# rr_priority_encoder

==> config.mk <==
export PLATFORM = sky130hd
export DESIGN_NAME = rr_priority_encoder
export DESIGN_NICKNAME = d
export VERILOG_FILES = /design/src/rtl/enc_pkg.sv /design/src/rtl/priority_pick.sv /design/src/rtl/rr_priority_encoder.sv
export SDC_FILE = /design/constraint.sdc
export NUM_CORES = 1
export LEC_CHECK = 0
export CORE_ASPECT_RATIO = 0.7
export CORE_MARGIN = 2
export CORE_UTILIZATION = 35
export CTS_BUF_LIST = sky130_fd_sc_hd__clkbuf_8
export DETAILED_ROUTE_END_ITERATION = 10
export HOLD_SLACK_MARGIN = 0.05
export PLACE_DENSITY = 0.59
export SYNTH_ARGS = -nofsm -noshare
export SYNTH_HDL_FRONTEND = slang
export SYNTH_HIERARCHICAL = 1
export SYNTH_SLANG_ARGS = --single-unit
==> constraint.sdc <==
create_clock -name clk -period 5.3 [get_ports clk]
set_input_delay 1.06 -clock clk [delete_from_list [all_inputs] [get_ports clk]]
set_output_delay 1.06 -clock clk [all_outputs]
set_load 0.03 [all_outputs]
==> src/rtl/enc_pkg.sv <==
// Shared constants and helpers for the registered priority encoder.
package enc_pkg;

  localparam int MODE_FIXED = 0;
  localparam int MODE_RR    = 1;

  function automatic int clog2(input int n);
    int r;
    r = 0;
    for (int v = n - 1; v > 0; v = v >> 1) begin
      r = r + 1;
    end
    return r;
  endfunction

endpackage

==> src/rtl/priority_pick.sv <==
// Combinational winner search: first set request at or above ptr_i, wrapping.
module priority_pick
  import enc_pkg::*;
#(
  parameter int N = 8
) (
  input  logic [N-1:0]        req_i,
  input  logic [clog2(N)-1:0] ptr_i,
  output logic                any_o,
  output logic [clog2(N)-1:0] win_o,
  output logic [N-1:0]        win_oh_o
);

  localparam int IDX_W = clog2(N);

  logic [N-1:0]   hi_mask_s;
  logic [2*N-1:0] dbl_s;
  logic           found_s;

  // Upper half sees every request, so the search wraps back to bit 0.
  always_comb begin
    hi_mask_s = {N{1'b0}};
    for (int i = 0; i < N; i++) begin
      hi_mask_s[i] = (i >= int'(ptr_i));
    end
    dbl_s    = {req_i, req_i & hi_mask_s};
    any_o    = |req_i;
    found_s  = 1'b0;
    win_o    = {IDX_W{1'b0}};
    win_oh_o = {N{1'b0}};
    for (int i = 0; i < 2 * N; i++) begin
      if (!found_s && dbl_s[i]) begin
        found_s = 1'b1;
        if (i >= N) begin
          win_o = IDX_W'(i - N);
        end else begin
          win_o = IDX_W'(i);
        end
      end else begin
        found_s = found_s;
      end
    end
    if (found_s) begin
      win_oh_o = {{(N-1){1'b0}}, 1'b1} << win_o;
    end else begin
      win_oh_o = {N{1'b0}};
    end
  end

endmodule

==> src/rtl/rr_priority_encoder.sv <==
// Registered N-input priority encoder, fixed or round-robin, with a
// valid/ready output register and a rotating search pointer.
module rr_priority_encoder
  import enc_pkg::*;
#(
  parameter int N    = 8,
  parameter int MODE = 1
) (
  input  logic                clk,
  input  logic                rst,
  input  logic                enable_i,
  input  logic [N-1:0]        req_i,
  input  logic                ready_i,
  output logic                valid_o,
  output logic [N-1:0]        grant_o,
  output logic [clog2(N)-1:0] index_o
);

  localparam int IDX_W = clog2(N);

  logic             valid_q, valid_d;
  logic [N-1:0]     grant_q, grant_d;
  logic [IDX_W-1:0] index_q, index_d;
  logic [IDX_W-1:0] ptr_q, ptr_d;

  logic             load_s;
  logic             any_s;
  logic [IDX_W-1:0] win_s;
  logic [N-1:0]     win_oh_s;
  logic [IDX_W-1:0] ptr_pick_s;

  // Fixed mode always searches from bit 0.
  always_comb begin
    if (MODE == MODE_RR) begin
      ptr_pick_s = ptr_q;
    end else begin
      ptr_pick_s = {IDX_W{1'b0}};
    end
  end

  priority_pick #(.N(N)) u_pick (
    .req_i    (req_i),
    .ptr_i    (ptr_pick_s),
    .any_o    (any_s),
    .win_o    (win_s),
    .win_oh_o (win_oh_s)
  );

  assign load_s = enable_i && (!valid_q || ready_i);

  // Next-state for the output register and the round-robin pointer.
  always_comb begin
    valid_d = valid_q;
    grant_d = grant_q;
    index_d = index_q;
    ptr_d   = ptr_q;
    if (load_s) begin
      if (any_s) begin
        valid_d = 1'b1;
        grant_d = win_oh_s;
        index_d = win_s;
        if (MODE == MODE_RR) begin
          if (win_s == IDX_W'(N - 1)) begin
            ptr_d = {IDX_W{1'b0}};
          end else begin
            ptr_d = win_s + IDX_W'(1);
          end
        end else begin
          ptr_d = {IDX_W{1'b0}};
        end
      end else begin
        valid_d = 1'b0;
        grant_d = {N{1'b0}};
        index_d = {IDX_W{1'b0}};
      end
    end else if (valid_q && !ready_i) begin
      valid_d = valid_q;
      grant_d = grant_q;
      index_d = index_q;
    end else begin
      valid_d = 1'b0;
      grant_d = {N{1'b0}};
      index_d = {IDX_W{1'b0}};
    end
  end

  // State registers with asynchronous reset.
  always_ff @(posedge clk or posedge rst) begin
    if (rst) begin
      valid_q <= 1'b0;
      grant_q <= {N{1'b0}};
      index_q <= {IDX_W{1'b0}};
      ptr_q   <= {IDX_W{1'b0}};
    end else begin
      valid_q <= valid_d;
      grant_q <= grant_d;
      index_q <= index_d;
      ptr_q   <= ptr_d;
    end
  end

  assign valid_o = valid_q;
  assign grant_o = grant_q;
  assign index_o = index_q;

endmodule
Figure 1. Clock routing (rr_priority_encoder).
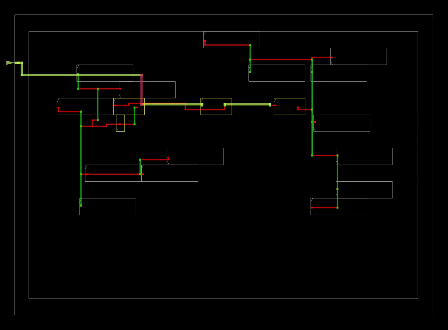
worst-case clock skew: 0.000584 ns
Clk power: 88.3 µW

Figure 2. Placed cells, one color a class (rr_priority_encoder).
(6 px per µm) Fill, decap, tap and diode cells in gray.
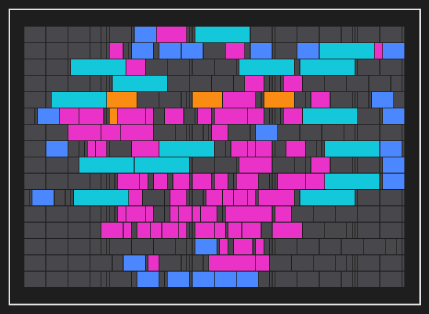
- orange: clock drivers and dummy loads (cells 4)
- magenta: remaining logic cells (cells 73)
- blue: remaining buffers and delay cells (cells 23)
- cyan: registers (cells 15)
sequential cell area share: 0.289
Final Util: 0.471
Layout Cell Area excl Fill: 1300 µm²

==> impl_metrics.tcl <==
# metrics dict for downstream scripts
set metrics [dict create \
    diodes 0 \
    num_io_pins 24 \
    grt_max_degree 16 \
    p_int_uw 371 \
    cp.depth 8 \
    io_buffers 23 \
    vias 825 \
    ys_top_logic_family "AND-OR/OR-AND gates" \
    first_iter_violations 49 \
    status "finished, final reports clean" \
    switchingPower_uw 283 \
    nets 130 \
    pg_seq_uw 194 \
    synth-xor-area-share 0 \
    cts_buffers 3 \
    rrSetupSlack_ns 2.71 \
    ir_drop_mv 0.264 \
    synthFlopType "dfrtp_1" \
    timing.slew.headroom 0.569 \
    top_area_frac 0.371 \
    netlist_area_um2 1010 \
    fp_util 0.366 \
    min_period_over_period 0.621 \
]

# tt_um_sequential_divider_8by4

Figure 3. Routed clock nets over the placement (tt_um_sequential_divider_8by4).
(8 px per µm)
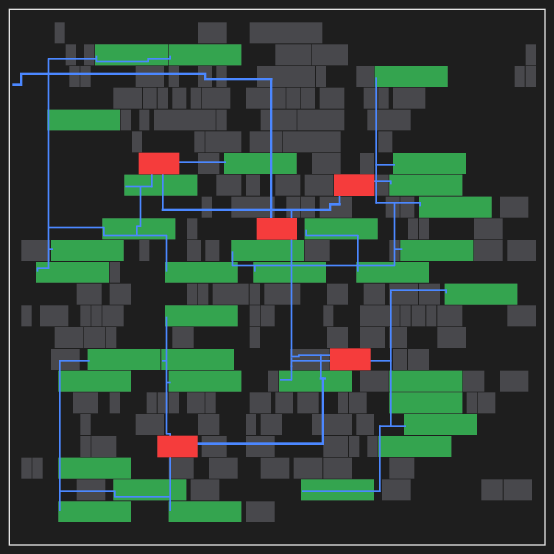
Figure 4. Met2 routing (tt_um_sequential_divider_8by4).
(6 px per µm)
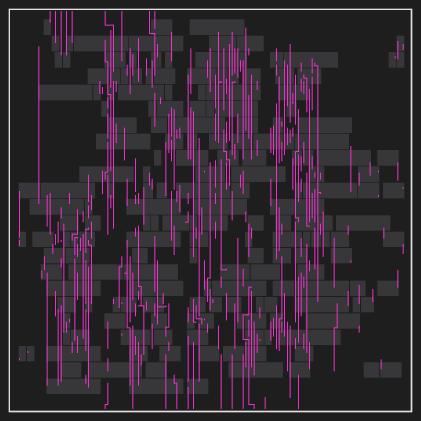
===== src/rtl/divider_pkg.sv =====
// rtl/divider_pkg.sv - shared widths, state encoding and output-enable mask for the 8/4 divider
package divider_pkg;

    localparam int DIVIDEND_W = 8;
    localparam int DIVISOR_W  = 4;
    localparam int CNT_W      = $clog2(DIVIDEND_W);

    localparam logic [7:0] UIO_OE_MASK = 8'h1F;

    typedef enum logic [1:0] {
        S_IDLE = 2'd0,
        S_BUSY = 2'd1,
        S_DONE = 2'd2
    } state_t;

endpackage


===== src/rtl/div_step.sv =====
// rtl/div_step.sv - one restoring-division iteration: shift in a dividend bit, subtract if it fits
module div_step
    import divider_pkg::*;
(
    input  logic [DIVISOR_W:0]   i_r,
    input  logic                 i_bit,
    input  logic [DIVISOR_W-1:0] i_d,
    output logic [DIVISOR_W:0]   o_r_next,
    output logic                 o_q_bit
);

    logic [DIVISOR_W:0] w_t;
    logic [DIVISOR_W:0] w_d_ext;
    logic               w_fits;

    // R is always below D, so its top bit is zero and dropping it loses nothing
    assign w_t      = {i_r[DIVISOR_W-1:0], i_bit};
    assign w_d_ext  = {1'b0, i_d};
    assign w_fits   = (w_t >= w_d_ext);

    assign o_q_bit  = w_fits;
    assign o_r_next = w_fits ? (w_t - w_d_ext) : w_t;

endmodule


===== src/rtl/tt_um_sequential_divider_8by4.sv =====
// rtl/tt_um_sequential_divider_8by4.sv - sequential restoring divider, 8-bit dividend by 4-bit divisor
module tt_um_sequential_divider_8by4
    import divider_pkg::*;
(
    input  logic       clk,
    input  logic       reset_n,
    input  logic [7:0] ui_in,
    input  logic [7:0] uio_in,
    input  logic       in_valid,
    output logic [7:0] uo_out,
    output logic [7:0] uio_out,
    output logic [7:0] uio_oe,
    output logic       out_done
);

    localparam logic [CNT_W-1:0] LAST_CNT = CNT_W'(DIVIDEND_W - 1);

    state_t                r_state;
    state_t                w_state_next;

    logic [DIVIDEND_W-1:0] r_q;
    logic [DIVISOR_W:0]    r_r;
    logic [DIVISOR_W-1:0]  r_d;
    logic [CNT_W-1:0]      r_cnt;

    logic [DIVIDEND_W-1:0] r_quot;
    logic [DIVISOR_W-1:0]  r_rem;
    logic                  r_dbz;

    logic                  w_load;
    logic                  w_step;
    logic                  w_finish;
    logic                  w_zero;

    logic [DIVISOR_W:0]    w_r_next;
    logic                  w_q_bit;
    logic [DIVIDEND_W-1:0] w_q_next;

    div_step u_step (
        .i_r      (r_r),
        .i_bit    (r_q[DIVIDEND_W-1]),
        .i_d      (r_d),
        .o_r_next (w_r_next),
        .o_q_bit  (w_q_bit)
    );

    assign w_q_next = {r_q[DIVIDEND_W-2:0], w_q_bit};

    always_ff @(posedge clk or negedge reset_n) begin
        if (!reset_n) begin
            r_state <= S_IDLE;
        end else begin
            r_state <= w_state_next;
        end
    end

    // The zero-divisor check spends the first BUSY cycle so both paths share the load timing
    always_comb begin
        w_state_next = r_state;
        w_load       = 1'b0;
        w_step       = 1'b0;
        w_finish     = 1'b0;
        w_zero       = 1'b0;
        case (r_state)
            S_IDLE: begin
                if (in_valid) begin
                    w_load       = 1'b1;
                    w_state_next = S_BUSY;
                end
            end
            S_BUSY: begin
                if (r_d == '0) begin
                    w_zero       = 1'b1;
                    w_state_next = S_DONE;
                end else begin
                    w_step = 1'b1;
                    if (r_cnt == LAST_CNT) begin
                        w_finish     = 1'b1;
                        w_state_next = S_DONE;
                    end
                end
            end
            S_DONE: begin
                w_state_next = S_IDLE;
            end
            default: begin
                w_state_next = S_IDLE;
            end
        endcase
    end

    always_ff @(posedge clk or negedge reset_n) begin
        if (!reset_n) begin
            r_q   <= '0;
            r_r   <= '0;
            r_d   <= '0;
            r_cnt <= '0;
        end else if (w_load) begin
            r_q   <= ui_in[DIVIDEND_W-1:0];
            r_d   <= uio_in[DIVISOR_W-1:0];
            r_r   <= '0;
            r_cnt <= '0;
        end else if (w_step) begin
            r_q   <= w_q_next;
            r_r   <= w_r_next;
            r_cnt <= r_cnt + 1'b1;
        end
    end

    // Visible results change only on entry to DONE; the working Q/R never reach the pins
    always_ff @(posedge clk or negedge reset_n) begin
        if (!reset_n) begin
            r_quot <= '0;
            r_rem  <= '0;
            r_dbz  <= 1'b0;
        end else if (w_finish) begin
            r_quot <= w_q_next;
            r_rem  <= w_r_next[DIVISOR_W-1:0];
            r_dbz  <= 1'b0;
        end else if (w_zero) begin
            r_quot <= '1;
            r_rem  <= '0;
            r_dbz  <= 1'b1;
        end
    end

    assign uo_out   = r_quot;
    assign uio_out  = {3'b000, r_dbz, r_rem};
    assign uio_oe   = UIO_OE_MASK;
    assign out_done = (r_state == S_DONE);

endmodule


===== config.mk =====
export PLATFORM = sky130hd
export DESIGN_NAME = tt_um_sequential_divider_8by4
export DESIGN_NICKNAME = d
export VERILOG_FILES = /design/src/rtl/divider_pkg.sv /design/src/rtl/div_step.sv /design/src/rtl/tt_um_sequential_divider_8by4.sv
export SDC_FILE = /design/constraint.sdc
export NUM_CORES = 1
export LEC_CHECK = 0
export CAP_MARGIN = 15
export CORE_UTILIZATION = 40
export CTS_CLUSTER_SIZE = 25
export DETAILED_ROUTE_END_ITERATION = 7
export GPL_TIMING_DRIVEN = 1
export PLACE_DENSITY_LB_ADDON = 0.12
export SLEW_MARGIN = 20
export SYNTH_ARGS = -nofsm -noshare
export SYNTH_HDL_FRONTEND = slang
export SYNTH_SLANG_ARGS = --single-unit

===== constraint.sdc =====
create_clock -name clk -period 1.9 [get_ports clk]
set_input_delay 0.19 -clock clk [delete_from_list [all_inputs] [get_ports clk]]
set_output_delay 0.19 -clock clk [all_outputs]
set_load 0.02 [all_outputs]

==> impl_metrics.tcl <==
# metrics dict for downstream scripts
set metrics [dict create \
    total_leakage_power_nw 0.951 \
    power_density_nw_per_um2 1990 \
    placeableCoreArea_um2 4030 \
    comb_power_share 0.576 \
    top_area_frac 0.507 \
    first_iter_violations 59 \
    grt_use_met1 0.228 \
    cp-endpoint "r_rem[3]" \
    dp_cells 243 \
    yosysChipArea_um2 1680 \
    grt-ovfl-total 0 \
    row_count 23 \
    arrival_ns 1.98 \
    busiest_layer "met2" \
    bufAreaShareNonClock 0.165 \
    place_ws_ns 0.0398 \
    max_freq_mhz 552 \
    comb-cell-share 0.361 \
    synthAoiAreaFrac 0.167 \
    status "finished, final reports clean" \
    critical_path.startpoint "r_d[1]" \
    cts_buffers 5 \
    slew_violations 0 \
    slowest_delay_ns 0.39 \
]
Notes on Figure 3 above:
- blue: clock wires (length 427 µm)
- green: flip-flops (count 34)
- red: clock-net drivers (count 5)
- flops lie: widely spread
Clk power: 514 µW
worst-case clock skew: 0.00513 ns
power share of the clock group: 0.120
clk ins delay skew pair: 0.28 ns

Notes on Figure 4 above:
- share of all routed wire: 49%
- wire length on this layer: 1680 µm
GR Layer Usage met2: 0.275
final wirelength: 3450 µm
Via Count: 1265


# mem_port_arbiter

### config.mk
export PLATFORM = sky130hd
export DESIGN_NAME = mem_port_arbiter
export DESIGN_NICKNAME = d
export VERILOG_FILES = /design/src/rtl/tinker_mem_pkg.sv /design/src/rtl/mem_arb_pick.sv /design/src/rtl/mem_port_arbiter.sv
export SDC_FILE = /design/constraint.sdc
export NUM_CORES = 1
export LEC_CHECK = 0
export CAP_MARGIN = 20
export CORE_AREA = 2 2 189 191
export CTS_CLUSTER_DIAMETER = 200
export DETAILED_ROUTE_END_ITERATION = 6
export DIE_AREA = 0 0 191 193
export PLACE_DENSITY = 0.63
export SYNTH_ARGS = -nofsm -noshare
export SYNTH_HDL_FRONTEND = slang
export SYNTH_HIERARCHICAL = 1
export SYNTH_SLANG_ARGS = --single-unit
### constraint.sdc
create_clock -name clk -period 8.4 [get_ports clk]
set_input_delay 1.68 -clock clk [delete_from_list [all_inputs] [get_ports clk]]
set_output_delay 1.68 -clock clk [all_outputs]
set_load 0.03 [all_outputs]
### src/rtl/tinker_mem_pkg.sv
// ============================================================================
//  Module : tinker_mem_pkg
//  Brief  : Shared types and defaults for the tinker core memory-port arbiter.
//  Rev    : 1.0  initial release
// ============================================================================
`default_nettype none

package tinker_mem_pkg;

    typedef enum logic [1:0] {
        IDLE  = 2'd0,
        ISSUE = 2'd1,
        WAIT  = 2'd2
    } arb_state_t;

    typedef enum logic {
        SRC_IF = 1'b0,
        SRC_D  = 1'b1
    } src_t;

    localparam int c_default_max_streak = 4;

endpackage

`default_nettype wire

### src/rtl/mem_arb_pick.sv
// ============================================================================
//  Module : mem_arb_pick
//  Brief  : Combinational data-priority pick with a fetch starvation override.
//  Rev    : 1.0  initial release
// ============================================================================
`default_nettype none

module mem_arb_pick
    import tinker_mem_pkg::*;
(
    input  logic if_req,
    input  logic d_req,
    input  logic streak_full,
    output logic grant_valid,
    output src_t grant_src
);

    always_comb begin
        grant_valid = if_req | d_req;
        grant_src   = (d_req && !(if_req && streak_full)) ? SRC_D : SRC_IF;
    end

endmodule

`default_nettype wire

### src/rtl/mem_port_arbiter.sv
// ============================================================================
//  Module : mem_port_arbiter
//  Brief  : Shares one single-ported memory between fetch and data ports,
//           one outstanding transaction, data priority with streak guard.
//  Rev    : 1.0  initial release
// ============================================================================
`default_nettype none

module mem_port_arbiter
    import tinker_mem_pkg::*;
#(
    parameter int ADDR_W     = 64,
    parameter int DATA_W     = 64,
    parameter int MAX_STREAK = c_default_max_streak
) (
    input  logic              clk,
    input  logic              reset,
    input  logic              if_req,
    input  logic [ADDR_W-1:0] if_addr,
    output logic              if_rvalid,
    output logic [31:0]       if_rdata,
    input  logic              d_req,
    input  logic              d_we,
    input  logic [ADDR_W-1:0] d_addr,
    input  logic [DATA_W-1:0] d_wdata,
    output logic              d_rvalid,
    output logic [DATA_W-1:0] d_rdata,
    output logic              mem_valid,
    input  logic              mem_ready,
    output logic              mem_we,
    output logic [ADDR_W-1:0] mem_addr,
    output logic [DATA_W-1:0] mem_wdata,
    input  logic              mem_rvalid,
    input  logic [DATA_W-1:0] mem_rdata,
    output logic              busy
);

    localparam int                 STREAK_W     = 4;
    localparam logic [STREAK_W-1:0] c_streak_max = STREAK_W'(MAX_STREAK);

    arb_state_t          state_q, state_d;
    src_t                src_q, src_d;
    logic                we_q, we_d;
    logic [ADDR_W-1:0]   addr_q, addr_d;
    logic [DATA_W-1:0]   wdata_q, wdata_d;
    logic [STREAK_W-1:0] streak_q, streak_d;
    logic [31:0]         if_rdata_q, if_rdata_d;
    logic [DATA_W-1:0]   d_rdata_q, d_rdata_d;
    logic                mem_valid_q, mem_valid_d;
    logic                busy_q, busy_d;

    logic                grant_valid;
    src_t                grant_src;
    logic                fire;

    mem_arb_pick u_pick (
        .if_req      (if_req),
        .d_req       (d_req),
        .streak_full (streak_q == c_streak_max),
        .grant_valid (grant_valid),
        .grant_src   (grant_src)
    );

    assign fire = (state_q == WAIT) && mem_rvalid;

    always_comb begin
        state_d    = state_q;
        src_d      = src_q;
        we_d       = we_q;
        addr_d     = addr_q;
        wdata_d    = wdata_q;
        streak_d   = streak_q;
        if_rdata_d = if_rdata_q;
        d_rdata_d  = d_rdata_q;

        case (state_q)
            IDLE: begin
                if (grant_valid) begin
                    state_d = ISSUE;
                    src_d   = grant_src;
                    if (grant_src == SRC_D) begin
                        we_d    = d_we;
                        addr_d  = d_addr;
                        wdata_d = d_wdata;
                        // Only a D win over a waiting fetch counts toward starvation.
                        if (!if_req) begin
                            streak_d = '0;
                        end else if (streak_q != c_streak_max) begin
                            streak_d = streak_q + STREAK_W'(1);
                        end
                    end else begin
                        we_d     = 1'b0;
                        addr_d   = if_addr;
                        wdata_d  = '0;
                        streak_d = '0;
                    end
                end
            end
            ISSUE: begin
                if (mem_ready) begin
                    state_d = WAIT;
                end
            end
            WAIT: begin
                if (mem_rvalid) begin
                    state_d = IDLE;
                    if (src_q == SRC_IF) begin
                        if_rdata_d = mem_rdata[31:0];
                    end else begin
                        d_rdata_d = mem_rdata;
                    end
                end
            end
            default: begin
                state_d = IDLE;
            end
        endcase

        mem_valid_d = (state_d == ISSUE);
        busy_d      = (state_d != IDLE);
    end

    always_ff @(posedge clk or posedge reset) begin
        if (reset) begin
            state_q     <= IDLE;
            src_q       <= SRC_IF;
            we_q        <= 1'b0;
            addr_q      <= '0;
            wdata_q     <= '0;
            streak_q    <= '0;
            if_rdata_q  <= '0;
            d_rdata_q   <= '0;
            mem_valid_q <= 1'b0;
            busy_q      <= 1'b0;
        end else begin
            state_q     <= state_d;
            src_q       <= src_d;
            we_q        <= we_d;
            addr_q      <= addr_d;
            wdata_q     <= wdata_d;
            streak_q    <= streak_d;
            if_rdata_q  <= if_rdata_d;
            d_rdata_q   <= d_rdata_d;
            mem_valid_q <= mem_valid_d;
            busy_q      <= busy_d;
        end
    end

    // Response data is forwarded in the completion cycle and held afterwards.
    assign if_rvalid = fire && (src_q == SRC_IF);
    assign d_rvalid  = fire && (src_q == SRC_D);
    assign if_rdata  = if_rdata_d;
    assign d_rdata   = d_rdata_d;
    assign mem_valid = mem_valid_q;
    assign mem_we    = we_q;
    assign mem_addr  = addr_q;
    assign mem_wdata = wdata_q;
    assign busy      = busy_q;

endmodule

`default_nettype wire

Figure 5. Met2 routing (mem_port_arbiter).
(2 px per µm)
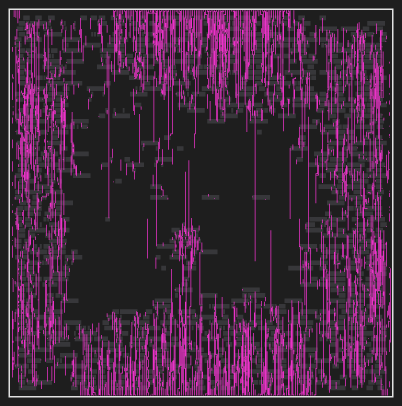
- share of all routed wire: 50%
- nets with wire on the layer: 1319
- longest straight run: 99.6 µm
- main direction: vertical
- wire length on this layer: 15500 µm
GR Layer Usage met2: 0.288
final wirelength: 31200 µm
Via Count: 7686

==> impl_metrics.tcl <==
# metrics dict for downstream scripts
set metrics [dict create \
    status "finished, final reports clean" \
    max_freq_mhz 173 \
    wl_met2_um 15500 \
    nNonClkBuffers 501 \
    lay_top_cells "clkdlybuf4s50_1 (491), dfrtp_1 (234), nand2_1 (198)" \
    grt_pass1_vias 7848 \
    edf_count 0 \
    rsz0062_at_grt "false" \
    yosysMostFrequentCell "dfrtp_1" \
    critical_path.startpoint "mem_rvalid" \
    power_frac_seq 0.296 \
    gp_congestion 0.779 \
    num_io_pins 492 \
    ys_async_sr_fraction 1.00 \
    diodes 1 \
    placed_area_um2 14800 \
    n_fill_cell 3283 \
    drc 0 \
    powerComb_mw 3.17 \
    comb_power_share 0.511 \
    clk_latency_ns 0.55 \
    whs_path_depth 2 \
    grt_max_degree 126 \
    seq_area_um2 5860 \
    crit_slowest_cell "clkdlybuf4s50_1" \
    nWellTaps 461 \
    synthToLayoutAreaGrowth_pct 66.3 \
    dp_hpwl_um 22600 \
    wl_met1_um 12100 \
]
Figure 6. Pin placement (mem_port_arbiter).
(1.5 px per µm) Pins as bars across the die edge, other pins in gray.
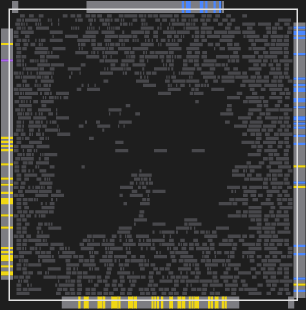
- blue: if_rdata (pins 32; direction output; edge 23 right, 9 top)
- purple: mem_we (pins 1; direction output; edge left)
- yellow: mem_addr (pins 64; direction output; edge 39 bottom, 22 left, 3 right)
- all pins by edge: 135 right, 132 bottom, 123 left, 102 top
Die Y: 193 µm
I/O Buffers: 491
Die Wd: 191 µm


# mastermind_round_ctrl

### config.mk
export PLATFORM = sky130hd
export DESIGN_NAME = mastermind_round_ctrl
export DESIGN_NICKNAME = d
export VERILOG_FILES = /design/src/rtl/mastermind_pkg.sv /design/src/rtl/peg_match_unit.sv /design/src/rtl/mastermind_round_ctrl.sv
export SDC_FILE = /design/constraint.sdc
export NUM_CORES = 1
export LEC_CHECK = 0
export ABC_CLOCK_PERIOD_IN_PS = 4900
export CORE_MARGIN = 10
export CORE_UTILIZATION = 57
export DETAILED_ROUTE_END_ITERATION = 10
export PLACE_DENSITY = 0.84
export SETUP_SLACK_MARGIN = 0.5
export SLEW_MARGIN = 20
export SYNTH_ARGS = -nofsm -noshare
export SYNTH_HDL_FRONTEND = slang
export SYNTH_SLANG_ARGS = --single-unit
### constraint.sdc
create_clock -name clk -period 4.9 [get_ports clk]
set_input_delay 0.98 -clock clk [delete_from_list [all_inputs] [get_ports clk]]
set_output_delay 0.98 -clock clk [all_outputs]
set_load 0.02 [all_outputs]
### src/rtl/mastermind_pkg.sv
// mastermind_pkg
// Shared definitions for the Mastermind blocks:
//   state_t   - round controller states
//   RED..GRN  - LED colour codes used by led_driver / color_coder
//   cnt_width - width needed to hold a count of 0..n inclusive
package mastermind_pkg;

    typedef enum logic [2:0] {
        ST_IDLE,
        ST_READY,
        ST_EXACT,
        ST_PARTIAL,
        ST_REPORT,
        ST_DONE
    } state_t;

    localparam logic [1:0] RED = 2'b00;
    localparam logic [1:0] YLW = 2'b01;
    localparam logic [1:0] BLU = 2'b10;
    localparam logic [1:0] GRN = 2'b11;

    // Bits required to represent every value 0..n.
    function automatic int cnt_width(input int n);
        return (n < 1) ? 1 : $clog2(n + 1);
    endfunction

endpackage

### src/rtl/peg_match_unit.sv
// peg_match_unit
// Combinational search for the lowest-index code peg that is still unused
// and carries the given symbol.
//   code         - packed secret code, peg 0 in the MSBs
//   sym          - guess symbol being matched
//   used_code    - bit j set when code peg j is already consumed
//   found        - at least one candidate peg exists
//   match_onehot - one-hot mask of the lowest candidate peg (bit j = peg j)
module peg_match_unit #(
    parameter int PEGS  = 4,
    parameter int SYM_W = 4
) (
    input  logic [PEGS*SYM_W-1:0] code,
    input  logic [SYM_W-1:0]      sym,
    input  logic [PEGS-1:0]       used_code,
    output logic                  found,
    output logic [PEGS-1:0]       match_onehot
);

    logic [PEGS-1:0] cand;

    genvar gi;
    generate
        for (gi = 0; gi < PEGS; gi++) begin : g_cand
            assign cand[gi] = !used_code[gi] &&
                              (code[(PEGS-1-gi)*SYM_W +: SYM_W] == sym);
        end
    endgenerate

    assign found = |cand;
    // Isolate the lowest set bit: x & -x.
    assign match_onehot = cand & (~cand + PEGS'(1));

endmodule

### src/rtl/mastermind_round_ctrl.sv
// mastermind_round_ctrl
// Holds a secret code, accepts guesses over valid/ready, scores each guess
// iteratively (exact pass, then one partial-match step per peg), counts
// turns and flags win / loss.
//   clk, rst            - clock, synchronous active-high reset
//   code_valid, code_i  - load new secret (IDLE / DONE only)
//   guess_valid/_ready  - guess handshake, guess_i sampled on acceptance
//   score_valid         - one-cycle pulse with hits_o / blows_o
//   turn_o              - guesses scored in the current game
//   won_o, lost_o       - sticky game result; lock_o mirrors won_o
module mastermind_round_ctrl
    import mastermind_pkg::*;
#(
    parameter int  PEGS      = 4,
    parameter int  SYM_W     = 4,
    parameter int  MAX_TURNS = 10,
    localparam int CW        = cnt_width(PEGS),
    localparam int TW        = cnt_width(MAX_TURNS)
) (
    input  logic                  clk,
    input  logic                  rst,
    input  logic                  code_valid,
    input  logic [PEGS*SYM_W-1:0] code_i,
    input  logic                  guess_valid,
    output logic                  guess_ready,
    input  logic [PEGS*SYM_W-1:0] guess_i,
    output logic                  score_valid,
    output logic [CW-1:0]         hits_o,
    output logic [CW-1:0]         blows_o,
    output logic [TW-1:0]         turn_o,
    output logic                  won_o,
    output logic                  lost_o,
    output logic                  lock_o
);

    localparam int KW = $clog2(PEGS);
    localparam int DW = PEGS * SYM_W;

    state_t          state_reg;
    logic [DW-1:0]   code_reg;
    logic [DW-1:0]   guess_reg;
    logic [PEGS-1:0] used_code_reg;
    logic [PEGS-1:0] used_guess_reg;
    logic [CW-1:0]   hits_reg;
    logic [CW-1:0]   blows_reg;
    logic [KW-1:0]   k_reg;
    logic            score_valid_reg;
    logic [CW-1:0]   hits_out_reg;
    logic [CW-1:0]   blows_out_reg;
    logic [TW-1:0]   turn_reg;
    logic            won_reg;
    logic            lost_reg;

    logic [PEGS-1:0] hit_mask;
    logic [CW-1:0]   hit_count;
    logic [SYM_W-1:0] guess_sym;
    logic            match_found;
    logic [PEGS-1:0] match_onehot;
    logic [TW-1:0]   turn_next;

    genvar gi;
    generate
        for (gi = 0; gi < PEGS; gi++) begin : g_hit
            assign hit_mask[gi] = (code_reg[(PEGS-1-gi)*SYM_W +: SYM_W] ==
                                   guess_reg[(PEGS-1-gi)*SYM_W +: SYM_W]);
        end
    endgenerate

    always_comb begin
        hit_count = '0;
        for (int i = 0; i < PEGS; i++) begin
            hit_count = hit_count + CW'(hit_mask[i]);
        end
    end

    // Guess symbol for the current partial step (peg 0 sits in the MSBs).
    assign guess_sym = SYM_W'(guess_reg >> ((PEGS - 1 - int'(k_reg)) * SYM_W));
    assign turn_next = turn_reg + TW'(1);

    peg_match_unit #(
        .PEGS  (PEGS),
        .SYM_W (SYM_W)
    ) u_match (
        .code         (code_reg),
        .sym          (guess_sym),
        .used_code    (used_code_reg),
        .found        (match_found),
        .match_onehot (match_onehot)
    );

    always_ff @(posedge clk) begin
        if (rst) begin
            state_reg       <= ST_IDLE;
            code_reg        <= '0;
            guess_reg       <= '0;
            used_code_reg   <= '0;
            used_guess_reg  <= '0;
            hits_reg        <= '0;
            blows_reg       <= '0;
            k_reg           <= '0;
            score_valid_reg <= 1'b0;
            hits_out_reg    <= '0;
            blows_out_reg   <= '0;
            turn_reg        <= '0;
            won_reg         <= 1'b0;
            lost_reg        <= 1'b0;
        end else begin
            score_valid_reg <= 1'b0;
            case (state_reg)
                ST_IDLE, ST_DONE: begin
                    // A guess offered alongside code_valid is simply dropped.
                    if (code_valid) begin
                        code_reg  <= code_i;
                        turn_reg  <= '0;
                        won_reg   <= 1'b0;
                        lost_reg  <= 1'b0;
                        state_reg <= ST_READY;
                    end
                end
                ST_READY: begin
                    if (guess_valid) begin
                        guess_reg <= guess_i;
                        state_reg <= ST_EXACT;
                    end
                end
                ST_EXACT: begin
                    // Exact hits consume their pegs on both sides up front.
                    used_code_reg  <= hit_mask;
                    used_guess_reg <= hit_mask;
                    hits_reg       <= hit_count;
                    blows_reg      <= '0;
                    k_reg          <= '0;
                    state_reg      <= ST_PARTIAL;
                end
                ST_PARTIAL: begin
                    if (!used_guess_reg[k_reg] && match_found) begin
                        used_code_reg <= used_code_reg | match_onehot;
                        blows_reg     <= blows_reg + CW'(1);
                    end
                    k_reg <= k_reg + KW'(1);
                    if (k_reg == KW'(PEGS - 1)) begin
                        state_reg <= ST_REPORT;
                    end
                end
                ST_REPORT: begin
                    score_valid_reg <= 1'b1;
                    hits_out_reg    <= hits_reg;
                    blows_out_reg   <= blows_reg;
                    turn_reg        <= turn_next;
                    if (hits_reg == CW'(PEGS)) begin
                        won_reg   <= 1'b1;
                        state_reg <= ST_DONE;
                    end else if (turn_next == TW'(MAX_TURNS)) begin
                        lost_reg  <= 1'b1;
                        state_reg <= ST_DONE;
                    end else begin
                        state_reg <= ST_READY;
                    end
                end
                default: state_reg <= ST_IDLE;
            endcase
        end
    end

    assign guess_ready = (state_reg == ST_READY);
    assign score_valid = score_valid_reg;
    assign hits_o      = hits_out_reg;
    assign blows_o     = blows_out_reg;
    assign turn_o      = turn_reg;
    assign won_o       = won_reg;
    assign lost_o      = lost_reg;
    assign lock_o      = won_reg;

endmodule

Figure 7. Pin placement (mastermind_round_ctrl).
(3 px per µm) Pins as bars across the die edge, other pins in gray.
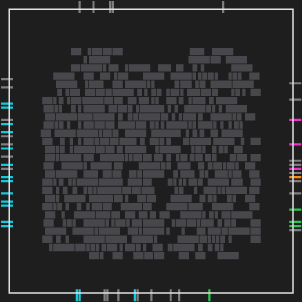
- green: turn_o (pins 4; direction output; edge 3 right, 1 bottom)
- magenta: hits_o (pins 3; direction output; edge right)
- orange: won_o (pins 1; direction output; edge right)
- cyan: guess_i (pins 16; direction input; edge 13 left, 3 bottom)
Die Y: 94.1 µm
I/O Buffers: 50
Die Wd: 94.1 µm

==> impl_metrics.tcl <==
# metrics dict for downstream scripts
set metrics [dict create \
    hold_path_class "reg -> reg" \
    powerClk_uw 370 \
    ctsResizeCount 0 \
    ff2ff_path_depth 7 \
    log.warning_count 27 \
    grtUsageMet3 0.0368 \
    period_needed_ns 3.22 \
    cts_tree "yes" \
    yosysUniqueCellTypes 44 \
    edf_count 0 \
    nMultiInputCombCells 268 \
    crit_path_end_kind "output port" \
    slowest_delay_ns 0.77 \
    clk_latency_ns 0.33 \
    diodes 0 \
    maxCapViolations 0 \
    status "finished, final reports clean" \
    simple_gate_share 0.211 \
    met3WireLength_um 355 \
    antenna_found_initial 0 \
    vias 2626 \
    critical_path.startpoint "state_reg[0]" \
    busiest_layer "met2" \
]

# cistern_pump_ctrl_flat

Figure 8. Pin placement (cistern_pump_ctrl_flat).
(4 px per µm) Pins as bars across the die edge, other pins in gray.
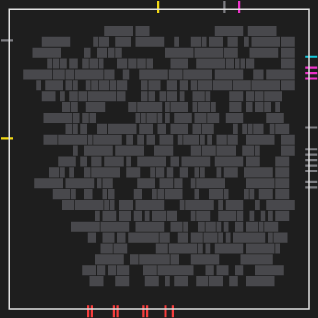
Figure 9. Routed clock nets over the placement (cistern_pump_ctrl_flat).
(8 px per µm)
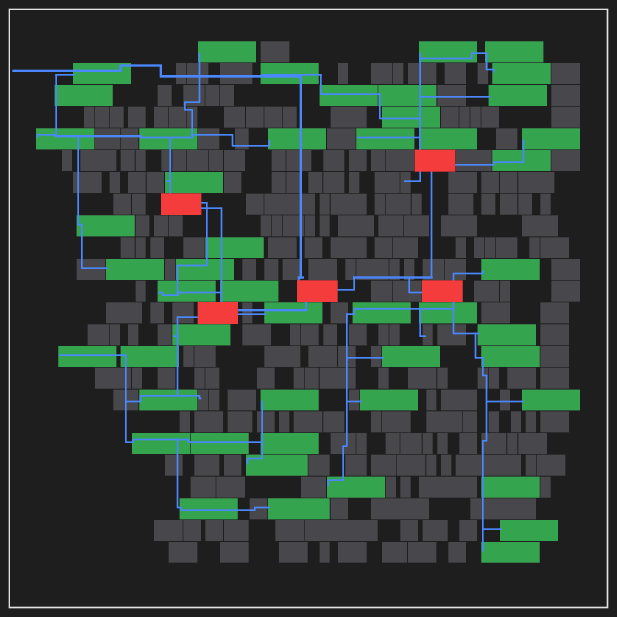
[src/rtl/cistern_pump_if.sv]
// Sensor, request and status bundle between the cistern pump controller and its environment.
interface cistern_pump_if;
  logic [7:0] floater;
  logic       manual_req;
  logic       fault_clr;
  logic       pump_on;
  logic [3:0] level;
  logic       level_valid;
  logic       fault;
  logic [1:0] fault_code;
  logic [3:0] disp_code;

  modport master (
    output floater, manual_req, fault_clr,
    input  pump_on, level, level_valid, fault, fault_code, disp_code
  );

  modport slave (
    input  floater, manual_req, fault_clr,
    output pump_on, level, level_valid, fault, fault_code, disp_code
  );
endinterface

[src/rtl/cistern_pump_ctrl.sv]
// Cistern pump controller: floater debounce, thermometer validation/encoding,
// and a hysteresis fill FSM with sensor and dry-run fault detection.
module cistern_pump_ctrl #(
  parameter int DEBOUNCE_CYCLES = 16,
  parameter int LOW_LEVEL       = 2,
  parameter int HIGH_LEVEL      = 8,
  parameter int MAX_FILL_CYCLES = 1024
) (
  input  logic           clk,
  input  logic           rst,
  cistern_pump_if.slave  bus
);

  localparam int DW = $clog2(DEBOUNCE_CYCLES);
  localparam int FW = $clog2(MAX_FILL_CYCLES);
  localparam logic [DW-1:0] DEB_LAST  = DW'(DEBOUNCE_CYCLES - 2);
  localparam logic [FW-1:0] FILL_LAST = FW'(MAX_FILL_CYCLES - 1);
  localparam logic [3:0]    LOW_L     = 4'(LOW_LEVEL);
  localparam logic [3:0]    HIGH_L    = 4'(HIGH_LEVEL);

  typedef enum logic [1:0] {
    ST_IDLE  = 2'd0,
    ST_FILL  = 2'd1,
    ST_FAULT = 2'd2
  } state_e;

  // A thermometer code has no zero below a one, so c & (c+1) is zero.
  function automatic logic code_legal(input logic [7:0] c);
    logic [8:0] p;
    p = {1'b0, c} + 9'd1;
    return (c & p[7:0]) == 8'h00;
  endfunction

  function automatic logic [3:0] code_level(input logic [7:0] c);
    logic [3:0] n;
    n = '0;
    for (int i = 0; i < 8; i++) n = n + {3'b000, c[i]};
    return n;
  endfunction

  logic [7:0]    cand_q;
  logic [DW-1:0] deb_cnt_q;
  logic [7:0]    committed_q;
  logic [3:0]    level_q;
  logic          level_valid_q;

  // Debounce and commit stage
  always_ff @(posedge clk) begin
    if (rst) begin
      cand_q        <= 8'h00;
      deb_cnt_q     <= '0;
      committed_q   <= 8'h00;
      level_q       <= 4'd0;
      level_valid_q <= 1'b0;
    end else if (bus.floater != cand_q) begin
      cand_q    <= bus.floater;
      deb_cnt_q <= '0;
    end else if (deb_cnt_q == DEB_LAST) begin
      committed_q   <= cand_q;
      level_q       <= code_legal(cand_q) ? code_level(cand_q) : 4'd0;
      level_valid_q <= code_legal(cand_q);
    end else begin
      deb_cnt_q <= deb_cnt_q + DW'(1);
    end
  end

  state_e        state_q, state_d;
  logic [FW-1:0] fill_cnt_q, fill_cnt_d;
  logic [1:0]    fault_code_q, fault_code_d;
  logic [3:0]    prev_level_q;
  logic          pump_on_q, fault_q;
  logic [3:0]    disp_code_q;
  logic          code_ok, level_up;

  assign code_ok  = code_legal(committed_q);
  assign level_up = level_q > prev_level_q;

  // Fill state machine stage
  always_comb begin
    state_d      = state_q;
    fill_cnt_d   = fill_cnt_q;
    fault_code_d = fault_code_q;
    case (state_q)
      ST_IDLE: begin
        if (!code_ok) begin
          state_d      = ST_FAULT;
          fault_code_d = 2'b01;
        end else if (level_valid_q &&
                     (level_q <= LOW_L || (bus.manual_req && level_q < HIGH_L))) begin
          state_d    = ST_FILL;
          fill_cnt_d = '0;
        end
      end
      ST_FILL: begin
        if (!code_ok) begin
          state_d      = ST_FAULT;
          fault_code_d = 2'b01;
        end else if (level_q >= HIGH_L) begin
          state_d = ST_IDLE;
        end else if (fill_cnt_q == FILL_LAST && !level_up) begin
          state_d      = ST_FAULT;
          fault_code_d = 2'b10;
        end else if (level_up) begin
          fill_cnt_d = '0;
        end else begin
          fill_cnt_d = fill_cnt_q + FW'(1);
        end
      end
      ST_FAULT: begin
        if (bus.fault_clr && level_valid_q && code_ok) begin
          state_d      = ST_IDLE;
          fault_code_d = 2'b00;
        end
      end
      default: state_d = ST_IDLE;
    endcase
  end

  // Output register stage
  always_ff @(posedge clk) begin
    if (rst) begin
      state_q      <= ST_IDLE;
      fill_cnt_q   <= '0;
      fault_code_q <= 2'b00;
      prev_level_q <= 4'd0;
      pump_on_q    <= 1'b0;
      fault_q      <= 1'b0;
      disp_code_q  <= 4'd0;
    end else begin
      state_q      <= state_d;
      fill_cnt_q   <= fill_cnt_d;
      fault_code_q <= fault_code_d;
      prev_level_q <= level_q;
      pump_on_q    <= (state_d == ST_FILL);
      fault_q      <= (state_d == ST_FAULT);
      disp_code_q  <= (state_d == ST_FAULT) ? 4'hE : level_q;
    end
  end

  assign bus.pump_on     = pump_on_q;
  assign bus.level       = level_q;
  assign bus.level_valid = level_valid_q;
  assign bus.fault       = fault_q;
  assign bus.fault_code  = fault_code_q;
  assign bus.disp_code   = disp_code_q;

endmodule

[src/flat_wrapper.sv]
// flat-port wrapper written by rule: the top's interface ports become plain ports
module cistern_pump_ctrl_flat 
#(
  parameter int DEBOUNCE_CYCLES = 16,
  parameter int LOW_LEVEL       = 2,
  parameter int HIGH_LEVEL      = 8,
  parameter int MAX_FILL_CYCLES = 1024
)
  (clk, rst, bus_floater, bus_manual_req, bus_fault_clr, bus_pump_on, bus_level, bus_level_valid, bus_fault, bus_fault_code, bus_disp_code);
  cistern_pump_if bus_i ();
  input  logic clk;
  input  logic rst;
  input wire logic [$bits(bus_i.floater)-1:0] bus_floater;
  input wire logic [$bits(bus_i.manual_req)-1:0] bus_manual_req;
  input wire logic [$bits(bus_i.fault_clr)-1:0] bus_fault_clr;
  output wire logic [$bits(bus_i.pump_on)-1:0] bus_pump_on;
  output wire logic [$bits(bus_i.level)-1:0] bus_level;
  output wire logic [$bits(bus_i.level_valid)-1:0] bus_level_valid;
  output wire logic [$bits(bus_i.fault)-1:0] bus_fault;
  output wire logic [$bits(bus_i.fault_code)-1:0] bus_fault_code;
  output wire logic [$bits(bus_i.disp_code)-1:0] bus_disp_code;
  assign bus_i.floater = bus_floater;
  assign bus_i.manual_req = bus_manual_req;
  assign bus_i.fault_clr = bus_fault_clr;
  assign bus_pump_on = bus_i.pump_on;
  assign bus_level = bus_i.level;
  assign bus_level_valid = bus_i.level_valid;
  assign bus_fault = bus_i.fault;
  assign bus_fault_code = bus_i.fault_code;
  assign bus_disp_code = bus_i.disp_code;
  cistern_pump_ctrl #(.DEBOUNCE_CYCLES(DEBOUNCE_CYCLES), .LOW_LEVEL(LOW_LEVEL), .HIGH_LEVEL(HIGH_LEVEL), .MAX_FILL_CYCLES(MAX_FILL_CYCLES)) u_core (.clk(clk), .rst(rst), .bus(bus_i));
endmodule
[config.mk]
export PLATFORM = sky130hd
export DESIGN_NAME = cistern_pump_ctrl_flat
export DESIGN_NICKNAME = d
export VERILOG_FILES = /design/src/rtl/cistern_pump_if.sv /design/src/rtl/cistern_pump_ctrl.sv /design/src/flat_wrapper.sv
export SDC_FILE = /design/constraint.sdc
export NUM_CORES = 1
export LEC_CHECK = 0
export ABC_CLOCK_PERIOD_IN_PS = 2800
export CORE_MARGIN = 3
export CORE_UTILIZATION = 53
export CTS_BUF_LIST = sky130_fd_sc_hd__clkbuf_8
export DETAILED_ROUTE_END_ITERATION = 7
export PLACE_DENSITY = 0.78
export SYNTH_ARGS = -nofsm -noshare
export SYNTH_HDL_FRONTEND = slang
export SYNTH_SLANG_ARGS = --single-unit
[constraint.sdc]
create_clock -name clk -period 2.8 [get_ports clk]
set_input_delay 0.56 -clock clk [delete_from_list [all_inputs] [get_ports clk]]
set_output_delay 0.56 -clock clk [all_outputs]
set_load 0.02 [all_outputs]
==> impl_metrics.tcl <==
# metrics dict for downstream scripts
set metrics [dict create \
    switching_share 0.227 \
    whs_path_depth 2 \
    status "finished, final reports clean" \
    hold_path_class "reg -> reg" \
    grt-ovfl-total 0 \
    netlist_area_um2 2490 \
    vias 2001 \
    seq_area_um2 983 \
    arrival_ns 2.92 \
    crit_path_end_kind "flip-flop" \
    busiest_layer "met2" \
    total_leakage_power_nw 1.11 \
    num_io_pins 25 \
    yosysWarnings 0 \
    drive_above_1_share 0.0689 \
    setup_viol 0 \
    slew_violations 0 \
    gp_congestion 0.911 \
    yosysUniqueCellTypes 54 \
    mux_share 0.0602 \
]
## Picture notes: Figure 8
- cyan: bus_fault (pins 1; direction output; edge right)
- magenta: bus_disp_code (pins 4; direction output; edge 3 right, 1 top)
- red: bus_floater (pins 8; direction input; edge bottom)
- yellow: bus_fault_code (pins 2; direction output; edge 1 left, 1 top)
Die Y: 74.6 µm
Die Wd: 74.6 µm
I/O Buffers: 24

## Picture notes: Figure 9
- green: flip-flops (count 49)
- red: clock-net drivers (count 5)
- blue: clock wires (length 537 µm)
- routed clock nets: 6
- flops lie: widely spread
power share of the clock group: 0.320
worst-case clock skew: 0.00585 ns
Clk power: 380 µW


# serial_subtractor_flat

`src/rtl/serial_subtractor_pkg.sv`:
```
// Shared types and sizing helpers for the bit-serial subtractor.
package serial_sub_pkg;

   localparam int DEFAULT_WIDTH = 4;

   typedef enum logic [1:0] {
      IDLE  = 2'd0,
      SHIFT = 2'd1,
      DONE  = 2'd2
   } state_e;

   // Bit counter must hold values 0..width inclusive.
   function automatic int cnt_width(input int width);
      return $clog2(width + 1);
   endfunction

endpackage

```
`src/rtl/serial_subtractor_if.sv`:
```
// Start/ready/done handshake and operand/result bus of the serial subtractor.
interface serial_subtractor_if #(
   parameter int WIDTH = serial_sub_pkg::DEFAULT_WIDTH
);
   logic             start;
   logic [WIDTH-1:0] a;
   logic [WIDTH-1:0] b;
   logic             ready;
   logic             busy;
   logic             done;
   logic [WIDTH-1:0] diff;
   logic             bout;
   logic             overflow;

   modport master (
      output start, a, b,
      input  ready, busy, done, diff, bout, overflow
   );

   modport slave (
      input  start, a, b,
      output ready, busy, done, diff, bout, overflow
   );
endinterface

```
`src/rtl/serial_subtractor_fsb.sv`:
```
// One-bit full subtractor: d = a - b - bin, with borrow out.
module full_subtractor_bit (
   input  logic a,
   input  logic b,
   input  logic bin,
   output logic d,
   output logic bout
);
   assign d    = a ^ b ^ bin;
   assign bout = (~a & b) | (~(a ^ b) & bin);
endmodule

```
`src/rtl/serial_subtractor.sv`:
```
// Bit-serial WIDTH-bit subtractor, LSB first, one bit per clock.
// Reports unsigned borrow and two's-complement overflow on completion.
module serial_subtractor
   import serial_sub_pkg::*;
#(
   parameter int WIDTH = DEFAULT_WIDTH
) (
   input  logic                  clk,
   input  logic                  rst_n,
   serial_subtractor_if.slave    bus
);
   localparam int CW = cnt_width(WIDTH);
   localparam logic [CW-1:0] LAST_CNT = CW'(WIDTH - 1);

   state_e           state_q, state_d;
   logic [WIDTH-1:0] a_sh_q, a_sh_d;
   logic [WIDTH-1:0] b_sh_q, b_sh_d;
   logic [WIDTH-1:0] res_q, res_d;
   logic             borrow_q, borrow_d;
   logic [CW-1:0]    cnt_q, cnt_d;
   logic [WIDTH-1:0] diff_q, diff_d;
   logic             bout_q, bout_d;
   logic             ovf_q, ovf_d;
   logic             ready_q, ready_d;
   logic             busy_q, busy_d;
   logic             done_q, done_d;

   logic             d_s;
   logic             bnext_s;
   logic [WIDTH-1:0] res_shift_s;

   full_subtractor_bit u_fsb (
      .a    (a_sh_q[0]),
      .b    (b_sh_q[0]),
      .bin  (borrow_q),
      .d    (d_s),
      .bout (bnext_s)
   );

   assign res_shift_s = {d_s, res_q[WIDTH-1:1]};

   // Next-state, datapath and output-register logic
   always_comb begin
      state_d  = state_q;
      a_sh_d   = a_sh_q;
      b_sh_d   = b_sh_q;
      res_d    = res_q;
      borrow_d = borrow_q;
      cnt_d    = cnt_q;
      diff_d   = diff_q;
      bout_d   = bout_q;
      ovf_d    = ovf_q;

      case (state_q)
         IDLE: begin
            if (bus.start) begin
               a_sh_d   = bus.a;
               b_sh_d   = bus.b;
               res_d    = {WIDTH{1'b0}};
               borrow_d = 1'b0;
               cnt_d    = {CW{1'b0}};
               state_d  = SHIFT;
            end else begin
               state_d  = IDLE;
            end
         end
         SHIFT: begin
            res_d    = res_shift_s;
            a_sh_d   = {1'b0, a_sh_q[WIDTH-1:1]};
            b_sh_d   = {1'b0, b_sh_q[WIDTH-1:1]};
            borrow_d = bnext_s;
            cnt_d    = cnt_q + CW'(1);
            // On the last step a_sh/b_sh bit 0 still holds the operand MSBs.
            if (cnt_q == LAST_CNT) begin
               diff_d  = res_shift_s;
               bout_d  = bnext_s;
               ovf_d   = (a_sh_q[0] != b_sh_q[0]) && (d_s != a_sh_q[0]);
               state_d = DONE;
            end else begin
               state_d = SHIFT;
            end
         end
         DONE: begin
            state_d = IDLE;
         end
         default: begin
            state_d = IDLE;
         end
      endcase

      ready_d = (state_d == IDLE);
      busy_d  = (state_d == SHIFT);
      done_d  = (state_d == DONE);
   end

   // State and datapath registers with synchronous active-low reset
   always_ff @(posedge clk) begin
      if (!rst_n) begin
         state_q  <= IDLE;
         a_sh_q   <= {WIDTH{1'b0}};
         b_sh_q   <= {WIDTH{1'b0}};
         res_q    <= {WIDTH{1'b0}};
         borrow_q <= 1'b0;
         cnt_q    <= {CW{1'b0}};
         diff_q   <= {WIDTH{1'b0}};
         bout_q   <= 1'b0;
         ovf_q    <= 1'b0;
         ready_q  <= 1'b1;
         busy_q   <= 1'b0;
         done_q   <= 1'b0;
      end else begin
         state_q  <= state_d;
         a_sh_q   <= a_sh_d;
         b_sh_q   <= b_sh_d;
         res_q    <= res_d;
         borrow_q <= borrow_d;
         cnt_q    <= cnt_d;
         diff_q   <= diff_d;
         bout_q   <= bout_d;
         ovf_q    <= ovf_d;
         ready_q  <= ready_d;
         busy_q   <= busy_d;
         done_q   <= done_d;
      end
   end

   assign bus.ready    = ready_q;
   assign bus.busy     = busy_q;
   assign bus.done     = done_q;
   assign bus.diff     = diff_q;
   assign bus.bout     = bout_q;
   assign bus.overflow = ovf_q;

endmodule

```
`src/flat_wrapper.sv`:
```
// flat-port wrapper written by rule: the top's interface ports become plain ports
module serial_subtractor_flat import serial_sub_pkg::*;
#(
   parameter int WIDTH = DEFAULT_WIDTH
)
  (clk, rst_n, bus_start, bus_a, bus_b, bus_ready, bus_busy, bus_done, bus_diff, bus_bout, bus_overflow);
  serial_subtractor_if #(.WIDTH(WIDTH)) bus_i ();
  input  logic clk;
  input  logic rst_n;
  input wire logic [$bits(bus_i.start)-1:0] bus_start;
  input wire logic [$bits(bus_i.a)-1:0] bus_a;
  input wire logic [$bits(bus_i.b)-1:0] bus_b;
  output wire logic [$bits(bus_i.ready)-1:0] bus_ready;
  output wire logic [$bits(bus_i.busy)-1:0] bus_busy;
  output wire logic [$bits(bus_i.done)-1:0] bus_done;
  output wire logic [$bits(bus_i.diff)-1:0] bus_diff;
  output wire logic [$bits(bus_i.bout)-1:0] bus_bout;
  output wire logic [$bits(bus_i.overflow)-1:0] bus_overflow;
  assign bus_i.start = bus_start;
  assign bus_i.a = bus_a;
  assign bus_i.b = bus_b;
  assign bus_ready = bus_i.ready;
  assign bus_busy = bus_i.busy;
  assign bus_done = bus_i.done;
  assign bus_diff = bus_i.diff;
  assign bus_bout = bus_i.bout;
  assign bus_overflow = bus_i.overflow;
  serial_subtractor #(.WIDTH(WIDTH)) u_core (.clk(clk), .rst_n(rst_n), .bus(bus_i));
endmodule
```
`config.mk`:
```
export PLATFORM = sky130hd
export DESIGN_NAME = serial_subtractor_flat
export DESIGN_NICKNAME = d
export VERILOG_FILES = /design/src/rtl/serial_subtractor_pkg.sv /design/src/rtl/serial_subtractor_if.sv /design/src/rtl/serial_subtractor_fsb.sv /design/src/rtl/serial_subtractor.sv /design/src/flat_wrapper.sv
export SDC_FILE = /design/constraint.sdc
export NUM_CORES = 1
export LEC_CHECK = 0
export ABC_CLOCK_PERIOD_IN_PS = 4100
export CAP_MARGIN = 20
export CORE_MARGIN = 2
export CORE_UTILIZATION = 57
export CTS_BUF_LIST = sky130_fd_sc_hd__clkbuf_8
export DETAILED_ROUTE_END_ITERATION = 12
export GPL_TIMING_DRIVEN = 0
export PLACE_DENSITY = 0.95
export REMOVE_ABC_BUFFERS = 1
export SYNTH_ARGS = -nofsm -noshare
export SYNTH_HDL_FRONTEND = slang
export SYNTH_SLANG_ARGS = --single-unit
```
`constraint.sdc`:
```
create_clock -name clk -period 4.1 [get_ports clk]
set_clock_uncertainty 0.2 [all_clocks]
set_input_delay 0.82 -clock clk [delete_from_list [all_inputs] [get_ports clk]]
set_output_delay 0.82 -clock clk [all_outputs]
set_load 0.05 [all_outputs]
```
==> impl_metrics.tcl <==
# metrics dict for downstream scripts
set metrics [dict create \
    status "finished, final reports clean" \
    yosysChipArea_um2 1070 \
    place_ws_ns 1.69 \
    ys_seq_frac 0.486 \
    crit_path_end_kind "output port" \
    yosysTopAreaCell "dfxtp_1" \
    n_fill_cell 121 \
    log.warning_count 26 \
    cp_num_buf_inv 1 \
    grt_usage 0.228 \
    yosysWarnings 0 \
    critical_path.startpoint "u_core.bus.diff[0]" \
    ctsResizeCount 0 \
    dp_hpwl_um 1340 \
    drt_first_pass_iters 4 \
    synthToLayoutAreaGrowth_pct 23.0 \
    nNonClkBuffers 19 \
    grtUsageMet3 0.0154 \
    ctsHtreeMaxLevel 1 \
    fin_hold_ws_ns 0.257 \
    area_leaders "dfxtp_1 (49%), mux2i_1 (7.5%), a21oi_1 (5.1%), a22oi_1 (4.2%), nor2_1 (3.9%)" \
    nonClockInverterCount 6 \
]
Figure 10. Routed clock nets over the placement (serial_subtractor_flat).
(12 px per µm)
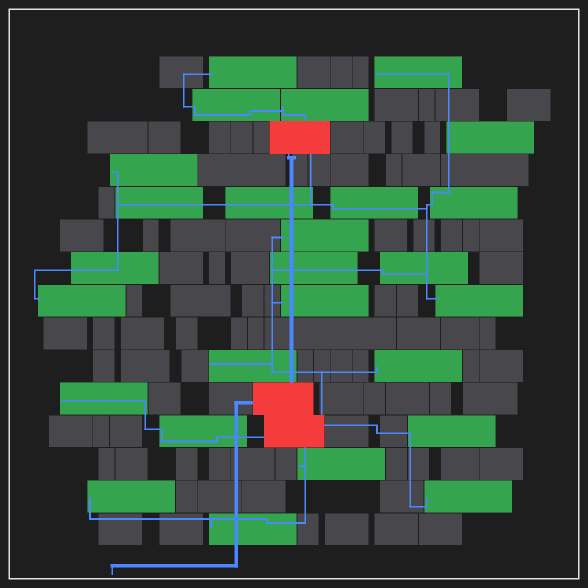
- blue: clock wires (length 269 µm)
- red: clock-net drivers (count 3)
- green: flip-flops (count 26)
- routed clock nets: 4
- flops lie: widely spread
clk ins delay skew pair: 0.27 ns
power share of the clock group: 0.389
Clk power: 211 µW

Figure 11. Clock routing (serial_subtractor_flat).
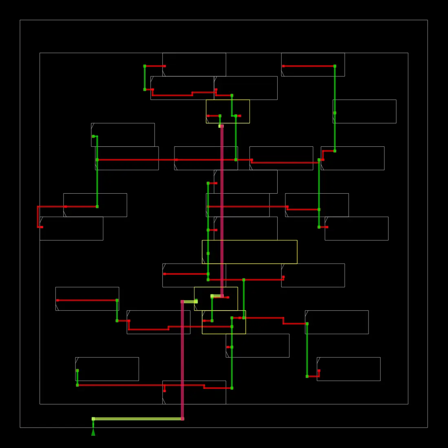
clk sinks: 26
flip-flops: 26

Figure 12. Met2 routing (serial_subtractor_flat).
(8 px per µm)
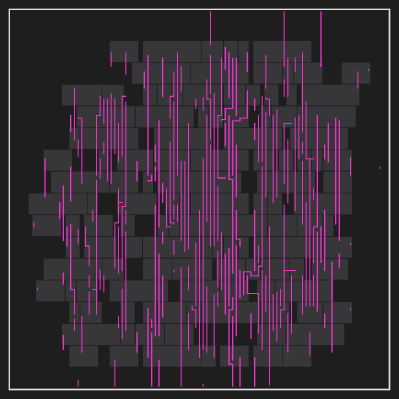
- nets with wire on the layer: 118
- share of all routed wire: 54%
- main direction: vertical
- wire length on this layer: 1130 µm
Via Count: 814
final wirelength: 2080 µm


# ip_fp2int

$ cat src/rtl/ip_fp_pkg.sv
// Shared definitions for the ip_fp_* float blocks: rounding modes, status bits
// and the FP-to-integer converter state encoding.
package ip_fp_pkg;

    localparam logic [2:0] RND_RNE = 3'd0;
    localparam logic [2:0] RND_RTZ = 3'd1;
    localparam logic [2:0] RND_RUP = 3'd2;
    localparam logic [2:0] RND_RDN = 3'd3;
    localparam logic [2:0] RND_RNA = 3'd4;

    localparam int ST_INVALID = 0;
    localparam int ST_INEXACT = 1;
    localparam int ST_ZERO    = 2;

    typedef enum logic [1:0] {
        S_IDLE  = 2'd0,
        S_SHIFT = 2'd1,
        S_ROUND = 2'd2,
        S_DONE  = 2'd3
    } fp2int_state_e;

endpackage

$ cat src/rtl/ip_fp_unpack.sv
// Combinational float unpacker: field split, hidden bit, unbiased exponent
// (denormals use 1-bias) and zero/inf/nan classification.
module ip_fp_unpack #(
    parameter int P_EXP  = 5,
    parameter int P_FRAC = 10,
    parameter int P_BIAS = 15,
    parameter int P_WORD = 1 + P_EXP + P_FRAC
) (
    input  logic [P_WORD-1:0]       a,
    output logic                    sign,
    output logic signed [P_EXP+1:0] exp_unb,
    output logic [P_FRAC:0]         mant,
    output logic                    is_zero,
    output logic                    is_inf,
    output logic                    is_nan
);

    logic [P_EXP-1:0]  exp_f;
    logic [P_FRAC-1:0] frac_f;
    logic              exp_zero;
    logic              exp_ones;
    logic              frac_zero;

    assign sign      = a[P_WORD-1];
    assign exp_f     = a[P_WORD-2 -: P_EXP];
    assign frac_f    = a[P_FRAC-1:0];
    assign exp_zero  = (exp_f == '0);
    assign exp_ones  = (exp_f == '1);
    assign frac_zero = (frac_f == '0);

    assign mant    = {~exp_zero, frac_f};
    assign exp_unb = exp_zero ? (P_EXP+2)'(1 - P_BIAS)
                              : $signed({2'b00, exp_f}) - (P_EXP+2)'(P_BIAS);

    assign is_zero = exp_zero & frac_zero;
    assign is_inf  = exp_ones & frac_zero;
    assign is_nan  = exp_ones & ~frac_zero;

endmodule

$ cat src/rtl/ip_fp2int.sv
// Sequential float-to-signed-integer converter: one-bit-per-cycle denormalising
// shifter with guard/sticky, mode-selectable rounding and saturation.
module ip_fp2int
    import ip_fp_pkg::*;
#(
    parameter int P_EXP  = 5,
    parameter int P_FRAC = 10,
    parameter int P_BIAS = 15,
    parameter int P_WORD = 1 + P_EXP + P_FRAC,
    parameter int P_INT  = 16
) (
    input  logic              clk,
    input  logic              rst_n,
    input  logic              in_valid,
    output logic              in_ready,
    input  logic [P_WORD-1:0] a,
    input  logic [2:0]        rnd,
    output logic              out_valid,
    input  logic              out_ready,
    output logic [P_INT-1:0]  z,
    output logic [7:0]        status
);

    // Handshake: a transfer happens on a rising edge where valid && ready; the
    // producer holds its data until then, and at most one operation is in flight.

    localparam int CW = $clog2(P_INT + P_FRAC + 3);
    localparam logic [P_INT-1:0] INT_MAX = {1'b0, {(P_INT-1){1'b1}}};
    localparam logic [P_INT-1:0] INT_MIN = {1'b1, {(P_INT-1){1'b0}}};
    localparam logic [P_INT:0]   MAG_POS_MAX = {2'b00, {(P_INT-1){1'b1}}};
    localparam logic [P_INT:0]   MAG_NEG_MAX = {2'b01, {(P_INT-1){1'b0}}};

    fp2int_state_e state, state_d;

    logic                    u_sign, u_zero, u_inf, u_nan;
    logic signed [P_EXP+1:0] u_exp;
    logic [P_FRAC:0]         u_mant;

    logic             sign_q, left_q, g_q, s_q;
    logic [2:0]       rnd_q;
    logic [P_INT-1:0] mag_q;
    logic [CW-1:0]    cnt_q;

    int               e_i, n_i;
    logic             frac_zero, ovf, special, shift_left;
    logic [P_INT-1:0] spec_z;
    logic [7:0]       spec_st;

    logic             inc, ovf_r;
    logic [P_INT:0]   mag_r;
    logic [P_INT-1:0] z_rnd;
    logic [7:0]       st_rnd;

    ip_fp_unpack #(
        .P_EXP (P_EXP),
        .P_FRAC(P_FRAC),
        .P_BIAS(P_BIAS),
        .P_WORD(P_WORD)
    ) u_unpack (
        .a      (a),
        .sign   (u_sign),
        .exp_unb(u_exp),
        .mant   (u_mant),
        .is_zero(u_zero),
        .is_inf (u_inf),
        .is_nan (u_nan)
    );

    assign in_ready  = (state == S_IDLE);
    assign out_valid = (state == S_DONE);

    // Classification of the operand presented in IDLE.
    always_comb begin
        e_i        = u_exp;
        frac_zero  = (a[P_FRAC-1:0] == '0);
        // -2^(P_INT-1) is the one exactly representable value at E == P_INT-1.
        ovf        = (e_i > P_INT - 1) || ((e_i == P_INT - 1) && !(u_sign && frac_zero));
        special    = u_nan | u_inf | u_zero | ovf;
        shift_left = (e_i >= P_FRAC);
        if (shift_left)
            n_i = e_i - P_FRAC;
        else if (P_FRAC - e_i > P_FRAC + 2)
            n_i = P_FRAC + 2;
        else
            n_i = P_FRAC - e_i;

        spec_z  = INT_MAX;
        spec_st = 8'h00;
        if (u_zero) begin
            spec_z           = '0;
            spec_st[ST_ZERO] = 1'b1;
        end else begin
            spec_st[ST_INVALID] = 1'b1;
            if (!u_nan && u_sign)
                spec_z = INT_MIN;
        end
    end

    always_comb begin
        case (rnd_q)
            RND_RTZ: inc = 1'b0;
            RND_RUP: inc = (g_q | s_q) & ~sign_q;
            RND_RDN: inc = (g_q | s_q) & sign_q;
            RND_RNA: inc = g_q;
            default: inc = g_q & (s_q | mag_q[0]);
        endcase
        mag_r  = {1'b0, mag_q} + {{P_INT{1'b0}}, inc};
        ovf_r  = sign_q ? (mag_r > MAG_NEG_MAX) : (mag_r > MAG_POS_MAX);
        z_rnd  = sign_q ? -mag_r[P_INT-1:0] : mag_r[P_INT-1:0];
        st_rnd = 8'h00;
        if (ovf_r) begin
            z_rnd              = sign_q ? INT_MIN : INT_MAX;
            st_rnd[ST_INVALID] = 1'b1;
        end else begin
            st_rnd[ST_INEXACT] = g_q | s_q;
            st_rnd[ST_ZERO]    = (z_rnd == '0);
        end
    end

    always_comb begin
        state_d = state;
        case (state)
            S_IDLE: begin
                if (in_valid) begin
                    if (special)
                        state_d = S_DONE;
                    else if (n_i == 0)
                        state_d = S_ROUND;
                    else
                        state_d = S_SHIFT;
                end
            end
            S_SHIFT: if (cnt_q == CW'(1)) state_d = S_ROUND;
            S_ROUND: state_d = S_DONE;
            S_DONE:  if (out_ready) state_d = S_IDLE;
            default: state_d = S_IDLE;
        endcase
    end

    always_ff @(posedge clk or negedge rst_n) begin
        if (!rst_n)
            state <= S_IDLE;
        else
            state <= state_d;
    end

    always_ff @(posedge clk or negedge rst_n) begin
        if (!rst_n) begin
            sign_q <= 1'b0;
            left_q <= 1'b0;
            g_q    <= 1'b0;
            s_q    <= 1'b0;
            rnd_q  <= RND_RNE;
            mag_q  <= '0;
            cnt_q  <= '0;
            z      <= '0;
            status <= 8'h00;
        end else begin
            case (state)
                S_IDLE: begin
                    if (in_valid) begin
                        sign_q <= u_sign;
                        rnd_q  <= rnd;
                        left_q <= shift_left;
                        mag_q  <= {{(P_INT-P_FRAC-1){1'b0}}, u_mant};
                        g_q    <= 1'b0;
                        s_q    <= 1'b0;
                        cnt_q  <= CW'(n_i);
                        if (special) begin
                            z      <= spec_z;
                            status <= spec_st;
                        end
                    end
                end
                S_SHIFT: begin
                    if (left_q) begin
                        mag_q <= mag_q << 1;
                    end else begin
                        mag_q <= mag_q >> 1;
                        g_q   <= mag_q[0];
                        s_q   <= s_q | g_q;
                    end
                    cnt_q <= cnt_q - CW'(1);
                end
                S_ROUND: begin
                    z      <= z_rnd;
                    status <= st_rnd;
                end
                default: ;
            endcase
        end
    end

endmodule

$ cat config.mk
export PLATFORM = sky130hd
export DESIGN_NAME = ip_fp2int
export DESIGN_NICKNAME = d
export VERILOG_FILES = /design/src/rtl/ip_fp_pkg.sv /design/src/rtl/ip_fp_unpack.sv /design/src/rtl/ip_fp2int.sv
export SDC_FILE = /design/constraint.sdc
export NUM_CORES = 1
export LEC_CHECK = 0
export ABC_AREA = 1
export CORE_ASPECT_RATIO = 0.75
export CORE_MARGIN = 5
export CORE_UTILIZATION = 35
export CTS_BUF_LIST = sky130_fd_sc_hd__clkbuf_4
export CTS_CLUSTER_DIAMETER = 60
export CTS_CLUSTER_SIZE = 12
export DETAILED_ROUTE_END_ITERATION = 8
export SETUP_SLACK_MARGIN = 0.4
export SLEW_MARGIN = 0
export SYNTH_ARGS = -nofsm -noshare
export SYNTH_HDL_FRONTEND = slang
export SYNTH_SLANG_ARGS = --single-unit
$ cat constraint.sdc
create_clock -name clk -period 7.72 [get_ports clk]
set_clock_uncertainty 0.2 [all_clocks]
set_input_delay 1.158 -clock clk [delete_from_list [all_inputs] [get_ports clk]]
set_output_delay 1.158 -clock clk [all_outputs]
set_load 0.02 [all_outputs]
Figure 13. Pin placement (ip_fp2int).
(2 px per µm) Pins as bars across the die edge, other pins in gray.
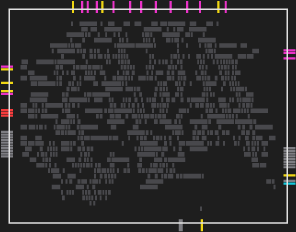
- red: rnd (pins 3; direction input; edge left)
- magenta: z (pins 16; direction output; edge 11 top, 3 right, 2 left)
- yellow: status (pins 8; direction output; edge 3 left, 3 top, 1 right, 1 bottom)
- cyan: rst_n (pins 1; direction input; edge right)
Die Y: 106 µm
Die Wd: 138 µm
I/O Buffers: 43

Figure 14. Routed clock nets over the placement (ip_fp2int).
(4 px per µm)
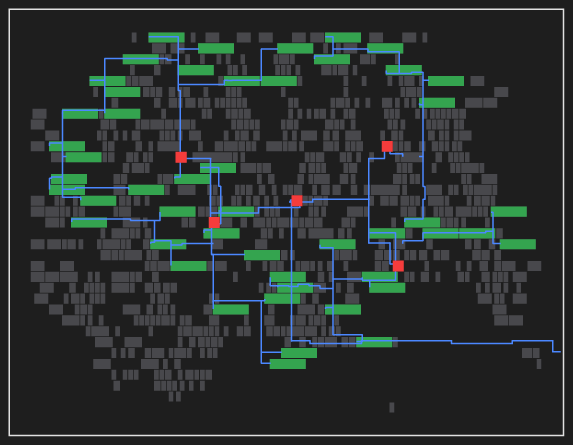
- red: clock-net drivers (count 5)
- green: flip-flops (count 49)
- blue: clock wires (length 774 µm)
- routed clock nets: 6
power share of the clock group: 0.081
Clk power: 141 µW
clk ins delay skew pair: 0.41 ns

==> impl_metrics.tcl <==
# metrics dict for downstream scripts
set metrics [dict create \
    status "finished, final reports clean" \
    grtUsageMet3 0.0297 \
    critical_path.max_fanout 19 \
    highest_layer "met4" \
    holdCritStartpoint "z[0]" \
    cpMostUsedCell "nand2_1" \
    power-top-group "combinational cells" \
    cts_tree "yes" \
    fa_ha_area_frac 0.0580 \
    power_frac_seq 0.274 \
    crit_path_end_kind "flip-flop" \
    nMultiInputCombCells 506 \
    common_cells "nand2_1 (174), inv_1 (91), nor2_1 (87)" \
    num_io_pins 49 \
    top_area_frac 0.284 \
    nNonClkBuffers 45 \
    r2r-start "state[1]" \
    use_met2 0.227 \
]

# data_mem_ctrl

Figure 15. Placed cells, one color a class (data_mem_ctrl).
(2 px per µm) Fill, decap, tap and diode cells in gray.
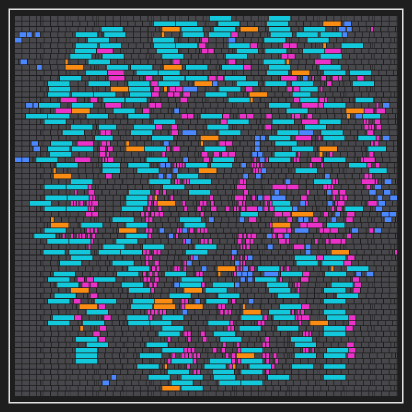
Figure 16. Met2 routing (data_mem_ctrl).
(2 px per µm)
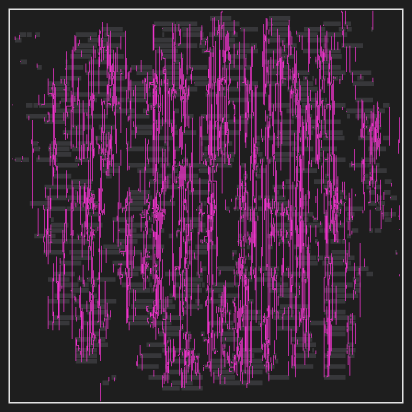
### config.mk
export PLATFORM = sky130hd
export DESIGN_NAME = data_mem_ctrl
export DESIGN_NICKNAME = d
export VERILOG_FILES = /design/src/rtl/data_mem_ctrl_pkg.sv /design/src/rtl/data_mem_array.sv /design/src/rtl/data_mem_ctrl.sv
export SDC_FILE = /design/constraint.sdc
export NUM_CORES = 1
export LEC_CHECK = 0
export CELL_PAD_IN_SITES_DETAIL_PLACEMENT = 0
export CELL_PAD_IN_SITES_GLOBAL_PLACEMENT = 1
export CORE_MARGIN = 2
export CORE_UTILIZATION = 31
export DETAILED_ROUTE_END_ITERATION = 7
export HOLD_SLACK_MARGIN = 0.06
export PLACE_DENSITY_LB_ADDON = 0.1
export SYNTH_ARGS = -nofsm -noshare
export SYNTH_HDL_FRONTEND = slang
export SYNTH_SLANG_ARGS = --single-unit
export TNS_END_PERCENT = 10
### constraint.sdc
create_clock -name clk -period 3.2 [get_ports clk]
set_input_delay 0.64 -clock clk [delete_from_list [all_inputs] [get_ports clk]]
set_output_delay 0.64 -clock clk [all_outputs]
set_load 0.005 [all_outputs]
### src/rtl/data_mem_ctrl_pkg.sv
// Shared types and helpers for the data memory controller: FSM state encoding,
// error-bit positions and the even-parity function used by the parity build.
package data_mem_ctrl_pkg;

  typedef enum logic [1:0] {
    IDLE = 2'd0,
    WAIT = 2'd1,
    RESP = 2'd2
  } state_e;

  localparam int ERR_RANGE  = 0;
  localparam int ERR_PARITY = 1;

  // Enough for RD_LAT up to 8.
  localparam int CNT_W = 4;

  // Zero-extending a narrower word does not change its XOR reduction.
  localparam int PAR_MAX_W = 64;

  function automatic logic parity_of(input logic [PAR_MAX_W-1:0] data);
    return ^data;
  endfunction

endpackage

### src/rtl/data_mem_array.sv
// Word storage for data_mem_ctrl: synchronous write, combinational read,
// all words zero at time 0.
module data_mem_array #(
  parameter int    WIDTH     = 8,
  parameter int    IDX_W     = 5,
  parameter int    DEPTH     = 32,
  parameter string INIT_FILE = ""
) (
  input  logic             clk,
  input  logic             i_we,
  input  logic [IDX_W-1:0] i_waddr,
  input  logic [WIDTH-1:0] i_wdata,
  input  logic [IDX_W-1:0] i_raddr,
  output logic [WIDTH-1:0] o_rdata
);

  logic [WIDTH-1:0] r_mem [DEPTH];

  // NOTE: the array has no reset port; contents are only set by this time-0
  // clear and by writes, so data committed before an rst_n pulse is retained.
  initial begin
    for (int i = 0; i < DEPTH; i++) r_mem[i] = '0;
  end

  // NOTE: sequential state is always updated with non-blocking assignments so
  // every flop samples its inputs as they were before the clock edge.
  always_ff @(posedge clk) begin
    if (i_we) r_mem[i_waddr] <= i_wdata;
  end

  assign o_rdata = (int'(i_raddr) < DEPTH) ? r_mem[i_raddr] : '0;

endmodule

### src/rtl/data_mem_ctrl.sv
// Parametrised data memory with valid/ready request/response handshake,
// range checking and configurable read latency. Define DATA_MEM_CTRL_PARITY_EN
// to store a per-word even-parity bit, check it on reads and add par_inj.
module data_mem_ctrl
  import data_mem_ctrl_pkg::*;
#(
  parameter int    DATA_W    = 8,
  parameter int    ADDR_W    = 5,
  parameter int    DEPTH     = 32,
  parameter int    RD_LAT    = 1,
  parameter string INIT_FILE = ""
) (
  input  logic              clk,
  input  logic              rst_n,
  input  logic              req_valid,
  output logic              req_ready,
  input  logic              req_we,
  input  logic [ADDR_W-1:0] req_addr,
  input  logic [DATA_W-1:0] req_wdata,
  output logic              rsp_valid,
  input  logic              rsp_ready,
  output logic [DATA_W-1:0] rsp_rdata,
  output logic [1:0]        rsp_err,
  output logic              busy
`ifdef DATA_MEM_CTRL_PARITY_EN
  ,
  input  logic              par_inj
`endif
);

`ifdef DATA_MEM_CTRL_PARITY_EN
  localparam int MEM_W = DATA_W + 1;
`else
  localparam int MEM_W = DATA_W;
`endif
  localparam int                IDX_W    = (DEPTH > 1) ? $clog2(DEPTH) : 1;
  localparam logic [ADDR_W:0]   DEPTH_L  = (ADDR_W + 1)'(DEPTH);
  localparam logic [CNT_W-1:0]  CNT_LOAD = CNT_W'(RD_LAT - 1);

  state_e             r_state;
  state_e             w_state_nxt;
  logic [CNT_W-1:0]   r_cnt;
  logic [ADDR_W-1:0]  r_addr;
  logic               r_oor;
  logic [DATA_W-1:0]  r_rsp_rdata;
  logic [1:0]         r_rsp_err;

  logic               w_accept;
  logic               w_hs;
  logic               w_in_range;
  logic               w_enter_resp;
  logic               w_rsp_is_write;
  logic [ADDR_W-1:0]  w_rd_addr;
  logic               w_rd_oor;
  logic [DATA_W-1:0]  w_rd_data;
  logic               w_par_err;
  logic [DATA_W-1:0]  w_rdata_nxt;
  logic [1:0]         w_err_nxt;
  logic               w_mem_we;
  logic [MEM_W-1:0]   w_mem_wdata;
  logic [MEM_W-1:0]   w_mem_rdata;

  // ---------------------------------------------------------------- FSM
  always_ff @(posedge clk or negedge rst_n) begin
    if (!rst_n) r_state <= IDLE;
    else        r_state <= w_state_nxt;
  end

  // NOTE: every output of this block gets a default first, so no path through
  // the case statement can leave one unassigned and infer a latch.
  always_comb begin
    w_state_nxt = r_state;
    req_ready   = 1'b0;
    busy        = 1'b1;
    rsp_valid   = 1'b0;
    unique case (r_state)
      IDLE: begin
        req_ready = rst_n;
        busy      = 1'b0;
        if (req_valid && rst_n) begin
          w_state_nxt = (req_we || (RD_LAT == 1)) ? RESP : WAIT;
        end
      end
      WAIT: begin
        if (r_cnt == CNT_W'(1)) w_state_nxt = RESP;
      end
      RESP: begin
        rsp_valid = 1'b1;
        if (rsp_ready) w_state_nxt = IDLE;
      end
      default: w_state_nxt = IDLE;
    endcase
  end

  assign w_accept       = req_valid && req_ready;
  assign w_hs           = rsp_valid && rsp_ready;
  assign w_in_range     = {1'b0, req_addr} < DEPTH_L;
  assign w_enter_resp   = (r_state != RESP) && (w_state_nxt == RESP);
  assign w_rsp_is_write = (r_state == IDLE) && req_we;

  // ------------------------------------------------ request latch + latency
  always_ff @(posedge clk or negedge rst_n) begin
    if (!rst_n) begin
      r_cnt  <= '0;
      r_addr <= '0;
      r_oor  <= 1'b0;
    end else if (w_accept) begin
      r_addr <= req_addr;
      r_oor  <= !w_in_range;
      if (!req_we) r_cnt <= CNT_LOAD;
    end else if (r_state == WAIT) begin
      r_cnt <= r_cnt - 1'b1;
    end
  end

  // A latency-1 read samples the array on the accepting edge, so the live
  // request is used in IDLE and the latched one while waiting.
  assign w_rd_addr = (r_state == IDLE) ? req_addr    : r_addr;
  assign w_rd_oor  = (r_state == IDLE) ? !w_in_range : r_oor;
  assign w_rd_data = w_mem_rdata[DATA_W-1:0];
  assign w_mem_we  = w_accept && req_we && w_in_range;

`ifdef DATA_MEM_CTRL_PARITY_EN
  assign w_mem_wdata = {parity_of(PAR_MAX_W'(req_wdata)) ^ par_inj, req_wdata};
  assign w_par_err   = parity_of(PAR_MAX_W'(w_rd_data)) != w_mem_rdata[DATA_W];
`else
  assign w_mem_wdata = req_wdata;
  assign w_par_err   = 1'b0;
`endif

  always_comb begin
    w_err_nxt             = '0;
    w_err_nxt[ERR_RANGE]  = w_rd_oor;
    w_err_nxt[ERR_PARITY] = !w_rd_oor && !w_rsp_is_write && w_par_err;
    w_rdata_nxt           = (w_rd_oor || w_rsp_is_write) ? '0 : w_rd_data;
  end

  // ------------------------------------------------------ response register
  always_ff @(posedge clk or negedge rst_n) begin
    if (!rst_n) begin
      r_rsp_rdata <= '0;
      r_rsp_err   <= '0;
    end else if (w_enter_resp) begin
      r_rsp_rdata <= w_rdata_nxt;
      r_rsp_err   <= w_err_nxt;
    end else if (w_hs) begin
      r_rsp_rdata <= '0;
      r_rsp_err   <= '0;
    end
  end

  assign rsp_rdata = r_rsp_rdata;
  assign rsp_err   = r_rsp_err;

  data_mem_array #(
    .WIDTH     (MEM_W),
    .IDX_W     (IDX_W),
    .DEPTH     (DEPTH),
    .INIT_FILE (INIT_FILE)
  ) u_array (
    .clk     (clk),
    .i_we    (w_mem_we),
    .i_waddr (req_addr[IDX_W-1:0]),
    .i_wdata (w_mem_wdata),
    .i_raddr (w_rd_addr[IDX_W-1:0]),
    .o_rdata (w_mem_rdata)
  );

endmodule

==> impl_metrics.tcl <==
# metrics dict for downstream scripts
set metrics [dict create \
    status "finished, final reports clean" \
    antenna_found_initial 0 \
    post_cts_buffers 0 \
    timing.slew.headroom 0.417 \
    placed_area_um2 12700 \
    top_area_frac 0.673 \
    clk_share 0.0674 \
    drc 0 \
    cp_num_buf_inv 1 \
    powerComb_mw 1.12 \
    rrSetupSlack_ns 0.36 \
    nNonClkBuffers 105 \
    critPathTopFamily "simple AND/OR/NAND/NOR gates" \
    grt_usage 0.167 \
    gp_congestion 0.800 \
    busiest_layer "met2" \
    avgSynthCellArea_um2 15.3 \
    switchingPower_mw 2.09 \
    largest_reg_flops 256 \
    dieWidth_um 196 \
    highest_layer "met4" \
    maxCapViolations 0 \
    power-top-group "registers" \
    ys_seq_frac 0.715 \
    pg_seq_mw 4.04 \
]
Notes on Figure 15 above:
- cyan: registers (cells 275)
- blue: remaining buffers and delay cells (cells 105)
- orange: clock drivers and dummy loads (cells 52)
- magenta: remaining logic cells (cells 429)
Layout Cell Area excl Fill: 13600 µm²
Final Util: 0.373
sequential cell area share: 0.600
Core Rows: 70

Notes on Figure 16 above:
- main direction: vertical
- nets with wire on the layer: 701
- wire length on this layer: 14700 µm
- longest straight run: 108 µm
- share of all routed wire: 47%
GR Layer Usage met2: 0.270
Via Count: 6814
final wirelength: 31600 µm


# ifft_s2p

Figure 17. Met2 routing (ifft_s2p).
(2 px per µm)
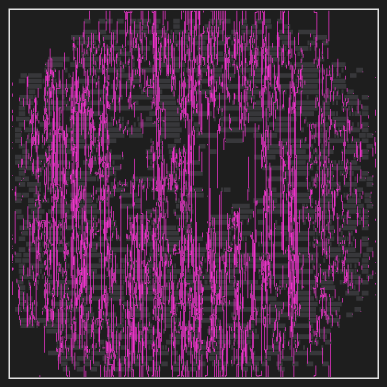
Figure 18. Routed clock nets over the placement (ifft_s2p).
(3 px per µm)
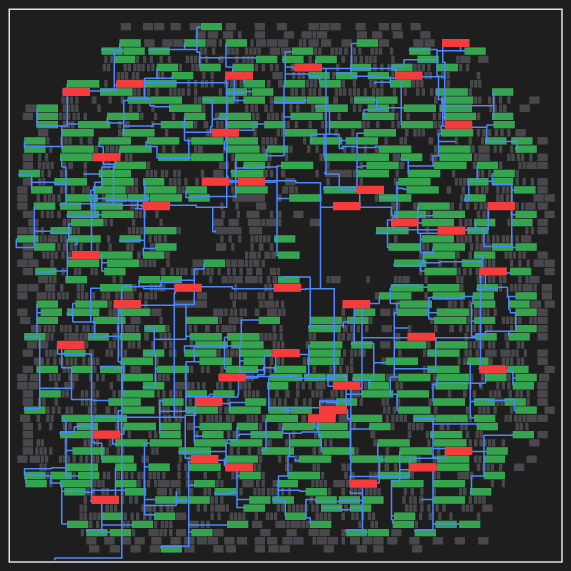
Figure 19. Clock routing (ifft_s2p).
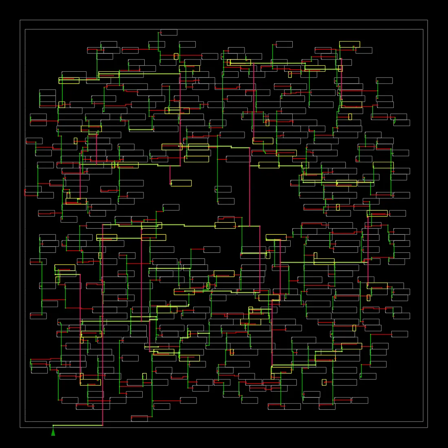
File: src/rtl/ifft_s2p.sv
// ifft_s2p: serial-to-parallel collector feeding the IFFT core.
// Gathers N samples of DW bits into a frame and holds the frame in an output
// register until out_ack; the next frame is collected during the hold.
// Optional macro IFFT_S2P_SOP_EN adds the sop input (start-of-frame marker)
// and the sticky frame_err output.
module ifft_s2p #(
  parameter int DW = 16,
  parameter int N  = 12
) (
  input  logic            clk,
  input  logic            rst,
  input  logic            in_valid,
  output logic            in_ready,
  input  logic [DW-1:0]   data_in,
  output logic [3:0]      count,
  output logic            out_valid,
  input  logic            out_ack,
  output logic [N*DW-1:0] out_data
`ifdef IFFT_S2P_SOP_EN
  ,
  input  logic            sop,
  output logic            frame_err
`endif
);

  localparam logic [3:0] LAST = 4'(N - 1);

  typedef enum logic {OUT_EMPTY = 1'b0, OUT_FULL = 1'b1} out_state_t;

  out_state_t        state_q, state_d;
  logic [3:0]        count_q, count_d;
  logic [N*DW-1:0]   out_data_q;
  logic [N*DW-1:0]   frame_w;
  logic [DW-1:0]     collect_q [N-1];
  logic              sop_w;
  logic              accept;
  logic              complete;
  logic              load_out;
  logic [3:0]        wr_idx;

`ifdef IFFT_S2P_SOP_EN
  assign sop_w = sop;
`else
  assign sop_w = 1'b0;
`endif

  // Only the completing sample can stall; the ack frees the register in the
  // same cycle so the completing sample passes straight through.
  assign in_ready = !((count_q == LAST) && (state_q == OUT_FULL) && !out_ack);
  assign accept   = in_valid && in_ready;
  // A sop sample always restarts at index 0, so it never completes a frame.
  assign complete = accept && !sop_w && (count_q == LAST);
  assign wr_idx   = sop_w ? 4'd0 : count_q;

  assign count     = count_q;
  assign out_valid = (state_q == OUT_FULL);
  assign out_data  = out_data_q;

  // The last slot is never stored: the completing sample is merged straight
  // from data_in into the frame loaded into the output register.
  generate
    for (genvar gi = 0; gi < N; gi++) begin : g_slot
      if (gi == N - 1) begin : g_last
        assign frame_w[gi*DW +: DW] = data_in;
      end else begin : g_buf
        assign frame_w[gi*DW +: DW] = collect_q[gi];

        // Direct-index write of an accepted sample into its collect slot.
        always_ff @(posedge clk) begin
          if (rst) begin
            collect_q[gi] <= '0;
          end else if (accept && (wr_idx == 4'(gi))) begin
            collect_q[gi] <= data_in;
          end
        end
      end
    end
  endgenerate

  // Next write index: advances per accepted sample, wraps after N-1, and
  // snaps to 1 when a sop sample lands in slot 0.
  always_comb begin
    count_d = count_q;
    if (accept) begin
      if (sop_w) begin
        count_d = 4'd1;
      end else if (count_q == LAST) begin
        count_d = 4'd0;
      end else begin
        count_d = count_q + 4'd1;
      end
    end
  end

  // Sample-index register.
  always_ff @(posedge clk) begin
    if (rst) begin
      count_q <= '0;
    end else begin
      count_q <= count_d;
    end
  end

  // Output FSM: a completing frame always loads (even on the ack edge, giving
  // back-to-back frames); otherwise an ack empties the register.
  always_comb begin
    state_d  = state_q;
    load_out = 1'b0;
    case (state_q)
      OUT_EMPTY: begin
        if (complete) begin
          state_d  = OUT_FULL;
          load_out = 1'b1;
        end
      end
      OUT_FULL: begin
        if (complete) begin
          load_out = 1'b1;
        end else if (out_ack) begin
          state_d = OUT_EMPTY;
        end
      end
      default: state_d = OUT_EMPTY;
    endcase
  end

  // Output state register.
  always_ff @(posedge clk) begin
    if (rst) begin
      state_q <= OUT_EMPTY;
    end else begin
      state_q <= state_d;
    end
  end

  // Output frame register; holds its value until the next frame loads.
  always_ff @(posedge clk) begin
    if (rst) begin
      out_data_q <= '0;
    end else if (load_out) begin
      out_data_q <= frame_w;
    end
  end

`ifdef IFFT_S2P_SOP_EN
  logic frame_err_q;

  assign frame_err = frame_err_q;

  // Sticky framing error: sop in mid-frame, or a frame starting without sop.
  always_ff @(posedge clk) begin
    if (rst) begin
      frame_err_q <= 1'b0;
    end else if (accept && ((sop && (count_q != 4'd0)) || (!sop && (count_q == 4'd0)))) begin
      frame_err_q <= 1'b1;
    end
  end
`endif

endmodule

File: config.mk
export PLATFORM = sky130hd
export DESIGN_NAME = ifft_s2p
export DESIGN_NICKNAME = d
export VERILOG_FILES = /design/src/rtl/ifft_s2p.sv
export SDC_FILE = /design/constraint.sdc
export NUM_CORES = 1
export LEC_CHECK = 0
export ABC_AREA = 1
export CORE_MARGIN = 2
export CORE_UTILIZATION = 45
export CTS_BUF_LIST = sky130_fd_sc_hd__clkbuf_16
export DETAILED_ROUTE_END_ITERATION = 7
export GPL_TIMING_DRIVEN = 0
export PLACE_DENSITY = 0.67
export SYNTH_ARGS = -nofsm -noshare
export SYNTH_HDL_FRONTEND = slang
export SYNTH_SLANG_ARGS = --single-unit
export TNS_END_PERCENT = 20
File: constraint.sdc
create_clock -name clk -period 5.4 [get_ports clk]
set_input_delay 0.54 -clock clk [delete_from_list [all_inputs] [get_ports clk]]
set_output_delay 0.54 -clock clk [all_outputs]
set_load 0.01 [all_outputs]
==> impl_metrics.tcl <==
# metrics dict for downstream scripts
set metrics [dict create \
    status "finished, final reports clean" \
    critical_path.max_fanout 4 \
    critPathTopFamily "buffers and inverters" \
    io_buffers 216 \
    p_total_mw 5.74 \
    dp_cells 2329 \
    startpoint_type "input pin" \
    powerComb_uw 164 \
    crit_path_end_kind "output port" \
    largest_reg_flops 192 \
    bufAreaShareNonClock 0.145 \
    nNonClkBuffers 312 \
    ys_async_sr_fraction 0 \
    via_per_inst 4.63 \
    yosysMostFrequentCell "nor2_1" \
    grt_pass1_vias 10465 \
]
Notes on Figure 17 above:
- main direction: vertical
- nets with wire on the layer: 1507
final wirelength: 37200 µm
Via Count: 11128

Notes on Figure 18 above:
- blue: clock wires (length 4300 µm)
- green: flip-flops (count 373)
- red: clock-net drivers (count 39)
- routed clock nets: 40
worst-case clock skew: 0.0218 ns
clk ins delay skew pair: 0.52 ns
power share of the clock group: 0.442
Clk power: 2.54 mW

Notes on Figure 19 above:
CTS buffer count: 39
Clock buffer cells: 41
flip-flops: 373
clk sinks: 373


# node_integrator

Figure 20. Clock routing (node_integrator).
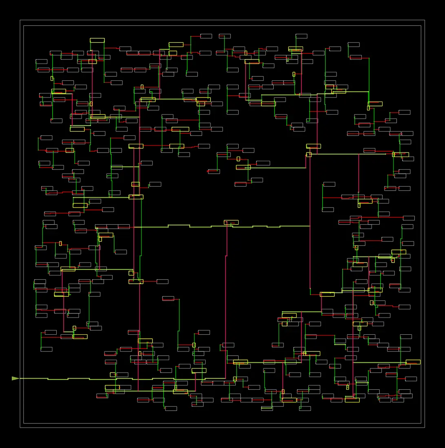
Figure 21. Placed cells, one color a class (node_integrator).
(1.5 px per µm) Fill, decap, tap and diode cells in gray.
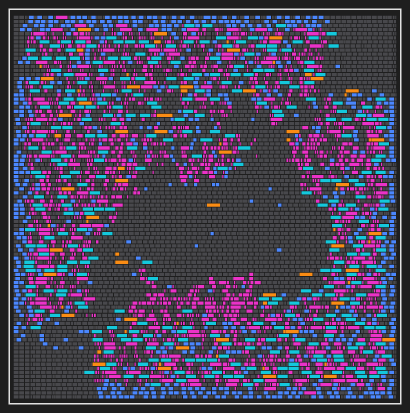
## config.mk

```make
export PLATFORM = sky130hd
export DESIGN_NAME = node_integrator
export DESIGN_NICKNAME = d
export VERILOG_FILES = /design/src/rtl/node_integrator_pkg.sv /design/src/rtl/node_integrator_euler_step.sv /design/src/rtl/node_integrator.sv
export SDC_FILE = /design/constraint.sdc
export NUM_CORES = 1
export LEC_CHECK = 0
export ABC_AREA = 0
export CELL_PAD_IN_SITES_DETAIL_PLACEMENT = 0
export CELL_PAD_IN_SITES_GLOBAL_PLACEMENT = 1
export CORE_AREA = 2 2 258 260
export DETAILED_ROUTE_END_ITERATION = 8
export DIE_AREA = 0 0 260 262
export HOLD_SLACK_MARGIN = 0.02
export PLACE_DENSITY = 0.87
export SLEW_MARGIN = 20
export SYNTH_ARGS = -nofsm -noshare
export SYNTH_HDL_FRONTEND = slang
export SYNTH_SLANG_ARGS = --single-unit
```

## constraint.sdc

```tcl
create_clock -name clk_in -period 13.32 [get_ports clk_in]
set_input_delay 1.332 -clock clk_in [delete_from_list [all_inputs] [get_ports clk_in]]
set_output_delay 1.332 -clock clk_in [all_outputs]
set_load 0.05 [all_outputs]
```

## src/rtl/node_integrator_pkg.sv

```systemverilog
//------------------------------------------------------------------------------
// Module : node_integrator_pkg
// Brief  : Shared physics constants, FSM encodings and the saturate helper.
// Rev    : 1.0  initial release
//------------------------------------------------------------------------------
`default_nettype none

package node_integrator_pkg;

    localparam int DEF_NUM_NODES     = 10;
    localparam int DEF_POSITION_SIZE = 8;
    localparam int DEF_VELOCITY_SIZE = 8;
    localparam int DEF_FORCE_SIZE    = 8;
    localparam int DEF_MASS_SHIFT    = 0;
    localparam int DEF_DT_SHIFT      = 2;

    typedef logic [1:0] state_t;
    localparam state_t ST_IDLE = 2'd0;
    localparam state_t ST_RUN  = 2'd1;
    localparam state_t ST_DONE = 2'd2;

    // Clamp a wide signed value into the range of a WIDTH-bit signed number.
    function automatic logic signed [31:0] saturate(input logic signed [31:0] val,
                                                    input int width);
        logic signed [31:0] hi;
        logic signed [31:0] lo;
        hi = (32'sd1 <<< (width - 1)) - 32'sd1;
        lo = -(32'sd1 <<< (width - 1));
        if (val > hi) begin
            return hi;
        end
        if (val < lo) begin
            return lo;
        end
        return val;
    endfunction

endpackage

`default_nettype wire

```

## src/rtl/node_integrator_euler_step.sv

```systemverilog
//------------------------------------------------------------------------------
// Module : euler_step
// Brief  : One-axis semi-implicit Euler update with saturating v and p.
// Rev    : 1.0  initial release
//------------------------------------------------------------------------------
`default_nettype none

module euler_step
    import node_integrator_pkg::*;
#(
    parameter int POSITION_SIZE = DEF_POSITION_SIZE,
    parameter int VELOCITY_SIZE = DEF_VELOCITY_SIZE,
    parameter int FORCE_SIZE    = DEF_FORCE_SIZE,
    parameter int MASS_SHIFT    = DEF_MASS_SHIFT,
    parameter int DT_SHIFT      = DEF_DT_SHIFT
) (
    input  logic signed [FORCE_SIZE-1:0]    force_i,
    input  logic signed [VELOCITY_SIZE-1:0] vel_i,
    input  logic signed [POSITION_SIZE-1:0] pos_i,
    output logic signed [VELOCITY_SIZE-1:0] vel_o,
    output logic signed [POSITION_SIZE-1:0] pos_o
);

    logic signed [31:0] accel_w;
    logic signed [31:0] vel_sum_w;
    logic signed [31:0] pos_sum_w;

    // Position advances with the already-updated velocity (semi-implicit).
    always_comb begin
        accel_w   = 32'(force_i) >>> MASS_SHIFT;
        vel_sum_w = 32'(vel_i) + (accel_w >>> DT_SHIFT);
        vel_o     = VELOCITY_SIZE'(saturate(vel_sum_w, VELOCITY_SIZE));
        pos_sum_w = 32'(pos_i) + (32'(vel_o) >>> DT_SHIFT);
        pos_o     = POSITION_SIZE'(saturate(pos_sum_w, POSITION_SIZE));
    end

endmodule

`default_nettype wire

```

## src/rtl/node_integrator.sv

```systemverilog
//------------------------------------------------------------------------------
// Module : node_integrator
// Brief  : Integrates one force beat per node per frame into stored v/p arrays.
// Rev    : 1.0  initial release
//------------------------------------------------------------------------------
`default_nettype none

module node_integrator
    import node_integrator_pkg::*;
#(
    parameter int NUM_NODES     = DEF_NUM_NODES,
    parameter int POSITION_SIZE = DEF_POSITION_SIZE,
    parameter int VELOCITY_SIZE = DEF_VELOCITY_SIZE,
    parameter int FORCE_SIZE    = DEF_FORCE_SIZE,
    parameter int MASS_SHIFT    = DEF_MASS_SHIFT,
    parameter int DT_SHIFT      = DEF_DT_SHIFT
) (
    input  logic                            clk_in,
    input  logic                            rst_in,
    input  logic                            load_valid,
    input  logic signed [POSITION_SIZE-1:0] nodes_in       [2][NUM_NODES],
    input  logic signed [VELOCITY_SIZE-1:0] velocities_in  [2][NUM_NODES],
    input  logic signed [FORCE_SIZE-1:0]    force_x_in,
    input  logic signed [FORCE_SIZE-1:0]    force_y_in,
    input  logic                            force_in_valid,
    output logic signed [POSITION_SIZE-1:0] nodes_out      [2][NUM_NODES],
    output logic signed [VELOCITY_SIZE-1:0] velocities_out [2][NUM_NODES],
    output logic                            busy,
    output logic                            output_valid,
    output logic                            overrun
);

    localparam int             IDX_W    = (NUM_NODES > 1) ? $clog2(NUM_NODES) : 1;
    localparam logic [IDX_W-1:0] LAST_IDX = IDX_W'(NUM_NODES - 1);

    state_t             state_q, state_d;
    logic [IDX_W-1:0]   idx_q, idx_d;
    logic               overrun_q, overrun_d;

    logic signed [POSITION_SIZE-1:0] pos_q [2][NUM_NODES];
    logic signed [VELOCITY_SIZE-1:0] vel_q [2][NUM_NODES];

    logic signed [FORCE_SIZE-1:0]    force_w   [2];
    logic signed [POSITION_SIZE-1:0] cur_pos_w [2];
    logic signed [VELOCITY_SIZE-1:0] cur_vel_w [2];
    logic signed [POSITION_SIZE-1:0] new_pos_w [2];
    logic signed [VELOCITY_SIZE-1:0] new_vel_w [2];
    logic                            load_w;
    logic                            beat_w;

    assign force_w[0] = force_x_in;
    assign force_w[1] = force_y_in;
    assign load_w     = load_valid && (state_q == ST_IDLE);
    assign beat_w     = force_in_valid && ((state_q == ST_IDLE) || (state_q == ST_RUN));

    // A same-cycle load feeds the first beat directly so it integrates loaded values.
    always_comb begin
        for (int ax = 0; ax < 2; ax++) begin
            cur_pos_w[ax] = load_w ? nodes_in[ax][idx_q]      : pos_q[ax][idx_q];
            cur_vel_w[ax] = load_w ? velocities_in[ax][idx_q] : vel_q[ax][idx_q];
        end
    end

    for (genvar ax = 0; ax < 2; ax++) begin : g_axis
        euler_step #(
            .POSITION_SIZE (POSITION_SIZE),
            .VELOCITY_SIZE (VELOCITY_SIZE),
            .FORCE_SIZE    (FORCE_SIZE),
            .MASS_SHIFT    (MASS_SHIFT),
            .DT_SHIFT      (DT_SHIFT)
        ) u_step (
            .force_i (force_w[ax]),
            .vel_i   (cur_vel_w[ax]),
            .pos_i   (cur_pos_w[ax]),
            .vel_o   (new_vel_w[ax]),
            .pos_o   (new_pos_w[ax])
        );
    end

    always_comb begin
        state_d   = state_q;
        idx_d     = idx_q;
        overrun_d = overrun_q;
        case (state_q)
            ST_IDLE: begin
                if (force_in_valid) begin
                    idx_d   = IDX_W'(1);
                    state_d = ST_RUN;
                end
            end
            ST_RUN: begin
                if (force_in_valid) begin
                    if (idx_q == LAST_IDX) begin
                        idx_d   = '0;
                        state_d = ST_DONE;
                    end else begin
                        idx_d = idx_q + IDX_W'(1);
                    end
                end
            end
            ST_DONE: begin
                state_d = ST_IDLE;
                if (force_in_valid) begin
                    overrun_d = 1'b1;
                end
            end
            default: begin
                state_d = ST_IDLE;
                idx_d   = '0;
            end
        endcase
    end

    always_ff @(posedge clk_in) begin
        if (rst_in) begin
            state_q   <= ST_IDLE;
            idx_q     <= '0;
            overrun_q <= 1'b0;
            for (int ax = 0; ax < 2; ax++) begin
                for (int n = 0; n < NUM_NODES; n++) begin
                    pos_q[ax][n] <= '0;
                    vel_q[ax][n] <= '0;
                end
            end
        end else begin
            state_q   <= state_d;
            idx_q     <= idx_d;
            overrun_q <= overrun_d;
            if (load_w) begin
                pos_q <= nodes_in;
                vel_q <= velocities_in;
            end
            // Beat write comes after the bulk load so node 0 takes the integrated value.
            if (beat_w) begin
                for (int ax = 0; ax < 2; ax++) begin
                    pos_q[ax][idx_q] <= new_pos_w[ax];
                    vel_q[ax][idx_q] <= new_vel_w[ax];
                end
            end
        end
    end

    assign nodes_out      = pos_q;
    assign velocities_out = vel_q;
    assign busy           = (state_q == ST_RUN);
    assign output_valid   = (state_q == ST_DONE);
    assign overrun        = overrun_q;

endmodule

`default_nettype wire

```

==> impl_metrics.tcl <==
# metrics dict for downstream scripts
set metrics [dict create \
    status "finished, final reports clean" \
    ir_drop_mv 0.119 \
    power-top-group "combinational cells" \
    critPathTopFamily "AND-OR/OR-AND gates" \
    power_density_nw_per_um2 150 \
    tightest_slew_ns 1.23 \
    skew_ns 0.0339 \
    cp.depth 24 \
    post_cts_buffers 0 \
    diodes 8 \
    ctsResizeCount 0 \
    ff_count 327 \
    crit_slowest_cell "o31ai_1" \
    grt_use_met1 0.386 \
    highest_layer "met5" \
    yosysUniqueCellTypes 79 \
]
## Picture notes: Figure 20
Clock buffer cells: 61
clk ins delay skew pair: 0.58 ns

## Picture notes: Figure 21
- blue: remaining buffers and delay cells (cells 705)
- orange: clock drivers and dummy loads (cells 75)
- magenta: remaining logic cells (cells 2012)
- cyan: registers (cells 327)
Final Util: 0.454
Core Rows: 94


# rv32i_encoder_flat

## src/rtl/rv32i_pkg.sv

```systemverilog
// Shared RV32I encoding constants: major opcodes, descriptor classes, error codes.
// Also holds small helpers used by the encoder datapath.
package rv32i_pkg;

  localparam logic [4:0] OPC_OP     = 5'b01100;
  localparam logic [4:0] OPC_OP_IMM = 5'b00100;
  localparam logic [4:0] OPC_LOAD   = 5'b00000;
  localparam logic [4:0] OPC_STORE  = 5'b01000;
  localparam logic [4:0] OPC_BRANCH = 5'b11000;
  localparam logic [4:0] OPC_LUI    = 5'b01101;
  localparam logic [4:0] OPC_AUIPC  = 5'b00101;
  localparam logic [4:0] OPC_JAL    = 5'b11011;
  localparam logic [4:0] OPC_JALR   = 5'b11001;

  typedef enum logic [3:0] {
    CLS_ALU    = 4'd0,
    CLS_ALU_I  = 4'd1,
    CLS_LOAD   = 4'd2,
    CLS_STORE  = 4'd3,
    CLS_BRANCH = 4'd4,
    CLS_LUI    = 4'd5,
    CLS_AUIPC  = 4'd6,
    CLS_JAL    = 4'd7,
    CLS_JALR   = 4'd8
  } instr_class_e;

  typedef enum logic [1:0] {
    ERR_NONE     = 2'd0,
    ERR_IMM      = 2'd1,
    ERR_MISALIGN = 2'd2,
    ERR_CLASS    = 2'd3
  } err_code_e;

  // Full 7-bit opcode for a descriptor class; illegal classes map to zero.
  function automatic logic [6:0] opcode_of(input logic [3:0] cls);
    case (cls)
      CLS_ALU:    opcode_of = {OPC_OP,     2'b11};
      CLS_ALU_I:  opcode_of = {OPC_OP_IMM, 2'b11};
      CLS_LOAD:   opcode_of = {OPC_LOAD,   2'b11};
      CLS_STORE:  opcode_of = {OPC_STORE,  2'b11};
      CLS_BRANCH: opcode_of = {OPC_BRANCH, 2'b11};
      CLS_LUI:    opcode_of = {OPC_LUI,    2'b11};
      CLS_AUIPC:  opcode_of = {OPC_AUIPC,  2'b11};
      CLS_JAL:    opcode_of = {OPC_JAL,    2'b11};
      CLS_JALR:   opcode_of = {OPC_JALR,   2'b11};
      default:    opcode_of = 7'd0;
    endcase
  endfunction

  // True when the bits selected by mask are all zero or all one (sign extension intact).
  function automatic logic sign_run_ok(input logic [31:0] v, input logic [31:0] mask);
    sign_run_ok = ((v & mask) == 32'd0) || ((v & mask) == mask);
  endfunction

endpackage

```

## src/rtl/rv32i_encoder_if.sv

```systemverilog
// Descriptor-in / word-out bus of the RV32I encoder, plus its status outputs.
interface rv32i_encoder_if #(parameter int ADDR_W = 10);
  logic              start;
  logic              in_valid;
  logic              in_ready;
  logic [3:0]        in_class;
  logic [4:0]        in_rd;
  logic [4:0]        in_rs1;
  logic [4:0]        in_rs2;
  logic [2:0]        in_funct3;
  logic [6:0]        in_funct7;
  logic [31:0]       in_imm;
  logic              out_valid;
  logic              out_ready;
  logic [31:0]       out_word;
  logic [ADDR_W-1:0] out_addr;
  logic              err;
  logic [1:0]        err_code;
  logic [ADDR_W:0]   count;

  modport master (
    output start, in_valid, in_class, in_rd, in_rs1, in_rs2, in_funct3, in_funct7, in_imm,
    output out_ready,
    input  in_ready, out_valid, out_word, out_addr, err, err_code, count
  );

  modport slave (
    input  start, in_valid, in_class, in_rd, in_rs1, in_rs2, in_funct3, in_funct7, in_imm,
    input  out_ready,
    output in_ready, out_valid, out_word, out_addr, err, err_code, count
  );
endinterface

```

## src/rtl/rv32i_imm_pack.sv

```systemverilog
// Places the immediate into its instruction-word bit positions for each format
// and range-checks it; purely combinational.
module rv32i_imm_pack
  import rv32i_pkg::*;
(
  input  logic [3:0]  cls,
  input  logic [2:0]  funct3,
  input  logic [6:0]  funct7,
  input  logic [31:0] imm,
  output logic [31:0] imm_bits,
  output logic [1:0]  err_code
);

  logic fits_i_s;
  logic fits_b_s;
  logic fits_j_s;

  assign fits_i_s = sign_run_ok(imm, 32'hFFFF_F800);
  assign fits_b_s = sign_run_ok(imm, 32'hFFFF_F000);
  assign fits_j_s = sign_run_ok(imm, 32'hFFF0_0000);

  // Format selection; range errors take precedence over misalignment.
  always_comb begin
    imm_bits = 32'd0;
    err_code = ERR_NONE;
    case (cls)
      CLS_ALU: begin
        imm_bits = 32'd0;
        err_code = ERR_NONE;
      end
      CLS_ALU_I: begin
        if ((funct3 == 3'b001) || (funct3 == 3'b101)) begin
          imm_bits = {funct7, imm[4:0], 20'd0};
          err_code = (imm[31:5] != 27'd0) ? ERR_IMM : ERR_NONE;
        end else begin
          imm_bits = {imm[11:0], 20'd0};
          err_code = fits_i_s ? ERR_NONE : ERR_IMM;
        end
      end
      CLS_LOAD, CLS_JALR: begin
        imm_bits = {imm[11:0], 20'd0};
        err_code = fits_i_s ? ERR_NONE : ERR_IMM;
      end
      CLS_STORE: begin
        imm_bits = {imm[11:5], 13'd0, imm[4:0], 7'd0};
        err_code = fits_i_s ? ERR_NONE : ERR_IMM;
      end
      CLS_BRANCH: begin
        imm_bits = {imm[12], imm[10:5], 13'd0, imm[4:1], imm[11], 7'd0};
        if (!fits_b_s) begin
          err_code = ERR_IMM;
        end else if (imm[0]) begin
          err_code = ERR_MISALIGN;
        end else begin
          err_code = ERR_NONE;
        end
      end
      CLS_LUI, CLS_AUIPC: begin
        imm_bits = {imm[31:12], 12'd0};
        err_code = (imm[11:0] != 12'd0) ? ERR_IMM : ERR_NONE;
      end
      CLS_JAL: begin
        imm_bits = {imm[20], imm[10:1], imm[11], imm[19:12], 12'd0};
        if (!fits_j_s) begin
          err_code = ERR_IMM;
        end else if (imm[0]) begin
          err_code = ERR_MISALIGN;
        end else begin
          err_code = ERR_NONE;
        end
      end
      default: begin
        imm_bits = 32'd0;
        err_code = ERR_CLASS;
      end
    endcase
  end

endmodule

```

## src/rtl/rv32i_encoder.sv

```systemverilog
// Streaming RV32I encoder: packs field descriptors into instruction words and
// emits them with sequential word addresses through a one-deep output register.
module rv32i_encoder
  import rv32i_pkg::*;
#(
  parameter int ADDR_W    = 10,
  parameter int BASE_ADDR = 0
) (
  input  logic           clk,
  input  logic           rst_n,
  rv32i_encoder_if.slave bus
);

  localparam logic [ADDR_W-1:0] BASE_S = ADDR_W'(BASE_ADDR);

  logic [31:0]       imm_bits_s;
  logic [1:0]        pack_err_s;
  logic [31:0]       word_s;
  logic              in_ready_s;
  logic              accept_s;
  logic              legal_s;
  logic              drain_s;
  logic [ADDR_W-1:0] addr_r;
  logic [ADDR_W-1:0] out_addr_r;
  logic [31:0]       out_word_r;
  logic              out_valid_r;
  logic [ADDR_W:0]   count_r;
  logic              err_r;
  logic [1:0]        err_code_r;

  rv32i_imm_pack u_imm_pack (
    .cls      (bus.in_class),
    .funct3   (bus.in_funct3),
    .funct7   (bus.in_funct7),
    .imm      (bus.in_imm),
    .imm_bits (imm_bits_s),
    .err_code (pack_err_s)
  );

  assign in_ready_s = rst_n && !bus.start && (!out_valid_r || bus.out_ready);
  assign accept_s   = bus.in_valid && in_ready_s;
  assign legal_s    = accept_s && (pack_err_s == ERR_NONE);
  assign drain_s    = out_valid_r && bus.out_ready;

  // Merge register/function fields used by each format with opcode and immediate.
  always_comb begin
    word_s = {25'd0, opcode_of(bus.in_class)} | imm_bits_s;
    case (bus.in_class)
      CLS_ALU:
        word_s = word_s | {bus.in_funct7, bus.in_rs2, bus.in_rs1, bus.in_funct3, bus.in_rd, 7'd0};
      CLS_ALU_I, CLS_LOAD:
        word_s = word_s | {12'd0, bus.in_rs1, bus.in_funct3, bus.in_rd, 7'd0};
      CLS_STORE, CLS_BRANCH:
        word_s = word_s | {7'd0, bus.in_rs2, bus.in_rs1, bus.in_funct3, 12'd0};
      CLS_LUI, CLS_AUIPC, CLS_JAL:
        word_s = word_s | {20'd0, bus.in_rd, 7'd0};
      CLS_JALR:
        word_s = word_s | {12'd0, bus.in_rs1, 3'b000, bus.in_rd, 7'd0};
      default:
        word_s = 32'd0;
    endcase
  end

  // Output register, address/count counters and sticky first-error capture.
  always_ff @(posedge clk) begin
    if (!rst_n || bus.start) begin
      out_valid_r <= 1'b0;
      out_word_r  <= 32'd0;
      out_addr_r  <= BASE_S;
      addr_r      <= BASE_S;
      count_r     <= '0;
      err_r       <= 1'b0;
      err_code_r  <= ERR_NONE;
    end else begin
      if (drain_s) begin
        count_r <= count_r + (ADDR_W+1)'(1);
      end
      if (legal_s) begin
        out_valid_r <= 1'b1;
        out_word_r  <= word_s;
        out_addr_r  <= addr_r;
        addr_r      <= addr_r + ADDR_W'(1);
      end else if (drain_s) begin
        out_valid_r <= 1'b0;
      end
      if (accept_s && !legal_s && !err_r) begin
        err_r      <= 1'b1;
        err_code_r <= pack_err_s;
      end
    end
  end

  assign bus.in_ready  = in_ready_s;
  assign bus.out_valid = out_valid_r;
  assign bus.out_word  = out_word_r;
  assign bus.out_addr  = out_addr_r;
  assign bus.err       = err_r;
  assign bus.err_code  = err_code_r;
  assign bus.count     = count_r;

endmodule

```

## src/flat_wrapper.sv

```systemverilog
// flat-port wrapper written by rule: the top's interface ports become plain ports
module rv32i_encoder_flat import rv32i_pkg::*;
#(
  parameter int ADDR_W    = 10,
  parameter int BASE_ADDR = 0
)
  (clk, rst_n, bus_start, bus_in_valid, bus_in_class, bus_in_rd, bus_in_rs1, bus_in_rs2, bus_in_funct3, bus_in_funct7, bus_in_imm, bus_out_ready, bus_in_ready, bus_out_valid, bus_out_word, bus_out_addr, bus_err, bus_err_code, bus_count);
  rv32i_encoder_if #(.ADDR_W(ADDR_W)) bus_i ();
  input  logic clk;
  input  logic rst_n;
  input wire logic [$bits(bus_i.start)-1:0] bus_start;
  input wire logic [$bits(bus_i.in_valid)-1:0] bus_in_valid;
  input wire logic [$bits(bus_i.in_class)-1:0] bus_in_class;
  input wire logic [$bits(bus_i.in_rd)-1:0] bus_in_rd;
  input wire logic [$bits(bus_i.in_rs1)-1:0] bus_in_rs1;
  input wire logic [$bits(bus_i.in_rs2)-1:0] bus_in_rs2;
  input wire logic [$bits(bus_i.in_funct3)-1:0] bus_in_funct3;
  input wire logic [$bits(bus_i.in_funct7)-1:0] bus_in_funct7;
  input wire logic [$bits(bus_i.in_imm)-1:0] bus_in_imm;
  input wire logic [$bits(bus_i.out_ready)-1:0] bus_out_ready;
  output wire logic [$bits(bus_i.in_ready)-1:0] bus_in_ready;
  output wire logic [$bits(bus_i.out_valid)-1:0] bus_out_valid;
  output wire logic [$bits(bus_i.out_word)-1:0] bus_out_word;
  output wire logic [$bits(bus_i.out_addr)-1:0] bus_out_addr;
  output wire logic [$bits(bus_i.err)-1:0] bus_err;
  output wire logic [$bits(bus_i.err_code)-1:0] bus_err_code;
  output wire logic [$bits(bus_i.count)-1:0] bus_count;
  assign bus_i.start = bus_start;
  assign bus_i.in_valid = bus_in_valid;
  assign bus_i.in_class = bus_in_class;
  assign bus_i.in_rd = bus_in_rd;
  assign bus_i.in_rs1 = bus_in_rs1;
  assign bus_i.in_rs2 = bus_in_rs2;
  assign bus_i.in_funct3 = bus_in_funct3;
  assign bus_i.in_funct7 = bus_in_funct7;
  assign bus_i.in_imm = bus_in_imm;
  assign bus_i.out_ready = bus_out_ready;
  assign bus_in_ready = bus_i.in_ready;
  assign bus_out_valid = bus_i.out_valid;
  assign bus_out_word = bus_i.out_word;
  assign bus_out_addr = bus_i.out_addr;
  assign bus_err = bus_i.err;
  assign bus_err_code = bus_i.err_code;
  assign bus_count = bus_i.count;
  rv32i_encoder #(.ADDR_W(ADDR_W), .BASE_ADDR(BASE_ADDR)) u_core (.clk(clk), .rst_n(rst_n), .bus(bus_i));
endmodule
```

## config.mk

```make
export PLATFORM = sky130hd
export DESIGN_NAME = rv32i_encoder_flat
export DESIGN_NICKNAME = d
export VERILOG_FILES = /design/src/rtl/rv32i_pkg.sv /design/src/rtl/rv32i_encoder_if.sv /design/src/rtl/rv32i_imm_pack.sv /design/src/rtl/rv32i_encoder.sv /design/src/flat_wrapper.sv
export SDC_FILE = /design/constraint.sdc
export NUM_CORES = 1
export LEC_CHECK = 0
export ABC_AREA = 1
export CORE_MARGIN = 4
export CORE_UTILIZATION = 39
export DETAILED_ROUTE_END_ITERATION = 8
export PLACE_DENSITY = 0.73
export SLEW_MARGIN = 20
export SYNTH_ARGS = -nofsm -noshare
export SYNTH_HDL_FRONTEND = slang
export SYNTH_HIERARCHICAL = 1
export SYNTH_SLANG_ARGS = --single-unit
export TNS_END_PERCENT = 100
```

## constraint.sdc

```tcl
create_clock -name clk -period 3.75 [get_ports clk]
set_input_delay 0.375 -clock clk [delete_from_list [all_inputs] [get_ports clk]]
set_output_delay 0.375 -clock clk [all_outputs]
set_load 0.02 [all_outputs]
```

Figure 22. Met2 routing (rv32i_encoder_flat).
(3 px per µm)
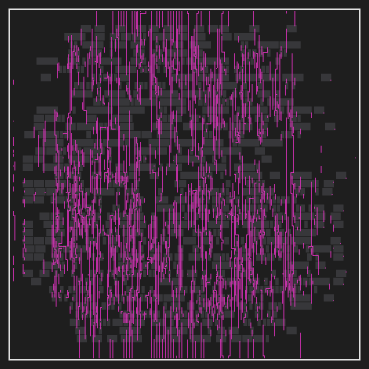
- wire length on this layer: 5840 µm
- main direction: vertical
GR Layer Usage met2: 0.308
Via Count: 4991

Figure 23. Pin placement (rv32i_encoder_flat).
(2 px per µm) Pins as bars across the die edge, other pins in gray.
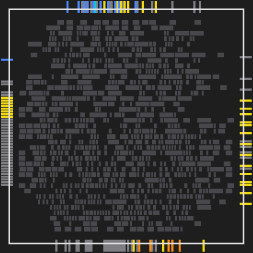
- orange: bus_in_rs1 (pins 5; direction input; edge bottom)
- cyan: rst_n (pins 1; direction input; edge top)
- blue: bus_count (pins 11; direction output; edge 10 top, 1 left)
- yellow: bus_out_word (pins 32; direction output; edge 14 right, 8 left, 7 top, 3 bottom)
- all pins by edge: 38 left, 34 bottom, 30 top, 22 right
Die Wd: 116 µm
Die Y: 116 µm
I/O Buffers: 123

==> impl_metrics.tcl <==
# metrics dict for downstream scripts
set metrics [dict create \
    via_per_inst 4.89 \
    status "finished, final reports clean" \
    fin_hold_ws_ns 0.463 \
    r2r-start "u_core/bus.out_valid" \
    avgSynthCellArea_um2 6.01 \
    power_frac_seq 0.396 \
    switchingPower_uw 484 \
    ctsHtreeMaxLevel 3 \
    powerComb_uw 305 \
    ctsResizeCount 0 \
    wl_met2_um 5840 \
    num_io_pins 124 \
    grt-ovfl-total 0 \
    antenna_found_initial 0 \
    grt_pass1_vias 4594 \
    rsz0062_at_grt "false" \
    drc 0 \
    critPathTopFamily "simple AND/OR/NAND/NOR gates" \
]
Figure 24. Placed cells, one color a class (rv32i_encoder_flat).
(3 px per µm) Fill, decap, tap and diode cells in gray.
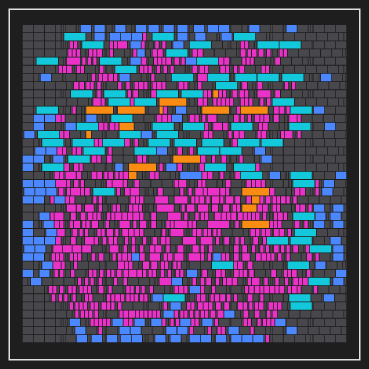
- orange: clock drivers and dummy loads (cells 16)
- cyan: registers (cells 67)
- magenta: remaining logic cells (cells 666)
- blue: remaining buffers and delay cells (cells 128)
Core Rows: 39
Core Area: 11500 µm²
Final Util: 0.537
Layout Cell Area excl Fill: 6160 µm²
sequential cell area share: 0.218


# shift_add_mult_ctrl

Figure 25. Pin placement (shift_add_mult_ctrl).
(4 px per µm) Pins as bars across the die edge, other pins in gray.
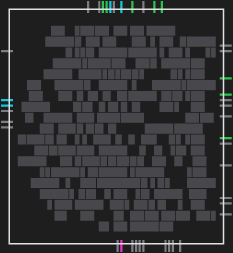
Figure 26. Routed clock nets over the placement (shift_add_mult_ctrl).
(10 px per µm)
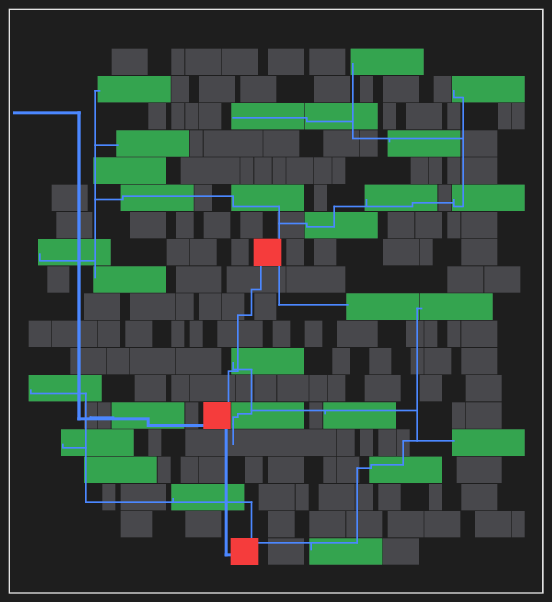
Figure 27. Placed cells, one color a class (shift_add_mult_ctrl).
(6 px per µm) Fill, decap, tap and diode cells in gray.
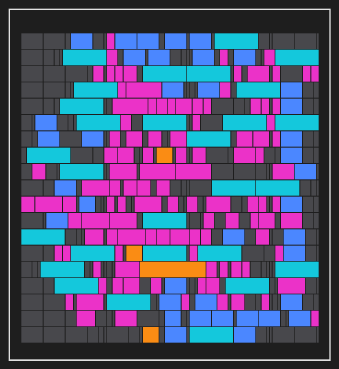
`src/rtl/shift_add_mult_ctrl.sv`:
```
// shift_add_mult_ctrl: sequencer for a shift-add unsigned multiplier that
// drives an external 74181-style ALU chain (WIDTH/4 slices rippled at the top).
// It owns the accumulator, the multiplier shift register and the bit counter,
// and issues one conditional add per multiplier bit.
// Optional feature macro: SHIFT_ADD_MULT_SKIP_ZERO_EN -- when defined, a zero
// multiplier bit is shifted straight out of the ADD state in a single cycle.
module shift_add_mult_ctrl #(
    parameter int WIDTH = 4
) (
    input  logic               clk,
    input  logic               rst,
    input  logic               start,
    input  logic [WIDTH-1:0]   multiplicand,
    input  logic [WIDTH-1:0]   multiplier,
    output logic               busy,
    output logic               done,
    output logic [2*WIDTH-1:0] product,
    output logic [WIDTH-1:0]   alu_a,
    output logic [WIDTH-1:0]   alu_b,
    output logic [3:0]         alu_s,
    output logic               alu_m,
    output logic               alu_c_in,
    input  logic [WIDTH-1:0]   alu_f,
    input  logic               alu_c_out
);

    localparam int CW = $clog2(WIDTH + 1);
    localparam logic [CW-1:0] CNT_LAST = CW'(WIDTH);

    typedef enum logic [1:0] {
        S_IDLE  = 2'd0,
        S_ADD   = 2'd1,
        S_SHIFT = 2'd2,
        S_DONE  = 2'd3
    } state_t;

    state_t               state_q, state_d;
    logic [WIDTH-1:0]     acc_q, acc_d;
    logic                 cy_q, cy_d;
    logic [WIDTH-1:0]     q_q, q_d;
    logic [WIDTH-1:0]     mcand_q, mcand_d;
    logic [CW-1:0]        cnt_q, cnt_d;
    logic [2*WIDTH-1:0]   product_q, product_d;
    logic                 busy_q, busy_d;
    logic                 done_q, done_d;

    // Result of one right shift of {cy,acc,q} with zero fill.
    logic [WIDTH-1:0]     shift_acc_s;
    logic [WIDTH-1:0]     shift_q_s;
    logic [CW-1:0]        cnt_inc_s;
    logic                 last_bit_s;

    // Shift datapath shared by SHIFT and (optionally) the zero-bit skip in ADD.
    always_comb begin
        shift_acc_s = {cy_q, acc_q[WIDTH-1:1]};
        shift_q_s   = {acc_q[0], q_q[WIDTH-1:1]};
        cnt_inc_s   = cnt_q + {{(CW-1){1'b0}}, 1'b1};
        last_bit_s  = (cnt_inc_s == CNT_LAST);
    end

    // Next-state and datapath-update logic of the sequencer.
    always_comb begin
        state_d   = state_q;
        acc_d     = acc_q;
        cy_d      = cy_q;
        q_d       = q_q;
        mcand_d   = mcand_q;
        cnt_d     = cnt_q;
        product_d = product_q;
        case (state_q)
            S_IDLE: begin
                if (start) begin
                    mcand_d = multiplicand;
                    q_d     = multiplier;
                    acc_d   = {WIDTH{1'b0}};
                    cy_d    = 1'b0;
                    cnt_d   = {CW{1'b0}};
                    state_d = S_ADD;
                end else begin
                    state_d = S_IDLE;
                end
            end
            S_ADD: begin
`ifdef SHIFT_ADD_MULT_SKIP_ZERO_EN
                if (!q_q[0]) begin
                    // Adding zero changes nothing; shift immediately.
                    acc_d = shift_acc_s;
                    q_d   = shift_q_s;
                    cy_d  = 1'b0;
                    cnt_d = cnt_inc_s;
                    if (last_bit_s) begin
                        product_d = {shift_acc_s, shift_q_s};
                        state_d   = S_DONE;
                    end else begin
                        state_d   = S_ADD;
                    end
                end else begin
                    acc_d   = alu_f;
                    cy_d    = alu_c_out;
                    state_d = S_SHIFT;
                end
`else
                acc_d   = alu_f;
                cy_d    = alu_c_out;
                state_d = S_SHIFT;
`endif
            end
            S_SHIFT: begin
                acc_d = shift_acc_s;
                q_d   = shift_q_s;
                cy_d  = 1'b0;
                cnt_d = cnt_inc_s;
                if (last_bit_s) begin
                    product_d = {shift_acc_s, shift_q_s};
                    state_d   = S_DONE;
                end else begin
                    state_d   = S_ADD;
                end
            end
            S_DONE: begin
                state_d = S_IDLE;
            end
            default: begin
                state_d = S_IDLE;
            end
        endcase
        busy_d = (state_d == S_ADD) || (state_d == S_SHIFT);
        done_d = (state_d == S_DONE);
    end

    // State and datapath registers with synchronous reset.
    always_ff @(posedge clk) begin
        if (rst) begin
            state_q   <= S_IDLE;
            acc_q     <= {WIDTH{1'b0}};
            cy_q      <= 1'b0;
            q_q       <= {WIDTH{1'b0}};
            mcand_q   <= {WIDTH{1'b0}};
            cnt_q     <= {CW{1'b0}};
            product_q <= {(2*WIDTH){1'b0}};
            busy_q    <= 1'b0;
            done_q    <= 1'b0;
        end else begin
            state_q   <= state_d;
            acc_q     <= acc_d;
            cy_q      <= cy_d;
            q_q       <= q_d;
            mcand_q   <= mcand_d;
            cnt_q     <= cnt_d;
            product_q <= product_d;
            busy_q    <= busy_d;
            done_q    <= done_d;
        end
    end

    // ALU pin drive: add in ADD, pass-through (f=a) everywhere else.
    always_comb begin
        alu_a    = acc_q;
        alu_b    = {WIDTH{1'b0}};
        alu_s    = 4'b1111;
        alu_m    = 1'b1;
        alu_c_in = 1'b0;
        if (state_q == S_ADD) begin
            alu_m = 1'b0;
            alu_s = 4'b1001;
            alu_b = q_q[0] ? mcand_q : {WIDTH{1'b0}};
        end else begin
            alu_m = 1'b1;
            alu_s = 4'b1111;
        end
    end

    assign busy    = busy_q;
    assign done    = done_q;
    assign product = product_q;

endmodule

```
`config.mk`:
```
export PLATFORM = sky130hd
export DESIGN_NAME = shift_add_mult_ctrl
export DESIGN_NICKNAME = d
export VERILOG_FILES = /design/src/rtl/shift_add_mult_ctrl.sv
export SDC_FILE = /design/constraint.sdc
export NUM_CORES = 1
export LEC_CHECK = 0
export CORE_ASPECT_RATIO = 1.1
export CORE_MARGIN = 1.5
export CORE_UTILIZATION = 50
export CTS_CLUSTER_SIZE = 20
export DETAILED_ROUTE_END_ITERATION = 12
export PLACE_DENSITY = 0.84
export RECOVER_POWER = 100
export SYNTH_ARGS = -nofsm -noshare
export SYNTH_HDL_FRONTEND = slang
export SYNTH_SLANG_ARGS = --single-unit
export TNS_END_PERCENT = 10
```
`constraint.sdc`:
```
create_clock -name clk -period 2.85 [get_ports clk]
set_input_delay 0.57 -clock clk [delete_from_list [all_inputs] [get_ports clk]]
set_output_delay 0.57 -clock clk [all_outputs]
set_load 0.02 [all_outputs]
```
==> impl_metrics.tcl <==
# metrics dict for downstream scripts
set metrics [dict create \
    ctsHoldBuffers 0 \
    synth-xor-area-share 0 \
    nWellTaps 31 \
    wl_met1_um 1220 \
    cp.required_ns 2.28 \
    place_ws_ns 0.646 \
    ir_drop_mv 0.450 \
    slowest_delay_ns 0.67 \
    critical_path.startpoint "state_q[1]" \
    seq_area_um2 561 \
    vias 1182 \
    drt_first_pass_iters 4 \
    cp_num_buf_inv 2 \
    setup_viol 0 \
    use_met2 0.362 \
    highest_layer "met4" \
    grt-ovfl-total 0 \
    timing.slew.headroom 0.538 \
    comb_power_share 0.144 \
    worstHoldEndpoint "product[1]" \
    gp_congestion 0.753 \
    nets 204 \
    log.warning_count 30 \
    num_io_pins 40 \
    dp_cells 206 \
    top_area_frac 0.404 \
    synthAoiAreaFrac 0.179 \
    status "finished, final reports clean" \
    slew_violations 0 \
]
Notes on Figure 25 above:
- magenta: alu_c_out (pins 1; direction input; edge bottom)
- cyan: alu_f (pins 4; direction input; edge 2 top, 2 left)
- green: product (pins 8; direction output; edge 5 top, 3 right)
I/O Buffers: 36
Die Wd: 53.2 µm
Die Y: 58.2 µm

Notes on Figure 26 above:
- green: flip-flops (count 28)
- red: clock-net drivers (count 3)
- blue: clock wires (length 334 µm)
- flops lie: widely spread
- routed clock nets: 4
clk ins delay skew pair: 0.33 ns
power share of the clock group: 0.330
Clk power: 262 µW
worst-case clock skew: 0.00450 ns

Notes on Figure 27 above:
- blue: remaining buffers and delay cells (cells 38)
- cyan: registers (cells 28)
- orange: clock drivers and dummy loads (cells 4)
- magenta: remaining logic cells (cells 109)
Core Rows: 19
Layout Cell Area excl Fill: 1730 µm²
sequential cell area share: 0.324
Core Area: 2570 µm²
Final Util: 0.673



==> screenshots <==
Met2 routing.
picture 1
(4 px per µm)
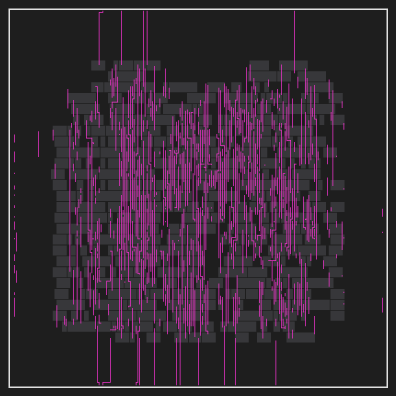
picture 2
(4 px per µm)
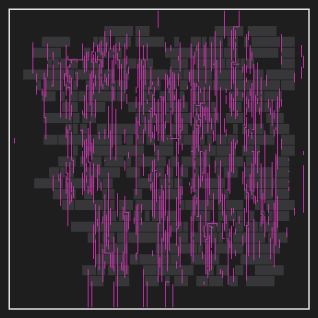
picture 3
(6 px per µm)
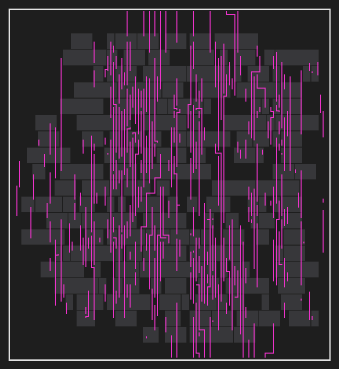
picture 4
(1.5 px per µm)
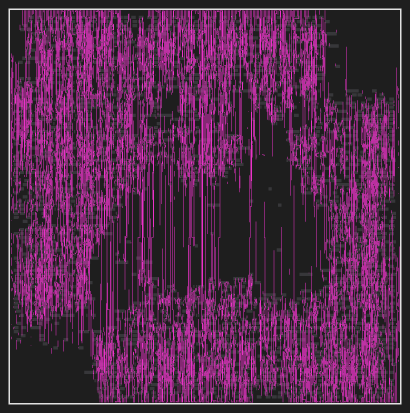
picture 5
(3 px per µm)
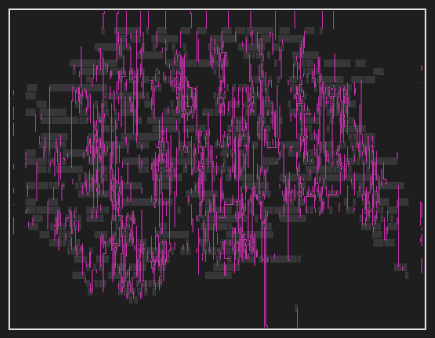
picture 6
(6 px per µm)
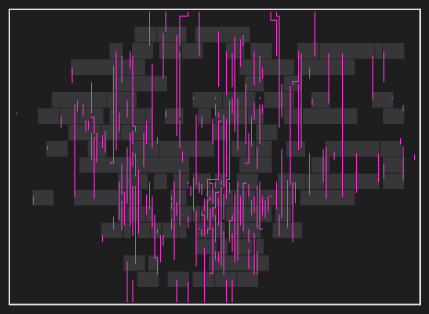
mastermind_round_ctrl: picture 1
shift_add_mult_ctrl: picture 3
rr_priority_encoder: picture 6
cistern_pump_ctrl_flat: picture 2
node_integrator: picture 4
ip_fp2int: picture 5
The one with the largest die is picture 4.


==> gallery <==
Routed clock nets over the placement.
Plate I
(3 px per µm)
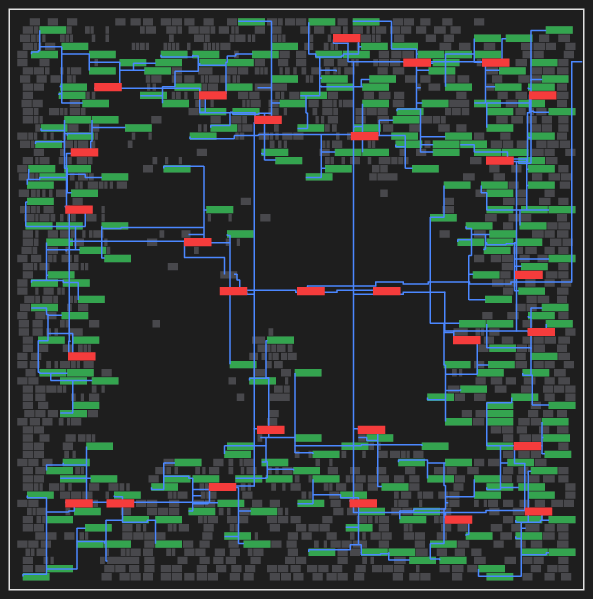
Plate II
(3 px per µm)
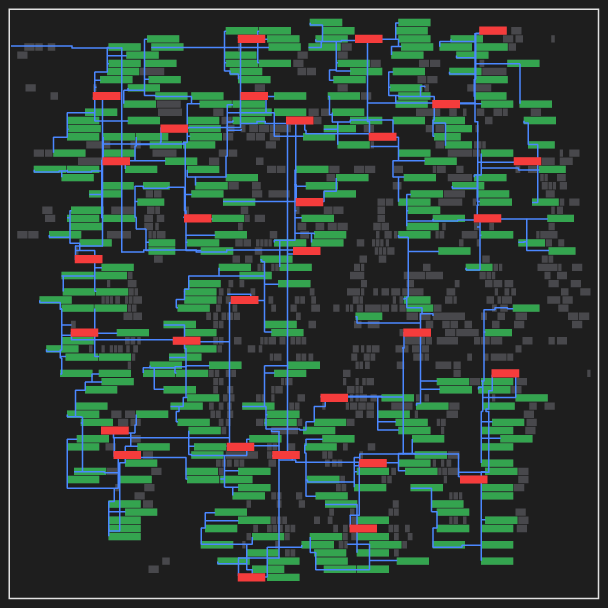
Plate III
(4 px per µm)
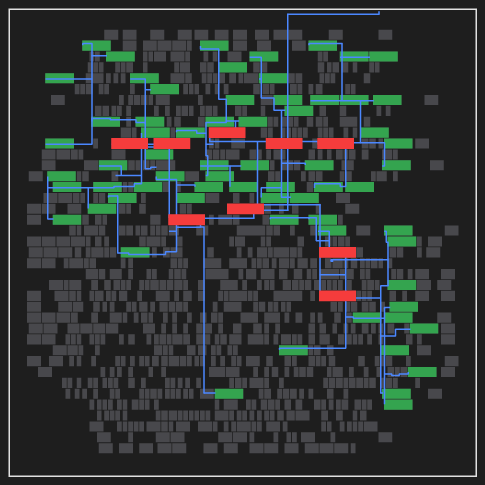
Plate IV
(6 px per µm)
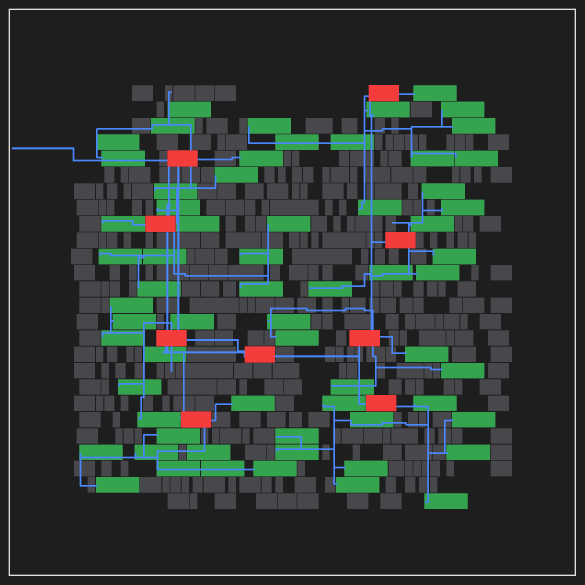
Plate V
(8 px per µm)
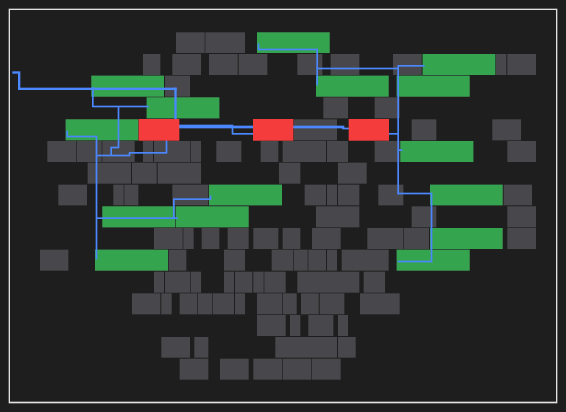
Plate VI
(2 px per µm)
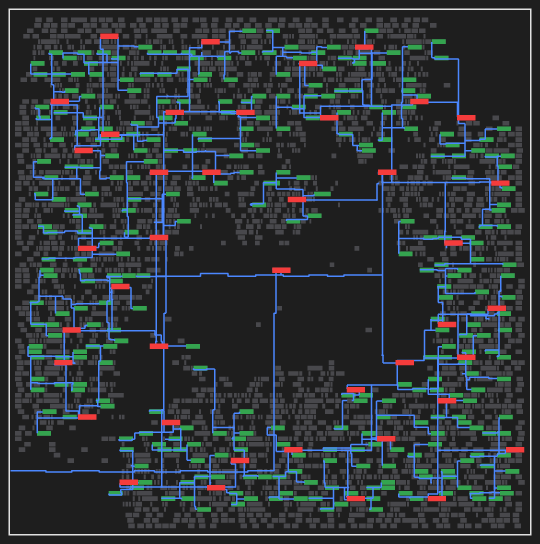
Of these, largest die: Plate VI
For data_mem_ctrl, see Plate II.
For mastermind_round_ctrl, see Plate IV.
For mem_port_arbiter, see Plate I.
For node_integrator, see Plate VI.
For rr_priority_encoder, see Plate V.
For rv32i_encoder_flat, see Plate III.

Key to Plate III:
- green: flip-flops (count 67)
- red: clock-net drivers (count 9)
- blue: clock wires (length 950 µm)
- routed clock nets: 10

Power and IR drop assume default switching activity.
